######## serial_deser_stream ########
**serial_deser_stream: cell classes on the final placement**

Fill, decap, tap and diode cells in grey.
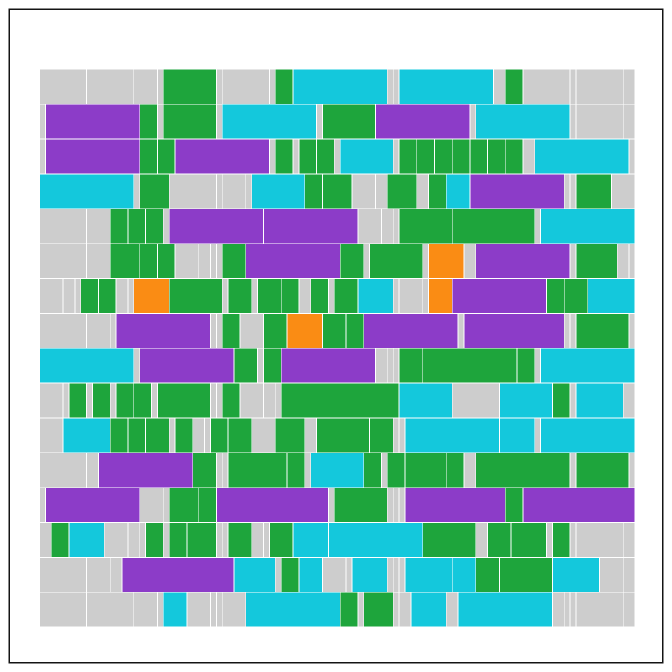

[config.mk]
export PLATFORM = sky130hd
export DESIGN_NAME = serial_deser_stream
export DESIGN_NICKNAME = d
export VERILOG_FILES = /design/src/rtl/serial_deser_stream.sv
export SDC_FILE = /design/constraint.sdc
export NUM_CORES = 1
export LEC_CHECK = 0
export ABC_AREA = 1
export CAP_MARGIN = 40
export CORE_MARGIN = 2
export CORE_UTILIZATION = 43
export CTS_CLUSTER_DIAMETER = 150
export DETAILED_ROUTE_END_ITERATION = 8
export GPL_TIMING_DRIVEN = 0
export HOLD_SLACK_MARGIN = 0.06
export PLACE_DENSITY = 0.7
export SLEW_MARGIN = 0
export SYNTH_ARGS = -nofsm -noshare
export SYNTH_HDL_FRONTEND = slang
export SYNTH_SLANG_ARGS = --single-unit
[constraint.sdc]
create_clock -name clk -period 1.2 [get_ports clk]
set_input_delay 0.12 -clock clk [delete_from_list [all_inputs] [get_ports clk]]
set_output_delay 0.12 -clock clk [all_outputs]
set_load 0.1 [all_outputs]
[src/rtl/serial_deser_stream.sv]
// Parametrised bit-serial to parallel deserializer with valid/ready output, frame resync and overrun flags.
// Defining SERIAL_DESER_PARITY_EN appends one trailing parity bit per frame and drives out_perr.
module serial_deser_stream #(
  parameter int WIDTH      = 7,
  parameter int MSB_FIRST  = 1,
  parameter int PARITY_ODD = 0
) (
  input  logic                          clk,
  input  logic                          rst,
  input  logic                          in_valid,
  input  logic                          in_bit,
  input  logic                          frame_sync,
  input  logic                          out_ready,
  input  logic                          ovf_clr,
  output logic [WIDTH-1:0]              out_data,
  output logic                          out_valid,
  output logic                          out_perr,
  output logic                          ovf_pulse,
  output logic                          ovf_sticky,
  output logic [$clog2(WIDTH+2)-1:0]    bit_cnt
);

  localparam int CNT_W = $clog2(WIDTH+2);
`ifdef SERIAL_DESER_PARITY_EN
  localparam bit PAR_EN = 1'b1;
`else
  localparam bit PAR_EN = 1'b0;
`endif
  localparam int              FRAME_LEN = WIDTH + (PAR_EN ? 1 : 0);
  localparam logic [CNT_W-1:0] LAST_IDX = CNT_W'(FRAME_LEN - 1);
  localparam logic [CNT_W-1:0] PAR_IDX  = CNT_W'(WIDTH);
  localparam logic            PAR_SENSE = (PARITY_ODD != 0);

  // Output register state; OUT_FULL is exactly out_valid.
  typedef enum logic {OUT_EMPTY = 1'b0, OUT_FULL = 1'b1} out_state_t;

  out_state_t        r_state;
  out_state_t        w_state_next;
  logic [WIDTH-1:0]  r_shift;
  logic [CNT_W-1:0]  r_cnt;
  logic [WIDTH-1:0]  r_data;
  logic              r_perr;
  logic              r_ovf_pulse;
  logic              r_ovf_sticky;

  logic [CNT_W-1:0]  w_cnt_base;
  logic [WIDTH-1:0]  w_shift_base;
  logic [WIDTH-1:0]  w_shift_next;
  logic [CNT_W-1:0]  w_cnt_next;
  logic              w_is_par_bit;
  logic              w_complete;
  logic              w_perr_calc;
  logic              w_load;
  logic              w_drop;

  // Handshake: a word transfers on any rising edge where out_valid=1 and
  // out_ready=1; out_data/out_perr hold steady while out_valid=1 and no
  // transfer happens, and a completion on a transfer edge refills at once.
  always_comb begin
    w_cnt_base   = frame_sync ? '0 : r_cnt;
    w_shift_base = frame_sync ? '0 : r_shift;
    w_is_par_bit = PAR_EN && (w_cnt_base == PAR_IDX);
    w_shift_next = w_shift_base;
    if (in_valid && !w_is_par_bit) begin
      if (MSB_FIRST != 0) w_shift_next = {w_shift_base[WIDTH-2:0], in_bit};
      else                w_shift_next = {in_bit, w_shift_base[WIDTH-1:1]};
    end
    w_complete  = in_valid && (w_cnt_base == LAST_IDX);
    // In parity frames the completing bit is the parity bit itself.
    w_perr_calc = PAR_EN && ((^w_shift_next ^ in_bit) != PAR_SENSE);
    if (w_complete)    w_cnt_next = '0;
    else if (in_valid) w_cnt_next = w_cnt_base + CNT_W'(1);
    else               w_cnt_next = w_cnt_base;
    w_load = w_complete && ((r_state == OUT_EMPTY) || out_ready);
    w_drop = w_complete && (r_state == OUT_FULL) && !out_ready;
  end

  always_comb begin
    w_state_next = r_state;
    case (r_state)
      OUT_EMPTY: if (w_load) w_state_next = OUT_FULL;
      OUT_FULL:  if (out_ready && !w_load) w_state_next = OUT_EMPTY;
      default:   w_state_next = OUT_EMPTY;
    endcase
  end

  always_ff @(posedge clk) begin
    if (!rst) begin
      r_state      <= OUT_EMPTY;
      r_shift      <= '0;
      r_cnt        <= '0;
      r_data       <= '0;
      r_perr       <= 1'b0;
      r_ovf_pulse  <= 1'b0;
      r_ovf_sticky <= 1'b0;
    end else begin
      r_state     <= w_state_next;
      r_shift     <= w_complete ? '0 : w_shift_next;
      r_cnt       <= w_cnt_next;
      r_ovf_pulse <= w_drop;
      if (w_load) begin
        r_data <= w_shift_next;
        r_perr <= w_perr_calc;
      end
      // A new overrun outranks a simultaneous clear.
      if (w_drop)       r_ovf_sticky <= 1'b1;
      else if (ovf_clr) r_ovf_sticky <= 1'b0;
    end
  end

  assign out_data   = r_data;
  assign out_valid  = (r_state == OUT_FULL);
  assign out_perr   = r_perr;
  assign ovf_pulse  = r_ovf_pulse;
  assign ovf_sticky = r_ovf_sticky;
  assign bit_cnt    = r_cnt;

endmodule

######## hdmi_packet_arbiter ########
### src/rtl/hdmi_packet_arbiter.sv
// ---------------------------------------------------------------------------
// hdmi_packet_arbiter
//
// Picks which of four HDMI data-island packet sources drives each 32-slot
// packet, decides how many packets an island carries (MAX_PACKETS) and
// flags null packets for the tail of an island.
//
// Optional feature macro: HDMI_PKT_ARB_RR_EN
//   defined   : audio sample (A) always wins, B..D share round-robin,
//               with the search starting after the last granted of B..D.
//   undefined : fixed priority A > B > C > D.
//
// Ports
//   clk          pixel clock, all state on the rising edge
//   reset_n      asynchronous active-low reset
//   ready[3:0]   per-source pending (A, B, C, D), held until served
//   ae           aux enable from the sequencer, high across island packets
//   slot[4:0]    packet slot 0..31, valid while ae=1
//   packet_end   one-cycle pulse on slot 31
//   aux_request  asks the sequencer to open or extend an island
//   enable[3:0]  one-hot grant (or zero) steering the aux mux
//   grant_id     encoded index of the most recent grant (held when idle)
//   null_packet  high in the island tail, the mux sends zeros
//   packet_count packets completed in the current island (saturates at 31)
// ---------------------------------------------------------------------------
module hdmi_packet_arbiter #(
    parameter int MAX_PACKETS = 2
) (
    input  logic       clk,
    input  logic       reset_n,
    input  logic [3:0] ready,
    input  logic       ae,
    input  logic [4:0] slot,
    input  logic       packet_end,
    output logic       aux_request,
    output logic [3:0] enable,
    output logic [1:0] grant_id,
    output logic       null_packet,
    output logic [4:0] packet_count
);

    typedef enum logic [1:0] {IDLE, ARMED, ISLAND, TAIL} state_t;

    state_t     r_state;
    logic [3:0] r_enable;
    logic [3:0] r_served;
    logic [1:0] r_grant;
    logic       r_aux;
    logic       r_null;
    logic [4:0] r_count;

    logic [3:0] w_avail;
    logic [3:0] w_served_next;
    logic [3:0] w_avail_end;
    logic [1:0] w_pick;
    logic [1:0] w_pick_end;
    logic [4:0] w_count_inc;
    logic       w_more;
    logic       w_start;
    logic       w_grant_vld;
    logic [1:0] w_grant_idx;

    function automatic logic [3:0] f_onehot(input logic [1:0] g);
        return 4'b0001 << g;
    endfunction

`ifdef HDMI_PKT_ARB_RR_EN
    logic [1:0] r_rr_ptr;

    // A first; otherwise walk B..D starting just after ptr, wrapping 3 -> 1.
    // Iterating k downwards lets the nearest candidate overwrite the rest.
    function automatic logic [1:0] f_pick(input logic [3:0] av, input logic [1:0] ptr);
        logic [1:0] sel;
        logic [1:0] idx;
        sel = 2'd0;
        if (!av[0]) begin
            for (int k = 3; k >= 1; k--) begin
                idx = 2'(((int'(ptr) + 2 + k) % 3) + 1);
                if (av[idx]) sel = idx;
            end
        end
        return sel;
    endfunction

    assign w_pick     = f_pick(w_avail, r_rr_ptr);
    assign w_pick_end = f_pick(w_avail_end, r_rr_ptr);

    always_ff @(posedge clk or negedge reset_n) begin
        if (!reset_n)
            r_rr_ptr <= 2'd3;
        else if (w_grant_vld && (w_grant_idx != 2'd0))
            r_rr_ptr <= w_grant_idx;
    end
`else
    // Fixed priority: lowest index wins.
    function automatic logic [1:0] f_pick(input logic [3:0] av);
        logic [1:0] sel;
        sel = 2'd0;
        for (int i = 3; i >= 0; i--)
            if (av[2'(i)]) sel = 2'(i);
        return sel;
    endfunction

    assign w_pick     = f_pick(w_avail);
    assign w_pick_end = f_pick(w_avail_end);
`endif

    assign w_avail       = ready & ~r_served;
    // Mask as it will be once the current packet completes, so the
    // regrant at packet_end never reselects the source just served.
    assign w_served_next = r_served | f_onehot(r_grant);
    assign w_avail_end   = ready & ~w_served_next;
    assign w_count_inc   = (r_count == 5'd31) ? 5'd31 : r_count + 5'd1;
    assign w_more        = (({1'b0, r_count} + 6'd1) < 6'(MAX_PACKETS));
    // The sequencer opens each packet at slot 0 with ae already high.
    assign w_start       = ae && (slot == 5'd0);

    // Every new grant, whichever state produced it.
    always_comb begin
        w_grant_vld = 1'b0;
        w_grant_idx = w_pick;
        case (r_state)
            IDLE:    w_grant_vld = |w_avail;
            ARMED:   w_grant_vld = !w_start && !ready[r_grant] && (|w_avail);
            ISLAND: begin
                w_grant_idx = w_pick_end;
                w_grant_vld = packet_end && ae && w_more && (|w_avail_end);
            end
            default: w_grant_vld = 1'b0;
        endcase
    end

    always_ff @(posedge clk or negedge reset_n) begin
        if (!reset_n) begin
            r_state  <= IDLE;
            r_enable <= 4'd0;
            r_served <= 4'd0;
            r_grant  <= 2'd0;
            r_aux    <= 1'b0;
            r_null   <= 1'b0;
            r_count  <= 5'd0;
        end else begin
            if (w_grant_vld) begin
                r_grant  <= w_grant_idx;
                r_enable <= f_onehot(w_grant_idx);
                r_aux    <= 1'b1;
            end
            case (r_state)
                IDLE: begin
                    if (w_grant_vld) r_state <= ARMED;
                end
                ARMED: begin
                    if (w_start) begin
                        r_state <= ISLAND;
                    end else if (!ready[r_grant] && !w_grant_vld) begin
                        // Granted source withdrew and nothing else is pending.
                        r_enable <= 4'd0;
                        r_aux    <= 1'b0;
                        r_state  <= IDLE;
                    end
                end
                ISLAND: begin
                    if (packet_end) begin
                        r_count  <= w_count_inc;
                        r_served <= w_served_next;
                        if (!ae) begin
                            // Completed and closed in the same cycle.
                            r_enable <= 4'd0;
                            r_aux    <= 1'b0;
                            r_count  <= 5'd0;
                            r_served <= 4'd0;
                            r_state  <= IDLE;
                        end else if (!w_grant_vld) begin
                            r_enable <= 4'd0;
                            r_aux    <= 1'b0;
                            r_null   <= 1'b1;
                            r_state  <= TAIL;
                        end
                    end else if (!ae) begin
                        // Abort: the source stays unserved and re-requests.
                        r_enable <= 4'd0;
                        r_aux    <= 1'b0;
                        r_count  <= 5'd0;
                        r_served <= 4'd0;
                        r_state  <= IDLE;
                    end
                end
                TAIL: begin
                    if (!ae) begin
                        r_null   <= 1'b0;
                        r_count  <= 5'd0;
                        r_served <= 4'd0;
                        r_state  <= IDLE;
                    end
                end
                default: r_state <= IDLE;
            endcase
        end
    end

    assign aux_request  = r_aux;
    assign enable       = r_enable;
    assign grant_id     = r_grant;
    assign null_packet  = r_null;
    assign packet_count = r_count;

endmodule

### config.mk
export PLATFORM = sky130hd
export DESIGN_NAME = hdmi_packet_arbiter
export DESIGN_NICKNAME = d
export VERILOG_FILES = /design/src/rtl/hdmi_packet_arbiter.sv
export SDC_FILE = /design/constraint.sdc
export NUM_CORES = 1
export LEC_CHECK = 0
export CAP_MARGIN = 20
export CORE_MARGIN = 2
export CORE_UTILIZATION = 50
export DETAILED_ROUTE_END_ITERATION = 16
export HOLD_SLACK_MARGIN = 0.05
export PLACE_DENSITY = 0.79
export SLEW_MARGIN = 30
export SYNTH_ARGS = -nofsm -noshare
export SYNTH_HDL_FRONTEND = slang
export SYNTH_SLANG_ARGS = --single-unit
### constraint.sdc
create_clock -name clk -period 3 [get_ports clk]
set_input_delay 0.45 -clock clk [delete_from_list [all_inputs] [get_ports clk]]
set_output_delay 0.45 -clock clk [all_outputs]
set_load 0.005 [all_outputs]
######## otp_ctrl_chk_arb ########
<file path="config.mk">
export PLATFORM = sky130hd
export DESIGN_NAME = otp_ctrl_chk_arb
export DESIGN_NICKNAME = d
export VERILOG_FILES = /design/src/rtl/otp_ctrl_chk_arb.sv
export SDC_FILE = /design/constraint.sdc
export NUM_CORES = 1
export LEC_CHECK = 0
export CELL_PAD_IN_SITES_DETAIL_PLACEMENT = 0
export CELL_PAD_IN_SITES_GLOBAL_PLACEMENT = 1
export CORE_ASPECT_RATIO = 0.9
export CORE_MARGIN = 1
export CORE_UTILIZATION = 35
export DETAILED_ROUTE_END_ITERATION = 12
export PLACE_DENSITY_LB_ADDON = 0.05
export SLEW_MARGIN = 25
export SYNTH_ARGS = -nofsm -noshare
export SYNTH_HDL_FRONTEND = slang
export SYNTH_SLANG_ARGS = --single-unit
</file>
<file path="constraint.sdc">
create_clock -name clk_i -period 8.7 [get_ports clk_i]
set_input_delay 1.305 -clock clk_i [delete_from_list [all_inputs] [get_ports clk_i]]
set_output_delay 1.305 -clock clk_i [all_outputs]
set_load 0.03 [all_outputs]
</file>
<file path="src/rtl/otp_ctrl_chk_arb.sv">
// otp_ctrl_chk_arb: round-robin arbiter that issues the timer's broadcast check requests to one partition at a time
module otp_ctrl_chk_arb #(
    parameter int NumPart = 8
) (
    input  logic               clk_i,
    input  logic               rst_ni,
    input  logic [NumPart-1:0] integ_chk_req_i,
    input  logic [NumPart-1:0] cnsty_chk_req_i,
    output logic [NumPart-1:0] integ_chk_ack_o,
    output logic [NumPart-1:0] cnsty_chk_ack_o,
    output logic [NumPart-1:0] part_integ_chk_req_o,
    output logic [NumPart-1:0] part_cnsty_chk_req_o,
    input  logic [NumPart-1:0] part_integ_chk_ack_i,
    input  logic [NumPart-1:0] part_cnsty_chk_ack_i,
    input  logic [3:0]         escalate_en_i,
    output logic               busy_o,
    output logic               fsm_err_o
);
    localparam int IdxW = (NumPart > 1) ? $clog2(NumPart) : 1;
    localparam logic [3:0] LcTxOff = 4'b1010;

    // Pairwise Hamming distance >= 3 so a single upset lands in an illegal code.
    typedef enum logic [4:0] {
        IdleSt      = 5'b01011,
        IntegWaitSt = 5'b10110,
        CnstyWaitSt = 5'b11101,
        ErrorSt     = 5'b00000
    } state_e;

    state_e             state_q, state_d;
    logic [NumPart-1:0] gnt_q, gnt_d, req_vec, wait_req, wait_ack;
    logic [IdxW-1:0]    rr_q, rr_d, idx_q, idx_d, sel_idx;
    logic               esc, in_integ, in_cnsty, hit;

    assign esc      = escalate_en_i != LcTxOff;
    assign in_integ = state_q == IntegWaitSt;
    assign in_cnsty = state_q == CnstyWaitSt;
    assign req_vec  = (|integ_chk_req_i) ? integ_chk_req_i : cnsty_chk_req_i;
    assign wait_req = in_integ ? integ_chk_req_i : cnsty_chk_req_i;
    assign wait_ack = in_integ ? part_integ_chk_ack_i : part_cnsty_chk_ack_i;
    assign hit      = (in_integ | in_cnsty) & (|(wait_ack & gnt_q)) & ~esc;

    assign integ_chk_ack_o      = (in_integ & hit) ? gnt_q : '0;
    assign cnsty_chk_ack_o      = (in_cnsty & hit) ? gnt_q : '0;
    assign part_integ_chk_req_o = in_integ ? gnt_q : '0;
    assign part_cnsty_chk_req_o = in_cnsty ? gnt_q : '0;
    assign busy_o               = in_integ | in_cnsty;
    assign fsm_err_o            = !(state_q inside {IdleSt, IntegWaitSt, CnstyWaitSt});

    // Scan downwards so the candidate closest to rr_q is assigned last and wins.
    always_comb begin
        sel_idx = '0;
        for (int k = NumPart - 1; k >= 0; k--) begin
            if (req_vec[IdxW'((int'(rr_q) + k) % NumPart)]) sel_idx = IdxW'((int'(rr_q) + k) % NumPart);
        end
    end

    always_comb begin
        state_d = state_q;
        gnt_d   = gnt_q;
        idx_d   = idx_q;
        rr_d    = rr_q;
        case (state_q)
            IdleSt: begin
                if (|req_vec) begin
                    state_d = (|integ_chk_req_i) ? IntegWaitSt : CnstyWaitSt;
                    gnt_d   = NumPart'(1) << sel_idx;
                    idx_d   = sel_idx;
                end
            end
            IntegWaitSt, CnstyWaitSt: begin
                if (hit) begin
                    state_d = IdleSt;
                    gnt_d   = '0;
                    rr_d    = (idx_q == IdxW'(NumPart - 1)) ? '0 : idx_q + 1'b1;
                end else if (!(|(wait_req & gnt_q))) begin
                    state_d = IdleSt;
                    gnt_d   = '0;
                end
            end
            ErrorSt: gnt_d = '0;
            default: begin
                state_d = ErrorSt;
                gnt_d   = '0;
            end
        endcase
        if (esc) begin
            state_d = ErrorSt;
            gnt_d   = '0;
        end
    end

    always_ff @(posedge clk_i or negedge rst_ni) begin
        if (!rst_ni) begin
            state_q <= IdleSt;
            gnt_q   <= '0;
            idx_q   <= '0;
            rr_q    <= '0;
        end else begin
            state_q <= state_d;
            gnt_q   <= gnt_d;
            idx_q   <= idx_d;
            rr_q    <= rr_d;
        end
    end

    a_req_onehot: assert property (@(posedge clk_i) disable iff (!rst_ni)
        $onehot0(part_integ_chk_req_o | part_cnsty_chk_req_o));
    a_integ_ack_onehot: assert property (@(posedge clk_i) disable iff (!rst_ni)
        $onehot0(integ_chk_ack_o));
    a_cnsty_ack_onehot: assert property (@(posedge clk_i) disable iff (!rst_ni)
        $onehot0(cnsty_chk_ack_o));
    a_known: assert property (@(posedge clk_i) disable iff (!rst_ni)
        !$isunknown({integ_chk_ack_o, cnsty_chk_ack_o, part_integ_chk_req_o,
                     part_cnsty_chk_req_o, busy_o, fsm_err_o}));
endmodule

</file>
######## boot_loader ########
<file path="src/rtl/boot_loader.sv">
// Serial boot loader: receives an A5/LEN_H/LEN_L/payload/CSUM frame on an 8N1 UART line and writes it to program memory.
// Define LOADER_TIMEOUT_EN to abort a frame when the gap between bytes exceeds TIMEOUT_BITS bit times.
module boot_loader #(
  parameter int          CLKS_PER_BIT = 234,
  parameter logic [15:0] BASE_ADDR    = 16'h0000,
  parameter logic [15:0] MAX_LEN      = 16'h0800,
  parameter int          TIMEOUT_BITS = 40
) (
  input  logic        clk,
  input  logic        rst,
  input  logic        rx,
  output logic [15:0] mem_addr,
  output logic [7:0]  mem_wdata,
  output logic        mem_we,
  output logic        cpu_hold,
  output logic        done,
  output logic        err
);

  localparam logic [2:0] S_SYNC  = 3'd0;
  localparam logic [2:0] S_LEN_H = 3'd1;
  localparam logic [2:0] S_LEN_L = 3'd2;
  localparam logic [2:0] S_DATA  = 3'd3;
  localparam logic [2:0] S_CSUM  = 3'd4;
  localparam logic [2:0] S_RUN   = 3'd5;

  localparam int CW = $clog2(CLKS_PER_BIT);
  localparam logic [CW-1:0] HALF_M1 = CW'(CLKS_PER_BIT / 2 - 1);
  localparam logic [CW-1:0] FULL_M1 = CW'(CLKS_PER_BIT - 1);

  logic rxMeta_q, rxSync_q, rxPrev_q;

  always_ff @(posedge clk or negedge rst) begin
    if (!rst) begin
      rxMeta_q <= 1'b1;
      rxSync_q <= 1'b1;
      rxPrev_q <= 1'b1;
    end else begin
      rxMeta_q <= rx;
      rxSync_q <= rxMeta_q;
      rxPrev_q <= rxSync_q;
    end
  end

  logic          rxBusy_q, rxBusy_d;
  logic [3:0]    rxBit_q, rxBit_d;
  logic [CW-1:0] rxCnt_q, rxCnt_d;
  logic [7:0]    rxShift_q, rxShift_d;
  logic          byteValid_q, byteValid_d;
  logic          frameErr_q, frameErr_d;

  // rxBit_q: 0 = start bit, 1..8 = data bits, 9 = stop bit
  always_comb begin
    rxBusy_d    = rxBusy_q;
    rxBit_d     = rxBit_q;
    rxCnt_d     = rxCnt_q;
    rxShift_d   = rxShift_q;
    byteValid_d = 1'b0;
    frameErr_d  = 1'b0;
    if (!rxBusy_q) begin
      if (rxPrev_q && !rxSync_q) begin
        rxBusy_d = 1'b1;
        rxBit_d  = 4'd0;
        rxCnt_d  = '0;
      end
    end else if (rxCnt_q == ((rxBit_q == 4'd0) ? HALF_M1 : FULL_M1)) begin
      rxCnt_d = '0;
      rxBit_d = rxBit_q + 4'd1;
      if (rxBit_q == 4'd0) begin
        if (rxSync_q) rxBusy_d = 1'b0;
      end else if (rxBit_q <= 4'd8) begin
        rxShift_d = {rxSync_q, rxShift_q[7:1]};
      end else begin
        rxBusy_d    = 1'b0;
        byteValid_d = rxSync_q;
        frameErr_d  = !rxSync_q;
      end
    end else begin
      rxCnt_d = rxCnt_q + 1'b1;
    end
  end

  always_ff @(posedge clk or negedge rst) begin
    if (!rst) begin
      rxBusy_q    <= 1'b0;
      rxBit_q     <= 4'd0;
      rxCnt_q     <= '0;
      rxShift_q   <= 8'h00;
      byteValid_q <= 1'b0;
      frameErr_q  <= 1'b0;
    end else begin
      rxBusy_q    <= rxBusy_d;
      rxBit_q     <= rxBit_d;
      rxCnt_q     <= rxCnt_d;
      rxShift_q   <= rxShift_d;
      byteValid_q <= byteValid_d;
      frameErr_q  <= frameErr_d;
    end
  end

  logic [2:0]  state_q, state_d;
  logic [7:0]  lenH_q, lenH_d;
  logic [15:0] len_q, len_d;
  logic [15:0] idx_q, idx_d;
  logic [7:0]  sum_q, sum_d;
  logic [15:0] memAddr_q, memAddr_d;
  logic [7:0]  memWdata_q, memWdata_d;
  logic        memWe_q, memWe_d;
  logic        cpuHold_q, cpuHold_d;
  logic        done_q, done_d;
  logic        err_q, err_d;
  logic        timeout;

`ifdef LOADER_TIMEOUT_EN
  localparam logic [31:0] TO_LAST = 32'(TIMEOUT_BITS * CLKS_PER_BIT - 1);
  logic [31:0] toCnt_q, toCnt_d;
  logic        toActive;

  assign toActive = (state_q != S_SYNC) && (state_q != S_RUN);
  assign timeout  = toActive && !byteValid_q && (toCnt_q == TO_LAST);

  always_comb begin
    toCnt_d = toCnt_q + 32'd1;
    if (!toActive || byteValid_q || timeout) toCnt_d = 32'd0;
  end

  always_ff @(posedge clk or negedge rst) begin
    if (!rst) toCnt_q <= 32'd0;
    else      toCnt_q <= toCnt_d;
  end
`else
  assign timeout = 1'b0;
`endif

  logic [15:0] lenFull;
  logic [7:0]  csumTotal;
  assign lenFull   = {lenH_q, rxShift_q};
  assign csumTotal = sum_q + rxShift_q;

  // A framing error aborts from any state; otherwise the FSM only moves on a received byte
  always_comb begin
    state_d    = state_q;
    lenH_d     = lenH_q;
    len_d      = len_q;
    idx_d      = idx_q;
    sum_d      = sum_q;
    memAddr_d  = memAddr_q;
    memWdata_d = memWdata_q;
    memWe_d    = 1'b0;
    cpuHold_d  = cpuHold_q;
    done_d     = done_q;
    err_d      = err_q;
    if (frameErr_q) begin
      err_d   = 1'b1;
      state_d = S_SYNC;
    end else if (byteValid_q) begin
      case (state_q)
        S_SYNC, S_RUN: begin
          if (rxShift_q == 8'hA5) begin
            err_d     = 1'b0;
            cpuHold_d = 1'b1;
            done_d    = 1'b0;
            state_d   = S_LEN_H;
          end
        end
        S_LEN_H: begin
          lenH_d  = rxShift_q;
          state_d = S_LEN_L;
        end
        S_LEN_L: begin
          if (lenFull == 16'd0 || lenFull > MAX_LEN) begin
            err_d   = 1'b1;
            state_d = S_SYNC;
          end else begin
            len_d   = lenFull;
            idx_d   = 16'd0;
            sum_d   = 8'h00;
            state_d = S_DATA;
          end
        end
        S_DATA: begin
          memWe_d    = 1'b1;
          memAddr_d  = BASE_ADDR + idx_q;
          memWdata_d = rxShift_q;
          sum_d      = sum_q + rxShift_q;
          idx_d      = idx_q + 16'd1;
          if (idx_q + 16'd1 == len_q) state_d = S_CSUM;
        end
        S_CSUM: begin
          if (csumTotal == 8'h00) begin
            done_d    = 1'b1;
            cpuHold_d = 1'b0;
            state_d   = S_RUN;
          end else begin
            err_d   = 1'b1;
            state_d = S_SYNC;
          end
        end
        default: state_d = S_SYNC;
      endcase
    end else if (timeout) begin
      err_d   = 1'b1;
      state_d = S_SYNC;
    end
  end

  always_ff @(posedge clk or negedge rst) begin
    if (!rst) begin
      state_q    <= S_SYNC;
      lenH_q     <= 8'h00;
      len_q      <= 16'd0;
      idx_q      <= 16'd0;
      sum_q      <= 8'h00;
      memAddr_q  <= 16'h0000;
      memWdata_q <= 8'h00;
      memWe_q    <= 1'b0;
      cpuHold_q  <= 1'b1;
      done_q     <= 1'b0;
      err_q      <= 1'b0;
    end else begin
      state_q    <= state_d;
      lenH_q     <= lenH_d;
      len_q      <= len_d;
      idx_q      <= idx_d;
      sum_q      <= sum_d;
      memAddr_q  <= memAddr_d;
      memWdata_q <= memWdata_d;
      memWe_q    <= memWe_d;
      cpuHold_q  <= cpuHold_d;
      done_q     <= done_d;
      err_q      <= err_d;
    end
  end

  assign mem_addr  = memAddr_q;
  assign mem_wdata = memWdata_q;
  assign mem_we    = memWe_q;
  assign cpu_hold  = cpuHold_q;
  assign done      = done_q;
  assign err       = err_q;

endmodule

</file>
<file path="config.mk">
export PLATFORM = sky130hd
export DESIGN_NAME = boot_loader
export DESIGN_NICKNAME = d
export VERILOG_FILES = /design/src/rtl/boot_loader.sv
export SDC_FILE = /design/constraint.sdc
export NUM_CORES = 1
export LEC_CHECK = 0
export ABC_AREA = 1
export CELL_PAD_IN_SITES_DETAIL_PLACEMENT = 1
export CELL_PAD_IN_SITES_GLOBAL_PLACEMENT = 1
export CORE_MARGIN = 1.5
export CORE_UTILIZATION = 48
export CTS_CLUSTER_DIAMETER = 50
export CTS_CLUSTER_SIZE = 20
export DETAILED_ROUTE_END_ITERATION = 10
export DONT_BUFFER_PORTS = 1
export PLACE_DENSITY = 0.92
export SLEW_MARGIN = 5
export SYNTH_ARGS = -nofsm -noshare
export SYNTH_HDL_FRONTEND = slang
export SYNTH_SLANG_ARGS = --single-unit
</file>
<file path="constraint.sdc">
create_clock -name clk -period 2.45 [get_ports clk]
set_input_delay 0.735 -clock clk [delete_from_list [all_inputs] [get_ports clk]]
set_output_delay 0.735 -clock clk [all_outputs]
set_load 0.01 [all_outputs]
</file>
**hdmi_packet_arbiter: the metal 3 layer**

Bar = 20 um.
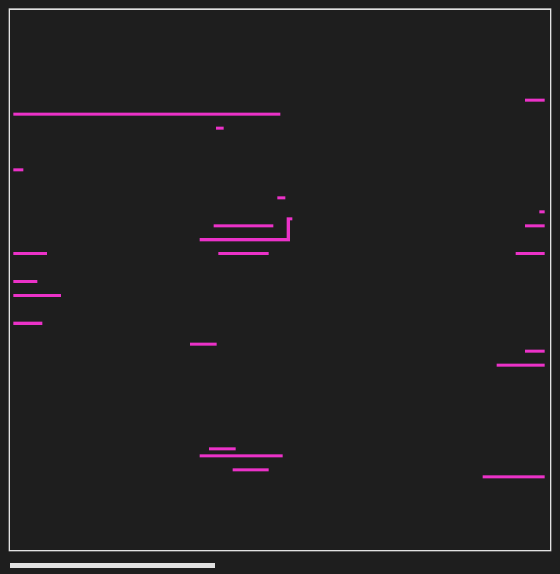
main direction: horizontal
nets with wire on the layer: 20
longest straight run: 25.8 um
share of all routed wire: 3.7%

==> notes.md, hdmi_packet_arbiter <==
run metrics: H-Tree Depth 1, CP Buf/Inv Count 0, Max VDD drop 0.0003692 V, Final Util 65.94%, end of the critical path enable[1]$_DFF_PN0_, Cell Area, Placed 0.001450 sq mm, highest metal used met4, Hold Buf Count CTS 0, Area growth, synth to finish 24.42%, M1 wire length 1125 um, Setup crit end kind register, post-route ant nets 0, status finished clean, dominant register cell dfrtp_1, switch share 32.97%, max reg flops 5, routed wl met2 1279 um, Psw 226.6 uW, Crit path required time 3.18 ns, synthesized area per cell 9.545 sq um, port bufs 24, Post-CTS Setup Bufs 0, Tmin final 2.469 ns, clock share of power 16.8%, crit path max fanout 6, routed len/inst 14.21 um, Reg power frac 42.4%, clock-cell share of area 1.529%, # fillers 189, drc violations 0, clock buffers 3, pre-CTS WS 0.5041 ns, vias in the first global route 979, Slew @ Worst Pin 0.8044 ns
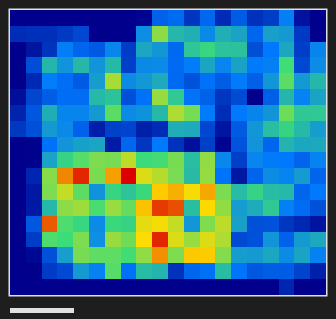
**Above:** otp_ctrl_chk_arb (wire density map).
Bar = 20 um. The die is cut into 20 by 18 equal tiles; dark blue is low, red is high, scaled to the fullest tile. Values are wire area over tile area, all layers added.
densest ninth of the die: bottom middle
nearly empty tiles: 14%
mean over tiles: 0.18

==> notes.md, otp_ctrl_chk_arb <==
run metrics: Pre-antenna DRT Iters 4, routed wl met2 4387 um, Final Util 45.61%, cell mode on critical path clkdlybuf4s50_1, drc violations 0, CTS resizes 0, starting DRC count in detailed routing 250, FA/HA/MAJ Cells, Area Fraction 1.684%, Late-Pin Clk Latency 0.25 ns, root buf cell clkbuf_8, Crit-path slowest cell clkdlybuf4s50_1, Seq Cell Count 17, CTS buffer count 3, seq pwr 79.1 uW, final net count 431, hold_sp idx_q[2]$_DFFE_PN0P_, clock buffers 3, vias in the first global route 2753, CP Class input pin to output pin, status finished clean, Worst Hold Depth 2, async set-reset flop share out of synthesis 100.0%, Hold Buf Count CTS 0, CP Buf/Inv Count 2, count of library flops with an enable pin 0, clock share of power 28.0%, max reg flops 8, register area 427.9 sq um, Reg power frac 37.8%, Comb group 71.5 uW, Area leader share 12.63%, H-Tree Depth 1, cell taking the most area after synthesis dfrtp_1, Slew @ Worst Pin 1.043 ns, mapped cell area 0.002973 sq mm, nonclk inv count 6, routed wire length 10090 um, final critical-path setup slack 3.374 ns, dpl hpwl 7522 um
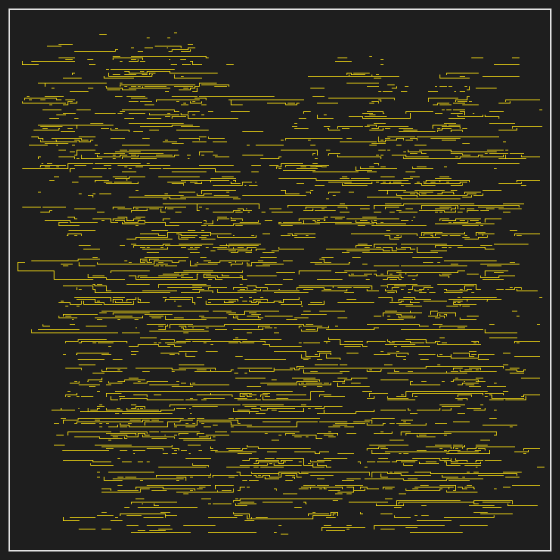
**Above:** boot_loader (the metal 1 layer).
wire length on this layer: 6070 um
main direction: horizontal

==> notes.md, boot_loader <==
run metrics: status finished clean, GRT overflow 0, Synth Net Count 715, Seq Cell Count 105, Setup crit end kind register, crit path max fanout 3, root buf cell clkbuf_16, Area leader share 46.40%, routed wl met3 564 um, routed wl met2 7901 um, initial antenna violation count 0, seq pwr 1890 uW, Final Max-Slew Violation Tally 0, Post-synth mux share 0%, FF-to-FF path depth 16, Clock Pin Slew Worst Setup and Hold Paths 0.08 ns, clock tree from TritonCTS yes, clock share of power 40.9%, synthesized area per cell 7.781 sq um, tool warnings 29, ANT cells 0, Min Hold Slack 0.06591 ns, max-cap violations 0, R2R Setup Slk 0.09 ns, final critical-path setup slack 0.08626 ns, Cell area leaders dfrtp_1, nand2_1, o21ai_0, largest stage delay on the critical path 0.42 ns, worst path cell trace ha_2, inv_1, fa_1, inv_1, nand3_1, nand2_1, nand2_1, nand2_1, nand3_1, nor2_2, nand3_2, nand3_1, nand2_1, inv_1, nand3_1, nand2_1, Max VDD drop 0.0004349 V, starting DRC count in detailed routing 234, # fillers 1375, Slew @ Worst Pin 0.6902 ns, Worst Skew 0.008120 ns, arrival time worst endpoint 2.66 ns, Die Ht 109.5 um, Post-Syn Instances 700, Cell Area, Placed 0.005594 sq mm, Seq share, synth 48.33%, Setup-failing EPs final 0, Crit path required time 2.75 ns, Late-Pin Clk Latency 0.36 ns, Crit path depth 16, die area 0.01199 sq mm
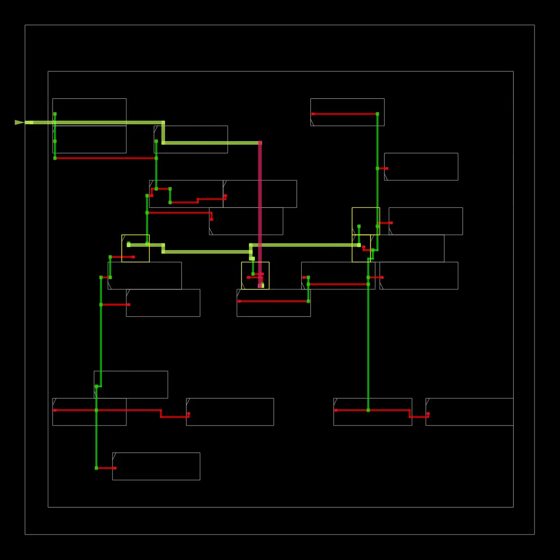
**Above:** serial_deser_stream (the clock network).
clock buffers: 3
Worst Skew: 0.007067 ns
clk pwr: 334 uW
clock sinks: 21
Late-Pin Clk Latency: 0.30 ns

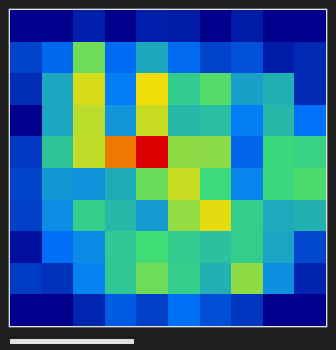
**Above:** serial_deser_stream (wire density map).
Bar = 20 um. The die is cut into 10 by 10 equal tiles; dark blue is low, red is high, scaled to the fullest tile. Values are wire area over tile area, all layers added.
densest ninth of the die: middle
nearly empty tiles: 11%
fullest tile: 0.47
mean over tiles: 0.15
tiles over half the peak: 19%

## Picture notes: 'cell classes on the final placement' of serial_deser_stream
| class | colour | cells | share of their area |
|---|---|---|---|
| clock drivers and dummy loads | orange | 4 | 1.8% |
| remaining buffers and delay cells | cyan | 35 | 30% |
| sequential cells | purple | 21 | 28% |
| combinational and other logic | green | 101 | 40% |

==> notes.md, serial_deser_stream <==
run metrics: gr busiest metal met2, dpl hpwl 1576 um, Ys Warns 0, crit path max fanout 6, Yosys cell types 25, CP Buf/Inv Count 3, final critical-path setup slack -0.2397 ns, violated checks setup timing, area fraction in compound gates 6.887%, clock share of power 27.7%, CTS resizes 42, Top Family by Delay on Critical Path simple AND/OR/NAND/NOR gates, Crit path required time 1.45 ns, Layout non-clock buf frac 29.35%, FA/HA/MAJ Cells, Area Fraction 2.649%, Psw 317.9 uW, Seq Cell Count 21, Setup crit end kind register, routed wire length 2496 um, seq pwr 703 uW, R2R Setup Slk -0.24 ns, routed wl met3 108 um, grt met1 use 25.46%, vias in the first global route 889, worst hold endpoint r_shift[0]$_SDFF_PP0_, CP Class register to register, Setup-failing EPs final 21, Top power group sequential cells, met2 Track Usage GR 37.28%, logic area 559.3 sq um, count of library flops with an enable pin 0, status complete, but fails checks, routed wl met2 1272 um, Max Fclk 694.6 MHz, Int Pwr 886.5 uW

==> screenshots <==
Cell classes on the final placement.
Fill, decap, tap and diode cells in grey.
image #1
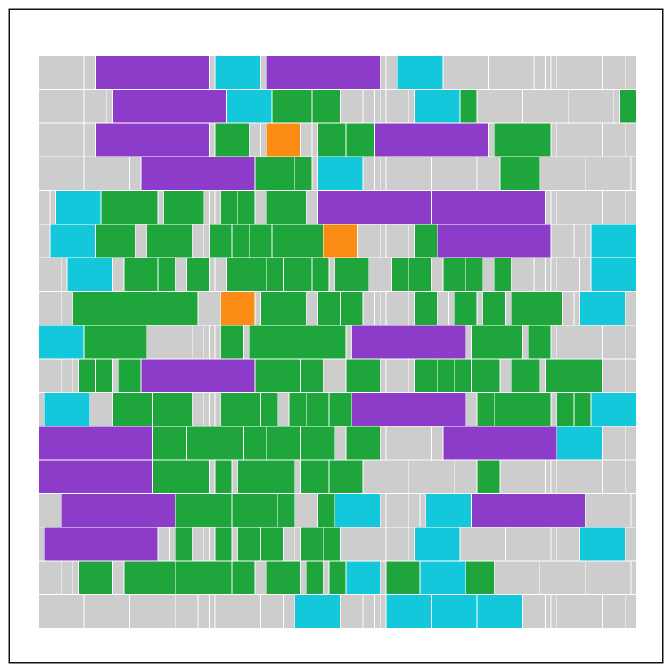
image #2
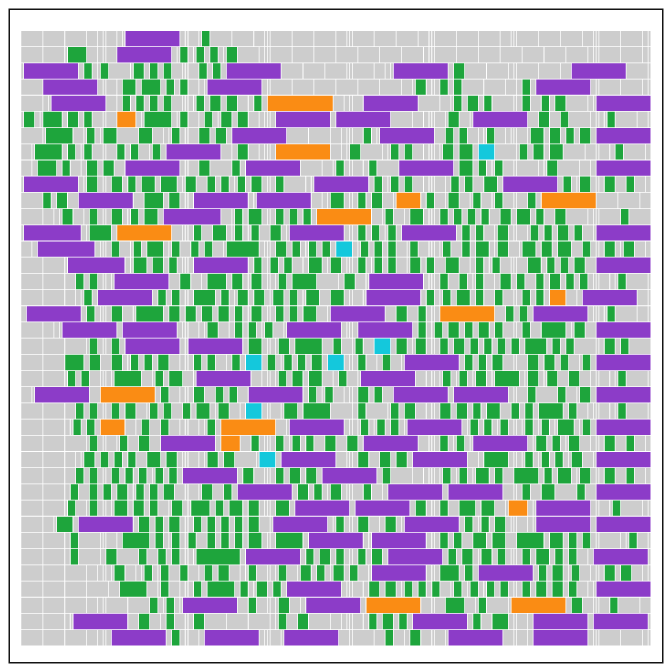
image #3
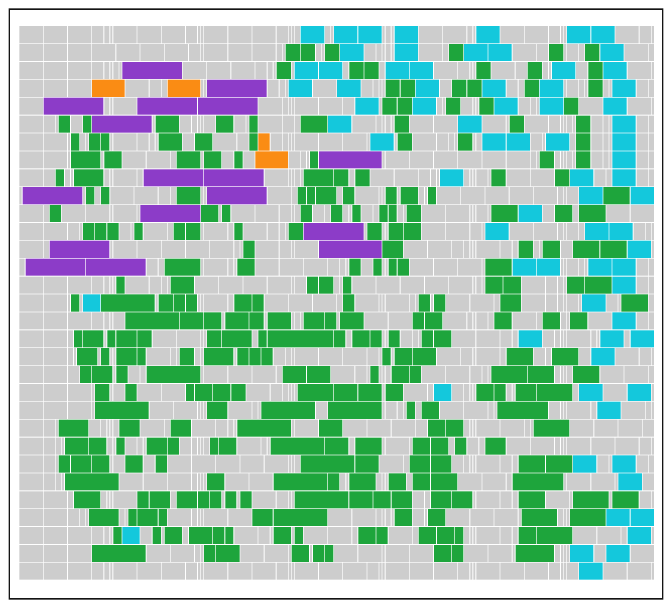
For otp_ctrl_chk_arb, see image #3.
For hdmi_packet_arbiter, see image #1.
For boot_loader, see image #2.
The one with the lowest utilization is image #3.
The one with the most sequential cells is image #2.

Key to image #3:
| class | colour | cells | share of their area |
|---|---|---|---|
| clock drivers and dummy loads | orange | 4 | 1.3% |
| sequential cells | purple | 17 | 12% |
| combinational and other logic | green | 293 | 66% |
| remaining buffers and delay cells | cyan | 74 | 20% |


######## gray_counter_n ########
File: src/rtl/gray_pkg.sv
// Shared helpers for the Gray-code counter family: code conversion, direction
// constants and the per-edge operation encoding.
package gray_pkg;

  localparam logic DIR_UP   = 1'b1;
  localparam logic DIR_DOWN = 1'b0;

  // Conversion helpers work on a fixed wide word; callers zero-extend narrower codes.
  localparam int GRAY_FN_W = 32;

  typedef enum logic [1:0] {
    OP_HOLD = 2'd0,
    OP_LOAD = 2'd1,
    OP_UP   = 2'd2,
    OP_DOWN = 2'd3
  } op_e;

  function automatic logic [GRAY_FN_W-1:0] bin2gray(input logic [GRAY_FN_W-1:0] b);
    return b ^ (b >> 1);
  endfunction

  function automatic logic [GRAY_FN_W-1:0] gray2bin(input logic [GRAY_FN_W-1:0] g);
    logic [GRAY_FN_W-1:0] b;
    b[GRAY_FN_W-1] = g[GRAY_FN_W-1];
    for (int i = GRAY_FN_W - 2; i >= 0; i--) begin
      b[i] = b[i+1] ^ g[i];
    end
    return b;
  endfunction

endpackage

File: src/rtl/gray_enc.sv
// Combinational binary-to-Gray encoder; also reused by the FIFO pointer blocks.
module gray_enc #(
  parameter int WIDTH = 3
) (
  input  logic [WIDTH-1:0] bin,
  output logic [WIDTH-1:0] gray
);

  genvar gi;
  generate
    for (gi = 0; gi < WIDTH - 1; gi++) begin : g_bit
      assign gray[gi] = bin[gi] ^ bin[gi+1];
    end
  endgenerate

  assign gray[WIDTH-1] = bin[WIDTH-1];

endmodule

File: src/rtl/gray_counter_n.sv
// Parametrised up/down Gray counter with load, wrap/saturate and sticky flags.
// Define GRAY_CNT_TC_EN to add the registered terminal-count pulse output Tc.
module gray_counter_n
  import gray_pkg::*;
#(
  parameter int WIDTH = 3,
  parameter int WRAP  = 1
) (
  input  logic             Clk,
  input  logic             Reset,
  input  logic             En,
  input  logic             Dir,
  input  logic             Load,
  input  logic [WIDTH-1:0] LoadVal,
  input  logic             ClrFlags,
  output logic [WIDTH-1:0] Output,
  output logic [WIDTH-1:0] BinOut,
  output logic             Overflow,
  output logic             Underflow
`ifdef GRAY_CNT_TC_EN
  ,
  output logic             Tc
`endif
);

  localparam logic [WIDTH-1:0] MAX_CNT = {WIDTH{1'b1}};
  localparam logic [WIDTH-1:0] MIN_CNT = {WIDTH{1'b0}};

  logic [WIDTH-1:0] bin_reg,  bin_next;
  logic [WIDTH-1:0] gray_reg, gray_next;
  logic             ovf_reg,  ovf_next;
  logic             unf_reg,  unf_next;
  logic             ovf_set,  unf_set;
  logic             at_max,   at_min;
  op_e              op;

  assign at_max = (bin_reg == MAX_CNT);
  assign at_min = (bin_reg == MIN_CNT);

  always_comb begin
    op = OP_HOLD;
    if (Load) begin
      op = OP_LOAD;
    end else if (En) begin
      op = (Dir == DIR_UP) ? OP_UP : OP_DOWN;
    end
  end

  // Boundaries are found by compare so saturate mode can hold without a carry path.
  always_comb begin
    bin_next = bin_reg;
    ovf_set  = 1'b0;
    unf_set  = 1'b0;
    case (op)
      OP_LOAD: bin_next = LoadVal;
      OP_UP: begin
        if (at_max) begin
          ovf_set = 1'b1;
          if (WRAP != 0) bin_next = MIN_CNT;
        end else begin
          bin_next = bin_reg + 1'b1;
        end
      end
      OP_DOWN: begin
        if (at_min) begin
          unf_set = 1'b1;
          if (WRAP != 0) bin_next = MAX_CNT;
        end else begin
          bin_next = bin_reg - 1'b1;
        end
      end
      default: bin_next = bin_reg;
    endcase
  end

  // A new event on the same edge outranks the clear.
  assign ovf_next = ovf_set | (ovf_reg & ~ClrFlags);
  assign unf_next = unf_set | (unf_reg & ~ClrFlags);

  gray_enc #(.WIDTH(WIDTH)) u_gray_enc (
    .bin  (bin_next),
    .gray (gray_next)
  );

  always_ff @(posedge Clk or negedge Reset) begin
    if (!Reset) begin
      bin_reg  <= '0;
      gray_reg <= '0;
      ovf_reg  <= 1'b0;
      unf_reg  <= 1'b0;
    end else begin
      bin_reg  <= bin_next;
      gray_reg <= gray_next;
      ovf_reg  <= ovf_next;
      unf_reg  <= unf_next;
    end
  end

  assign BinOut    = bin_reg;
  assign Output    = gray_reg;
  assign Overflow  = ovf_reg;
  assign Underflow = unf_reg;

`ifdef GRAY_CNT_TC_EN
  logic tc_reg, tc_next;

  // Only a count step that actually arrives at the end pulses; loads and saturating holds do not.
  always_comb begin
    tc_next = 1'b0;
    if (op == OP_UP && bin_next == MAX_CNT && !at_max) tc_next = 1'b1;
    if (op == OP_DOWN && bin_next == MIN_CNT && !at_min) tc_next = 1'b1;
  end

  always_ff @(posedge Clk or negedge Reset) begin
    if (!Reset) begin
      tc_reg <= 1'b0;
    end else begin
      tc_reg <= tc_next;
    end
  end

  assign Tc = tc_reg;
`endif

endmodule

File: config.mk
export PLATFORM = sky130hd
export DESIGN_NAME = gray_counter_n
export DESIGN_NICKNAME = d
export VERILOG_FILES = /design/src/rtl/gray_pkg.sv /design/src/rtl/gray_enc.sv /design/src/rtl/gray_counter_n.sv
export SDC_FILE = /design/constraint.sdc
export NUM_CORES = 1
export LEC_CHECK = 0
export CAP_MARGIN = 0
export CORE_MARGIN = 2
export CORE_UTILIZATION = 35
export CTS_CLUSTER_DIAMETER = 80
export DETAILED_ROUTE_END_ITERATION = 7
export PLACE_DENSITY = 0.73
export RECOVER_POWER = 50
export SLEW_MARGIN = 30
export SYNTH_ARGS = -nofsm -noshare
export SYNTH_HDL_FRONTEND = slang
export SYNTH_SLANG_ARGS = --single-unit
File: constraint.sdc
create_clock -name Clk -period 2.2 [get_ports Clk]
set_input_delay 0.33 -clock Clk [delete_from_list [all_inputs] [get_ports Clk]]
set_output_delay 0.33 -clock Clk [all_outputs]
set_load 0.03 [all_outputs]
######## mem_rr_arbiter ########
--- src/rtl/icp_pkg.sv ---
// Shared memory-port definitions used by the icp cores and the memory arbiter.
package icp_pkg;

    typedef enum logic [1:0] {
        MEM_OP_NONE  = 2'd0,
        MEM_OP_READ  = 2'd1,
        MEM_OP_WRITE = 2'd2,
        MEM_OP_RSVD  = 2'd3
    } mem_op_t;

    localparam int MEM_ADDR_W = 13;
    localparam int MEM_DATA_W = 64;

    // Only READ and WRITE claim the memory; the reserved code is treated as idle.
    function automatic logic is_mem_req(input logic [1:0] op);
        return (op == MEM_OP_READ) || (op == MEM_OP_WRITE);
    endfunction

endpackage

--- src/rtl/mem_rr_arbiter_rr_pick.sv ---
// Combinational round-robin pick: rotate requests to start at the pointer,
// take the lowest set bit, then rotate the index back into port numbering.
module rr_pick #(
    parameter int NUM_REQ = 4,
    parameter int IDX_W   = $clog2(NUM_REQ)
) (
    input  logic [NUM_REQ-1:0] req,
    input  logic [IDX_W-1:0]   ptr,
    output logic [NUM_REQ-1:0] gnt,
    output logic [IDX_W-1:0]   idx,
    output logic               any
);

    logic [NUM_REQ-1:0] rot;
    int                 off;

    // Explicit wrap keeps non-power-of-two port counts inside 0..NUM_REQ-1.
    function automatic logic [IDX_W-1:0] wrap(input int s);
        int t;
        t = (s >= NUM_REQ) ? s - NUM_REQ : s;
        return IDX_W'(t);
    endfunction

    always_comb begin
        rot = '0;
        for (int i = 0; i < NUM_REQ; i++) begin
            rot[i] = req[wrap(int'(ptr) + i)];
        end
    end

    // NOTE: every output of a combinational block gets a default first, so no path leaves it unassigned and no latch is inferred.
    always_comb begin
        any = 1'b0;
        off = 0;
        for (int i = NUM_REQ - 1; i >= 0; i--) begin
            if (rot[i]) begin
                any = 1'b1;
                off = i;
            end
        end
    end

    always_comb begin
        idx = wrap(int'(ptr) + off);
        gnt = any ? (NUM_REQ'(1) << idx) : '0;
    end

endmodule

--- src/rtl/mem_rr_arbiter.sv ---
// Round-robin arbiter sharing one single-ported word memory with tagged fixed-latency read return.
// Define ARB_STATS_EN to add per-port saturating grant counters on o_gnt_cnt.
module mem_rr_arbiter
    import icp_pkg::*;
#(
    parameter int NUM_REQ = 4,
    parameter int ADDR_W  = MEM_ADDR_W,
    parameter int DATA_W  = MEM_DATA_W,
    parameter int RD_LAT  = 1
) (
    input  logic                           i_clk,
    input  logic                           i_rst,
    input  logic [NUM_REQ-1:0][1:0]        i_req_op,
    input  logic [NUM_REQ-1:0][ADDR_W-1:0] i_req_addr,
    input  logic [NUM_REQ-1:0][DATA_W-1:0] i_req_wdata,
    output logic [NUM_REQ-1:0]             o_req_gnt,
    output logic [NUM_REQ-1:0]             o_req_rvalid,
    output logic [DATA_W-1:0]              o_req_rdata,
    output mem_op_t                        o_mem_op,
    output logic [ADDR_W-1:0]              o_mem_addr,
    output logic [DATA_W-1:0]              o_mem_wdata,
    input  logic [DATA_W-1:0]              i_mem_rdata,
`ifdef ARB_STATS_EN
    output logic [NUM_REQ-1:0][31:0]       o_gnt_cnt,
`endif
    output logic                           o_busy
);

    localparam int IDX_W = $clog2(NUM_REQ);

    typedef struct packed {
        logic             valid;
        logic [IDX_W-1:0] idx;
    } tag_t;

    logic [NUM_REQ-1:0] req_vec;
    logic [NUM_REQ-1:0] pick_gnt;
    logic [IDX_W-1:0]   pick_idx;
    logic               pick_any;
    logic [IDX_W-1:0]   ptr_q;
    mem_op_t            gnt_op;
    logic               grant;
    tag_t               tag_q [RD_LAT+1];

    always_comb begin
        for (int i = 0; i < NUM_REQ; i++) begin
            req_vec[i] = is_mem_req(i_req_op[i]);
        end
    end

    rr_pick #(
        .NUM_REQ (NUM_REQ),
        .IDX_W   (IDX_W)
    ) u_rr_pick (
        .req (req_vec),
        .ptr (ptr_q),
        .gnt (pick_gnt),
        .idx (pick_idx),
        .any (pick_any)
    );

    assign grant     = pick_any && !i_rst;
    assign o_req_gnt = grant ? pick_gnt : '0;
    assign gnt_op    = mem_op_t'(i_req_op[pick_idx]);

    // NOTE: all clocked state uses non-blocking assignments so every register samples pre-edge values.
    always_ff @(posedge i_clk) begin
        if (i_rst) begin
            ptr_q       <= '0;
            o_mem_op    <= MEM_OP_NONE;
            o_mem_addr  <= '0;
            o_mem_wdata <= '0;
        end else if (grant) begin
            ptr_q       <= (pick_idx == IDX_W'(NUM_REQ - 1)) ? '0 : pick_idx + IDX_W'(1);
            o_mem_op    <= gnt_op;
            o_mem_addr  <= i_req_addr[pick_idx];
            o_mem_wdata <= i_req_wdata[pick_idx];
        end else begin
            o_mem_op    <= MEM_OP_NONE;
        end
    end

    // Tag stage RD_LAT lines up with i_mem_rdata for the read that entered RD_LAT+1 edges earlier.
    always_ff @(posedge i_clk) begin
        if (i_rst) begin
            // NOTE: the tag pipe is a handful of flops, not a RAM, so it is reset; clearing valid discards in-flight reads.
            for (int i = 0; i <= RD_LAT; i++) begin
                tag_q[i] <= '0;
            end
            o_req_rvalid <= '0;
            o_req_rdata  <= '0;
        end else begin
            tag_q[0].valid <= grant && (gnt_op == MEM_OP_READ);
            tag_q[0].idx   <= pick_idx;
            for (int i = 1; i <= RD_LAT; i++) begin
                tag_q[i] <= tag_q[i-1];
            end
            o_req_rvalid <= tag_q[RD_LAT].valid ? (NUM_REQ'(1) << tag_q[RD_LAT].idx) : '0;
            if (tag_q[RD_LAT].valid) begin
                o_req_rdata <= i_mem_rdata;
            end
        end
    end

    always_comb begin
        o_busy = 1'b0;
        for (int i = 0; i <= RD_LAT; i++) begin
            o_busy = o_busy | tag_q[i].valid;
        end
    end

`ifdef ARB_STATS_EN
    always_ff @(posedge i_clk) begin
        if (i_rst) begin
            o_gnt_cnt <= '0;
        end else begin
            for (int i = 0; i < NUM_REQ; i++) begin
                if (o_req_gnt[i] && (o_gnt_cnt[i] != 32'hFFFF_FFFF)) begin
                    o_gnt_cnt[i] <= o_gnt_cnt[i] + 32'd1;
                end
            end
        end
    end
`endif

endmodule

--- config.mk ---
export PLATFORM = sky130hd
export DESIGN_NAME = mem_rr_arbiter
export DESIGN_NICKNAME = d
export VERILOG_FILES = /design/src/rtl/icp_pkg.sv /design/src/rtl/mem_rr_arbiter_rr_pick.sv /design/src/rtl/mem_rr_arbiter.sv
export SDC_FILE = /design/constraint.sdc
export NUM_CORES = 1
export LEC_CHECK = 0
export ABC_AREA = 1
export CORE_AREA = 2 2 208 210
export CTS_CLUSTER_DIAMETER = 150
export CTS_CLUSTER_SIZE = 12
export DETAILED_ROUTE_END_ITERATION = 10
export DIE_AREA = 0 0 210 212
export GPL_TIMING_DRIVEN = 0
export MAX_ROUTING_LAYER = met4
export PLACE_DENSITY_LB_ADDON = 0.15
export SLEW_MARGIN = 20
export SYNTH_ARGS = -nofsm -noshare
export SYNTH_HDL_FRONTEND = slang
export SYNTH_SLANG_ARGS = --single-unit
export TNS_END_PERCENT = 30
--- constraint.sdc ---
create_clock -name i_clk -period 7.72 [get_ports i_clk]
set_input_delay 1.544 -clock i_clk [delete_from_list [all_inputs] [get_ports i_clk]]
set_output_delay 1.544 -clock i_clk [all_outputs]
set_load 0.1 [all_outputs]
######## preproc_source_select ########
[src/rtl/preproc_source_select.sv]
// preproc_source_select
//   Head of the preprocessing chain. For every channel it picks either the
//   live ADC sample or an internal test pattern (ramp, square tone, PRBS-15).
//   It then subtracts a programmable signed offset and saturates the result
//   back to the ADC width. Configuration is written and read through a simple
//   word-addressed register port that runs in the same clock domain.
//
// Ports
//   clk, rst             : ADC-domain clock, synchronous active-high reset
//   in_valid, in_data    : one signed sample per channel, ch k at [k*ADC_WIDTH +: ADC_WIDTH]
//   out_valid, out_data  : corrected samples, same packing, two cycles after input
//   cfg_we, cfg_re       : register write / read strobes
//   cfg_addr             : byte address, word index = cfg_addr[ADDR_WIDTH-1:2]
//   cfg_wdata, cfg_wstrb : write data and byte enables
//   cfg_rdata            : read data, updated the cycle after cfg_re and held otherwise
//
// Register map
//   word 0      CTRL     [2:0] source select, [31:16] square half period
//   word 1+k    OFFSET_k [15:0] signed offset for channel k
//   other words read 0, writes ignored

module preproc_source_select #(
  parameter int NUM_CH      = 2,
  parameter int ADC_WIDTH   = 14,
  parameter int DATA_WIDTH  = 32,
  parameter int ADDR_WIDTH  = 4,
  parameter int WSTRB_WIDTH = DATA_WIDTH / 8
) (
  input  logic                        clk,
  input  logic                        rst,
  input  logic                        in_valid,
  input  logic [NUM_CH*ADC_WIDTH-1:0] in_data,
  output logic                        out_valid,
  output logic [NUM_CH*ADC_WIDTH-1:0] out_data,
  input  logic                        cfg_we,
  input  logic                        cfg_re,
  input  logic [ADDR_WIDTH-1:0]       cfg_addr,
  input  logic [DATA_WIDTH-1:0]       cfg_wdata,
  input  logic [WSTRB_WIDTH-1:0]      cfg_wstrb,
  output logic [DATA_WIDTH-1:0]       cfg_rdata
);

  localparam int WORD_W = ADDR_WIDTH - 2;
  localparam int CH_W   = NUM_CH * ADC_WIDTH;
  localparam int DIFF_W = ADC_WIDTH + 2;

  localparam logic [ADC_WIDTH-1:0]     SQ_POS    = {1'b0, {(ADC_WIDTH-1){1'b1}}};
  localparam logic [ADC_WIDTH-1:0]     SQ_NEG    = {1'b1, {(ADC_WIDTH-2){1'b0}}, 1'b1};
  localparam logic signed [DIFF_W-1:0] SAT_HI    = {3'b000, {(ADC_WIDTH-1){1'b1}}};
  localparam logic signed [DIFF_W-1:0] SAT_LO    = {3'b111, {(ADC_WIDTH-1){1'b0}}};
  localparam logic [14:0]              PRBS_SEED = 15'h7FFF;

  // Rotate an ADC-width word left by k bit positions.
  function automatic logic [ADC_WIDTH-1:0] rotl(input logic [ADC_WIDTH-1:0] v, input int k);
    logic [ADC_WIDTH-1:0] r;
    r = {ADC_WIDTH{1'b0}};
    for (int i = 0; i < ADC_WIDTH; i++) begin
      r[(i + k) % ADC_WIDTH] = v[i];
    end
    return r;
  endfunction

  // Clamp a widened difference into the signed ADC range.
  function automatic logic [ADC_WIDTH-1:0] saturate(input logic signed [DIFF_W-1:0] d);
    logic [ADC_WIDTH-1:0] r;
    if (d > SAT_HI) begin
      r = SAT_HI[ADC_WIDTH-1:0];
    end else if (d < SAT_LO) begin
      r = SAT_LO[ADC_WIDTH-1:0];
    end else begin
      r = d[ADC_WIDTH-1:0];
    end
    return r;
  endfunction

  // One step of the x^15 + x^14 + 1 Fibonacci LFSR.
  function automatic logic [14:0] prbs_step(input logic [14:0] s);
    return {s[13:0], s[14] ^ s[13]};
  endfunction

  logic [WORD_W-1:0]            word_s;
  logic                         ctrl_wr_s;
  logic                         unused_addr_s;
  logic [DATA_WIDTH-1:0]        rd_word_s;
  logic [15:0]                  hp_eff_s;
  logic [CH_W-1:0]              src_s;
  logic [CH_W-1:0]              corr_s;

  logic [2:0]                   sel_r;
  logic [15:0]                  half_period_r;
  logic [NUM_CH-1:0][15:0]      offset_r;
  logic [ADC_WIDTH-1:0]         ramp_r;
  logic [15:0]                  sq_cnt_r;
  logic                         sq_neg_r;
  logic [14:0]                  prbs_r;
  logic                         vld_s1_r;
  logic [CH_W-1:0]              src_s1_r;
  logic [NUM_CH-1:0][15:0]      off_s1_r;

  assign word_s        = cfg_addr[ADDR_WIDTH-1:2];
  assign unused_addr_s = ^cfg_addr[1:0];
  // Any CTRL write with at least one byte enabled restarts the generators.
  assign ctrl_wr_s     = cfg_we & (word_s == {WORD_W{1'b0}}) & (|cfg_wstrb);
  assign hp_eff_s      = (half_period_r == 16'd0) ? 16'd1 : half_period_r;

  // Configuration registers with byte-enable writes.
  always_ff @(posedge clk) begin
    if (rst) begin
      sel_r         <= 3'd0;
      half_period_r <= 16'd0;
      offset_r      <= {(NUM_CH*16){1'b0}};
    end else if (cfg_we) begin
      if (word_s == {WORD_W{1'b0}}) begin
        if (cfg_wstrb[0]) sel_r               <= cfg_wdata[2:0];
        if (cfg_wstrb[2]) half_period_r[7:0]  <= cfg_wdata[23:16];
        if (cfg_wstrb[3]) half_period_r[15:8] <= cfg_wdata[31:24];
      end
      for (int k = 0; k < NUM_CH; k++) begin
        if (word_s == WORD_W'(k + 1)) begin
          if (cfg_wstrb[0]) offset_r[k][7:0]  <= cfg_wdata[7:0];
          if (cfg_wstrb[1]) offset_r[k][15:8] <= cfg_wdata[15:8];
        end
      end
    end
  end

  // Read mux: current register contents for the addressed word, zero if unmapped.
  always_comb begin
    rd_word_s = {DATA_WIDTH{1'b0}};
    if (word_s == {WORD_W{1'b0}}) begin
      rd_word_s[2:0]   = sel_r;
      rd_word_s[31:16] = half_period_r;
    end else begin
      for (int k = 0; k < NUM_CH; k++) begin
        rd_word_s[15:0] = (word_s == WORD_W'(k + 1)) ? offset_r[k] : rd_word_s[15:0];
      end
    end
  end

  // Read data register; holds between reads. A same-cycle write is not yet visible.
  always_ff @(posedge clk) begin
    if (rst) begin
      cfg_rdata <= {DATA_WIDTH{1'b0}};
    end else if (cfg_re) begin
      cfg_rdata <= rd_word_s;
    end
  end

  // Pattern generators; they run on every accepted sample whatever source is selected.
  always_ff @(posedge clk) begin
    if (rst || ctrl_wr_s) begin
      ramp_r   <= {ADC_WIDTH{1'b0}};
      sq_cnt_r <= 16'd0;
      sq_neg_r <= 1'b0;
      prbs_r   <= PRBS_SEED;
    end else if (in_valid) begin
      ramp_r <= ramp_r + {{(ADC_WIDTH-1){1'b0}}, 1'b1};
      prbs_r <= prbs_step(prbs_r);
      // >= keeps the toggle bounded if HALF_PERIOD is lowered with a byte-masked write.
      if (sq_cnt_r >= (hp_eff_s - 16'd1)) begin
        sq_cnt_r <= 16'd0;
        sq_neg_r <= ~sq_neg_r;
      end else begin
        sq_cnt_r <= sq_cnt_r + 16'd1;
      end
    end
  end

  // Per-channel source selection from the current generator state.
  always_comb begin
    src_s = {CH_W{1'b0}};
    for (int k = 0; k < NUM_CH; k++) begin
      case (sel_r)
        3'd0:    src_s[k*ADC_WIDTH +: ADC_WIDTH] = in_data[k*ADC_WIDTH +: ADC_WIDTH];
        3'd1:    src_s[k*ADC_WIDTH +: ADC_WIDTH] = ramp_r + ADC_WIDTH'(k);
        3'd2:    src_s[k*ADC_WIDTH +: ADC_WIDTH] = sq_neg_r ? SQ_NEG : SQ_POS;
        3'd3:    src_s[k*ADC_WIDTH +: ADC_WIDTH] = rotl(ADC_WIDTH'(prbs_r), k);
        default: src_s[k*ADC_WIDTH +: ADC_WIDTH] = {ADC_WIDTH{1'b0}};
      endcase
    end
  end

  // Stage 1: capture the selected source together with the offsets in force
  // this cycle, so a write landing now only affects later samples.
  always_ff @(posedge clk) begin
    if (rst) begin
      vld_s1_r <= 1'b0;
      src_s1_r <= {CH_W{1'b0}};
      off_s1_r <= {(NUM_CH*16){1'b0}};
    end else begin
      vld_s1_r <= in_valid;
      if (in_valid) begin
        src_s1_r <= src_s;
        off_s1_r <= offset_r;
      end
    end
  end

  // Offset subtraction in ADC_WIDTH+2 bits followed by saturation.
  always_comb begin
    corr_s = {CH_W{1'b0}};
    for (int k = 0; k < NUM_CH; k++) begin
      corr_s[k*ADC_WIDTH +: ADC_WIDTH] =
        saturate(DIFF_W'($signed(src_s1_r[k*ADC_WIDTH +: ADC_WIDTH])) -
                 DIFF_W'($signed(off_s1_r[k])));
    end
  end

  // Stage 2: registered outputs; data holds while no sample is presented.
  always_ff @(posedge clk) begin
    if (rst) begin
      out_valid <= 1'b0;
      out_data  <= {CH_W{1'b0}};
    end else begin
      out_valid <= vld_s1_r;
      if (vld_s1_r) begin
        out_data <= corr_s;
      end
    end
  end

endmodule

[config.mk]
export PLATFORM = sky130hd
export DESIGN_NAME = preproc_source_select
export DESIGN_NICKNAME = d
export VERILOG_FILES = /design/src/rtl/preproc_source_select.sv
export SDC_FILE = /design/constraint.sdc
export NUM_CORES = 1
export LEC_CHECK = 0
export CORE_UTILIZATION = 52
export CTS_BUF_LIST = sky130_fd_sc_hd__clkbuf_4
export CTS_CLUSTER_SIZE = 40
export DETAILED_ROUTE_END_ITERATION = 16
export PLACE_DENSITY = 0.8
export SYNTH_ARGS = -nofsm -noshare
export SYNTH_HDL_FRONTEND = slang
export SYNTH_SLANG_ARGS = --single-unit
[constraint.sdc]
create_clock -name clk -period 4.5 [get_ports clk]
set_clock_uncertainty 0.05 [all_clocks]
set_input_delay 0.9 -clock clk [delete_from_list [all_inputs] [get_ports clk]]
set_output_delay 0.9 -clock clk [all_outputs]
set_load 0.05 [all_outputs]

==> notes/layouts.md <==
Pictures saved along the way, in no particular order.

The clock network.
picture 1
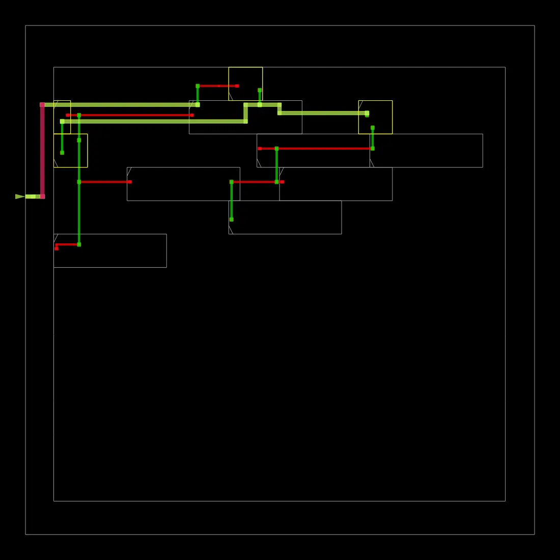
picture 2
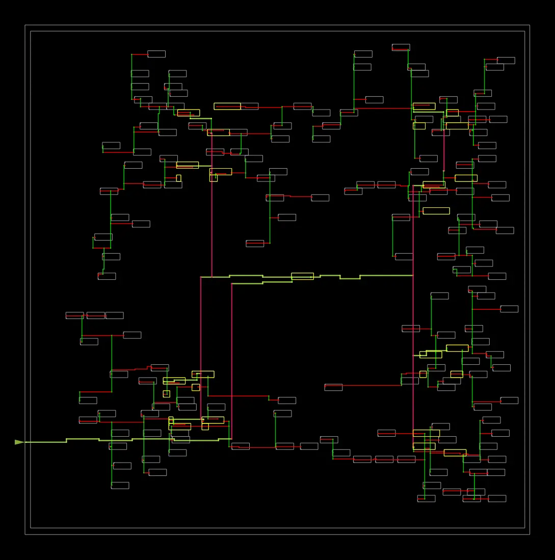
picture 3
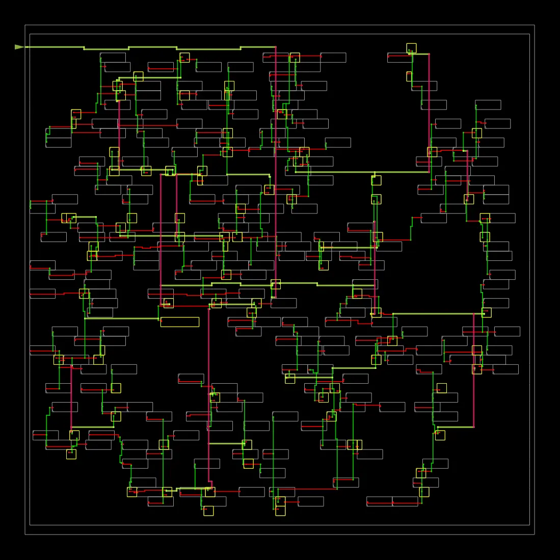
gray_counter_n is picture 1.
preproc_source_select is picture 3.
mem_rr_arbiter is picture 2.

**mem_rr_arbiter: cell classes on the final placement**

Fill, decap, tap and diode cells in grey.
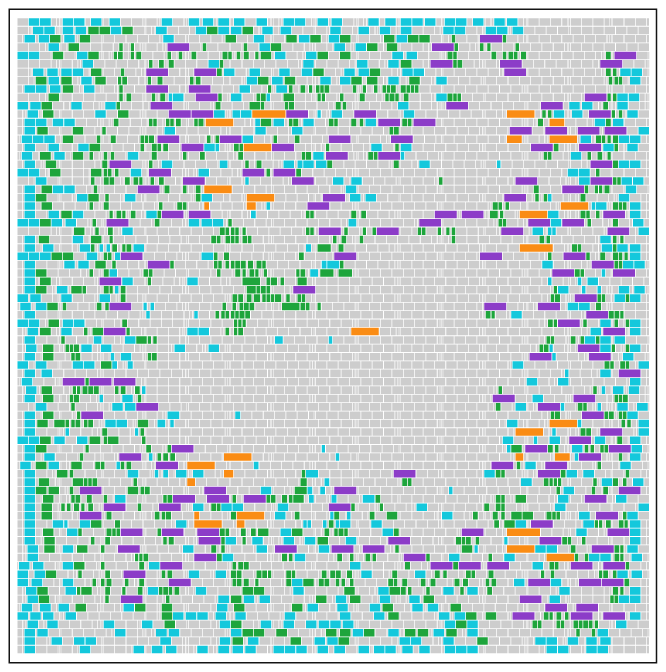
| class | colour | cells | share of their area |
|---|---|---|---|
| clock drivers and dummy loads | orange | 30 | 4.3% |
| sequential cells | purple | 155 | 22% |
| remaining buffers and delay cells | cyan | 618 | 41% |
| combinational and other logic | green | 844 | 33% |

==> notes.md, mem_rr_arbiter <==
run metrics: crit path max fanout 10, root buf cell clkbuf_16, Max VDD drop 0.0001511 V, power density over cell area 445.4 mW/mm^2, largest net degree at the start of global routing 17, final critical-path setup slack 0.4892 ns, CP Class input pin to output pin, port bufs 533, tool warnings 27, count of library flops with an enable pin 0, largest stage delay on the critical path 1.15 ns, Pwr Total 6543 uW, # Cells Yosys 1084, max-cap violations 0, GRT overflow 0, Longest Clk Path Bufs 2, status finished clean, Seq Cell Count 155, placed cells 2163
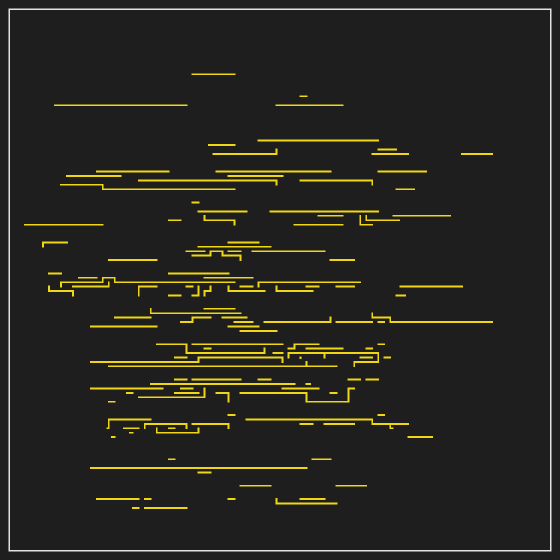
**Above:** gray_counter_n (the metal 1 layer).
nets with wire on the layer: 66
wire length on this layer: 463 um
main direction: horizontal

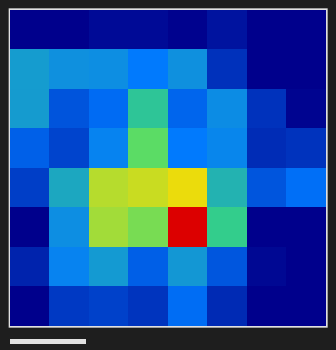
**Above:** gray_counter_n (wire density map).
Bar = 10 um. The die is cut into 8 by 8 equal tiles; dark blue is low, red is high, scaled to the fullest tile. Values are wire area over tile area, all layers added.
emptiest ninth of the die: top right
nearly empty tiles: 25%
fullest tile: 0.46
mean over tiles: 0.099
tiles over half the peak: 11%

==> notes.md, gray_counter_n <==
run metrics: clk pwr 113 uW, power density over cell area 671.1 mW/mm^2, Worst Setup SP BinOut[0]$_DFF_PN0_, clock-cell share of area 3.896%, Seq Cell Count 7, Psw 157.8 uW, num ports 17, count of library flops with an enable pin 0, Cell Area, Placed 651.9 sq um, FF-to-FF path depth 6, Design Area, Final 674.4 sq um, tool warnings 28, Seq/total area 25.97%, CTS buffer count 3, Top Layout Cells clkdlybuf4s50_1, dfrtp_1, inv_1, ha_1, Longest Clk Path Bufs 2, status finished clean, dpl hpwl 812.6 um, placed cells 77
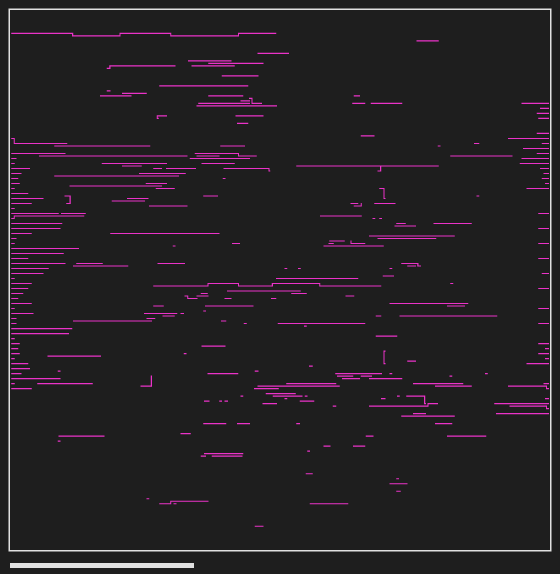
**Above:** preproc_source_select (the metal 3 layer).
Bar = 50 um.
longest straight run: 40.0 um
main direction: horizontal
nets with wire on the layer: 189

==> notes.md, preproc_source_select <==
run metrics: routed wl met3 1834 um, top cell category combinational gates, fp util 53.51%, clock sinks 219, Top Family by Delay on Critical Path simple AND/OR/NAND/NOR gates, Worst Hold Class register to register, Setup-failing EPs final 17, Comb gates 970, routed wl met2 13510 um, Post-synth mux share 6.831%, Late-Pin Clk Latency 0.69 ns, status complete, but fails checks, Slew HR 16.67%, final critical-path setup slack -0.1691 ns, Cell Area, Placed 0.01241 sq mm, violated checks setup timing, hold_sp out_data[16]$_SDFFE_PP0P_, CTS resizes 16, # Cells Yosys 1310, R2R Setup Slk -0.17 ns, Longest Clk Path Bufs 3, Post-Syn Instances 1310, switch share 30.18%


==> layout pictures side by side <==
The metal 3 layer.
panel A
Bar = 50 um.
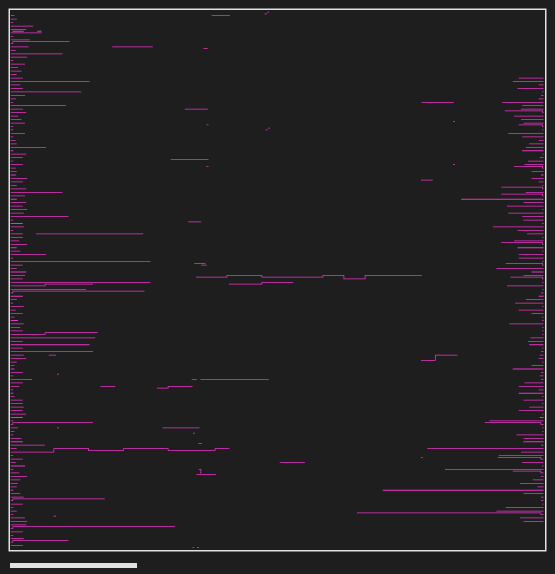
panel B
Bar = 10 um.
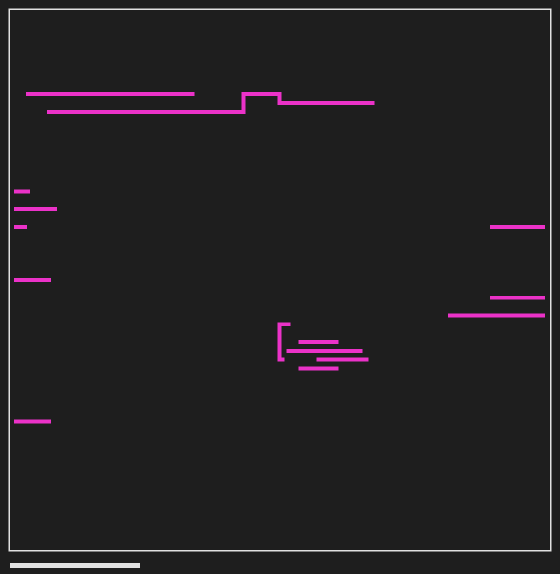
panel C
Bar = 20 um.
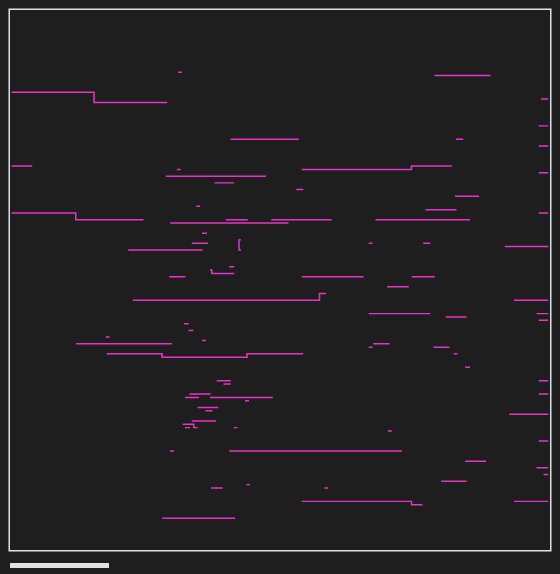
panel D
Bar = 20 um.
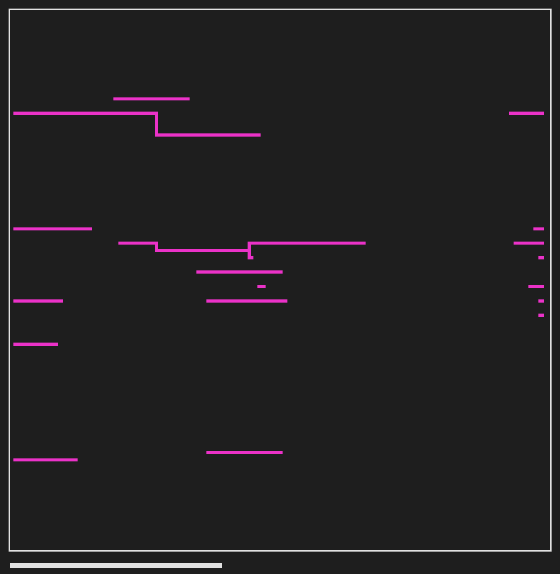
panel E
Bar = 20 um.
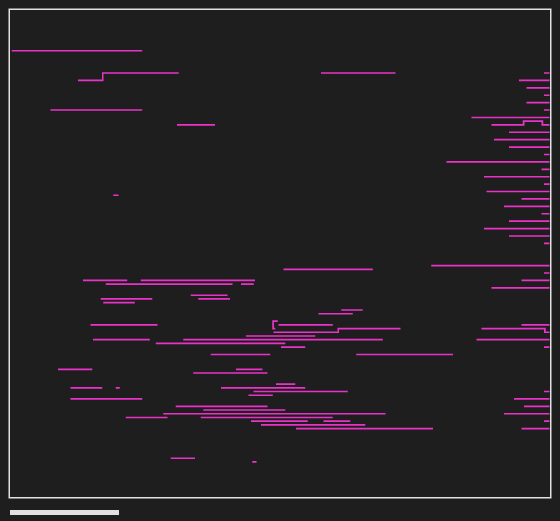
panel E -> otp_ctrl_chk_arb
panel D -> serial_deser_stream
panel B -> gray_counter_n
panel A -> mem_rr_arbiter
panel C -> boot_loader
The one with the smallest die is panel B.

Key to panel C:
share of all routed wire: 3.7%
longest straight run: 37.7 um
nets with wire on the layer: 50


==> layout pictures side by side <==
The metal 1 layer.
(a)
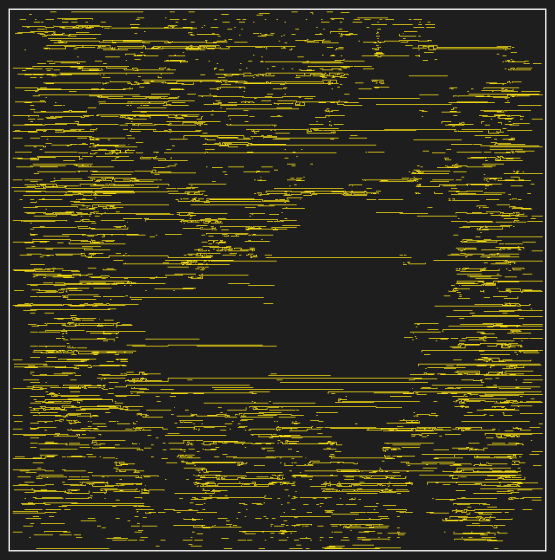
(b)
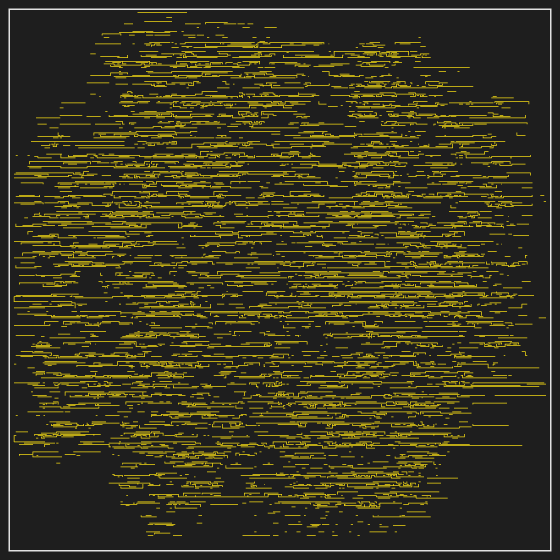
(c)
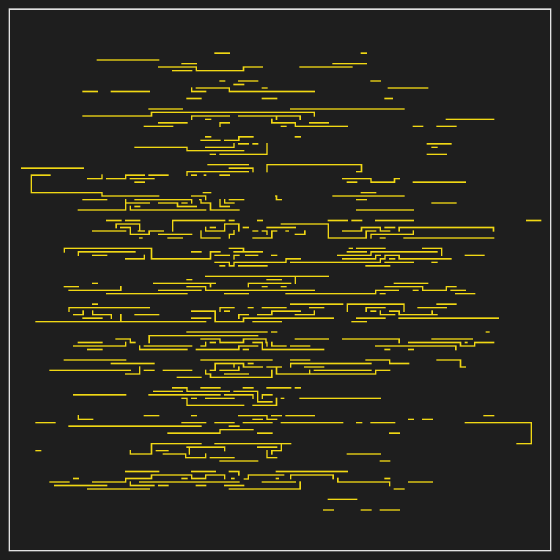
(d)
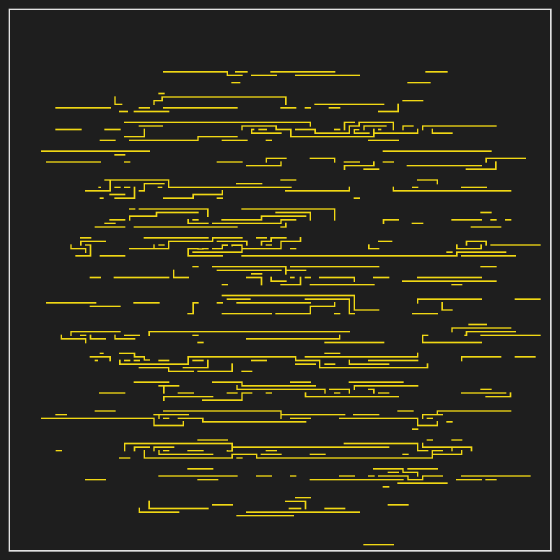
(e)
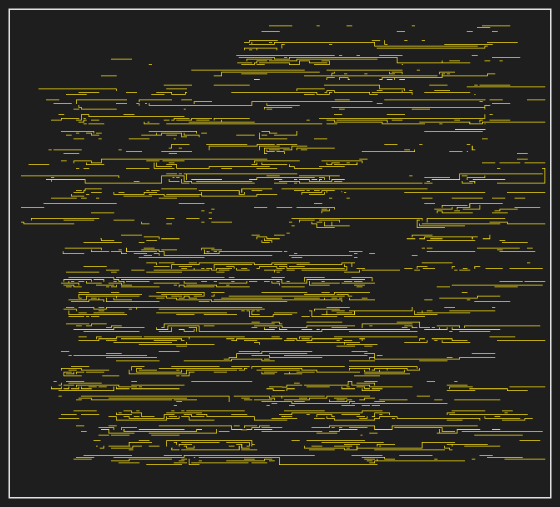
- mem_rr_arbiter = (a)
- otp_ctrl_chk_arb = (e)
- hdmi_packet_arbiter = (c)
- serial_deser_stream = (d)
- preproc_source_select = (b)

Power figures rest on the tool's default switching activity, not on a simulated workload.
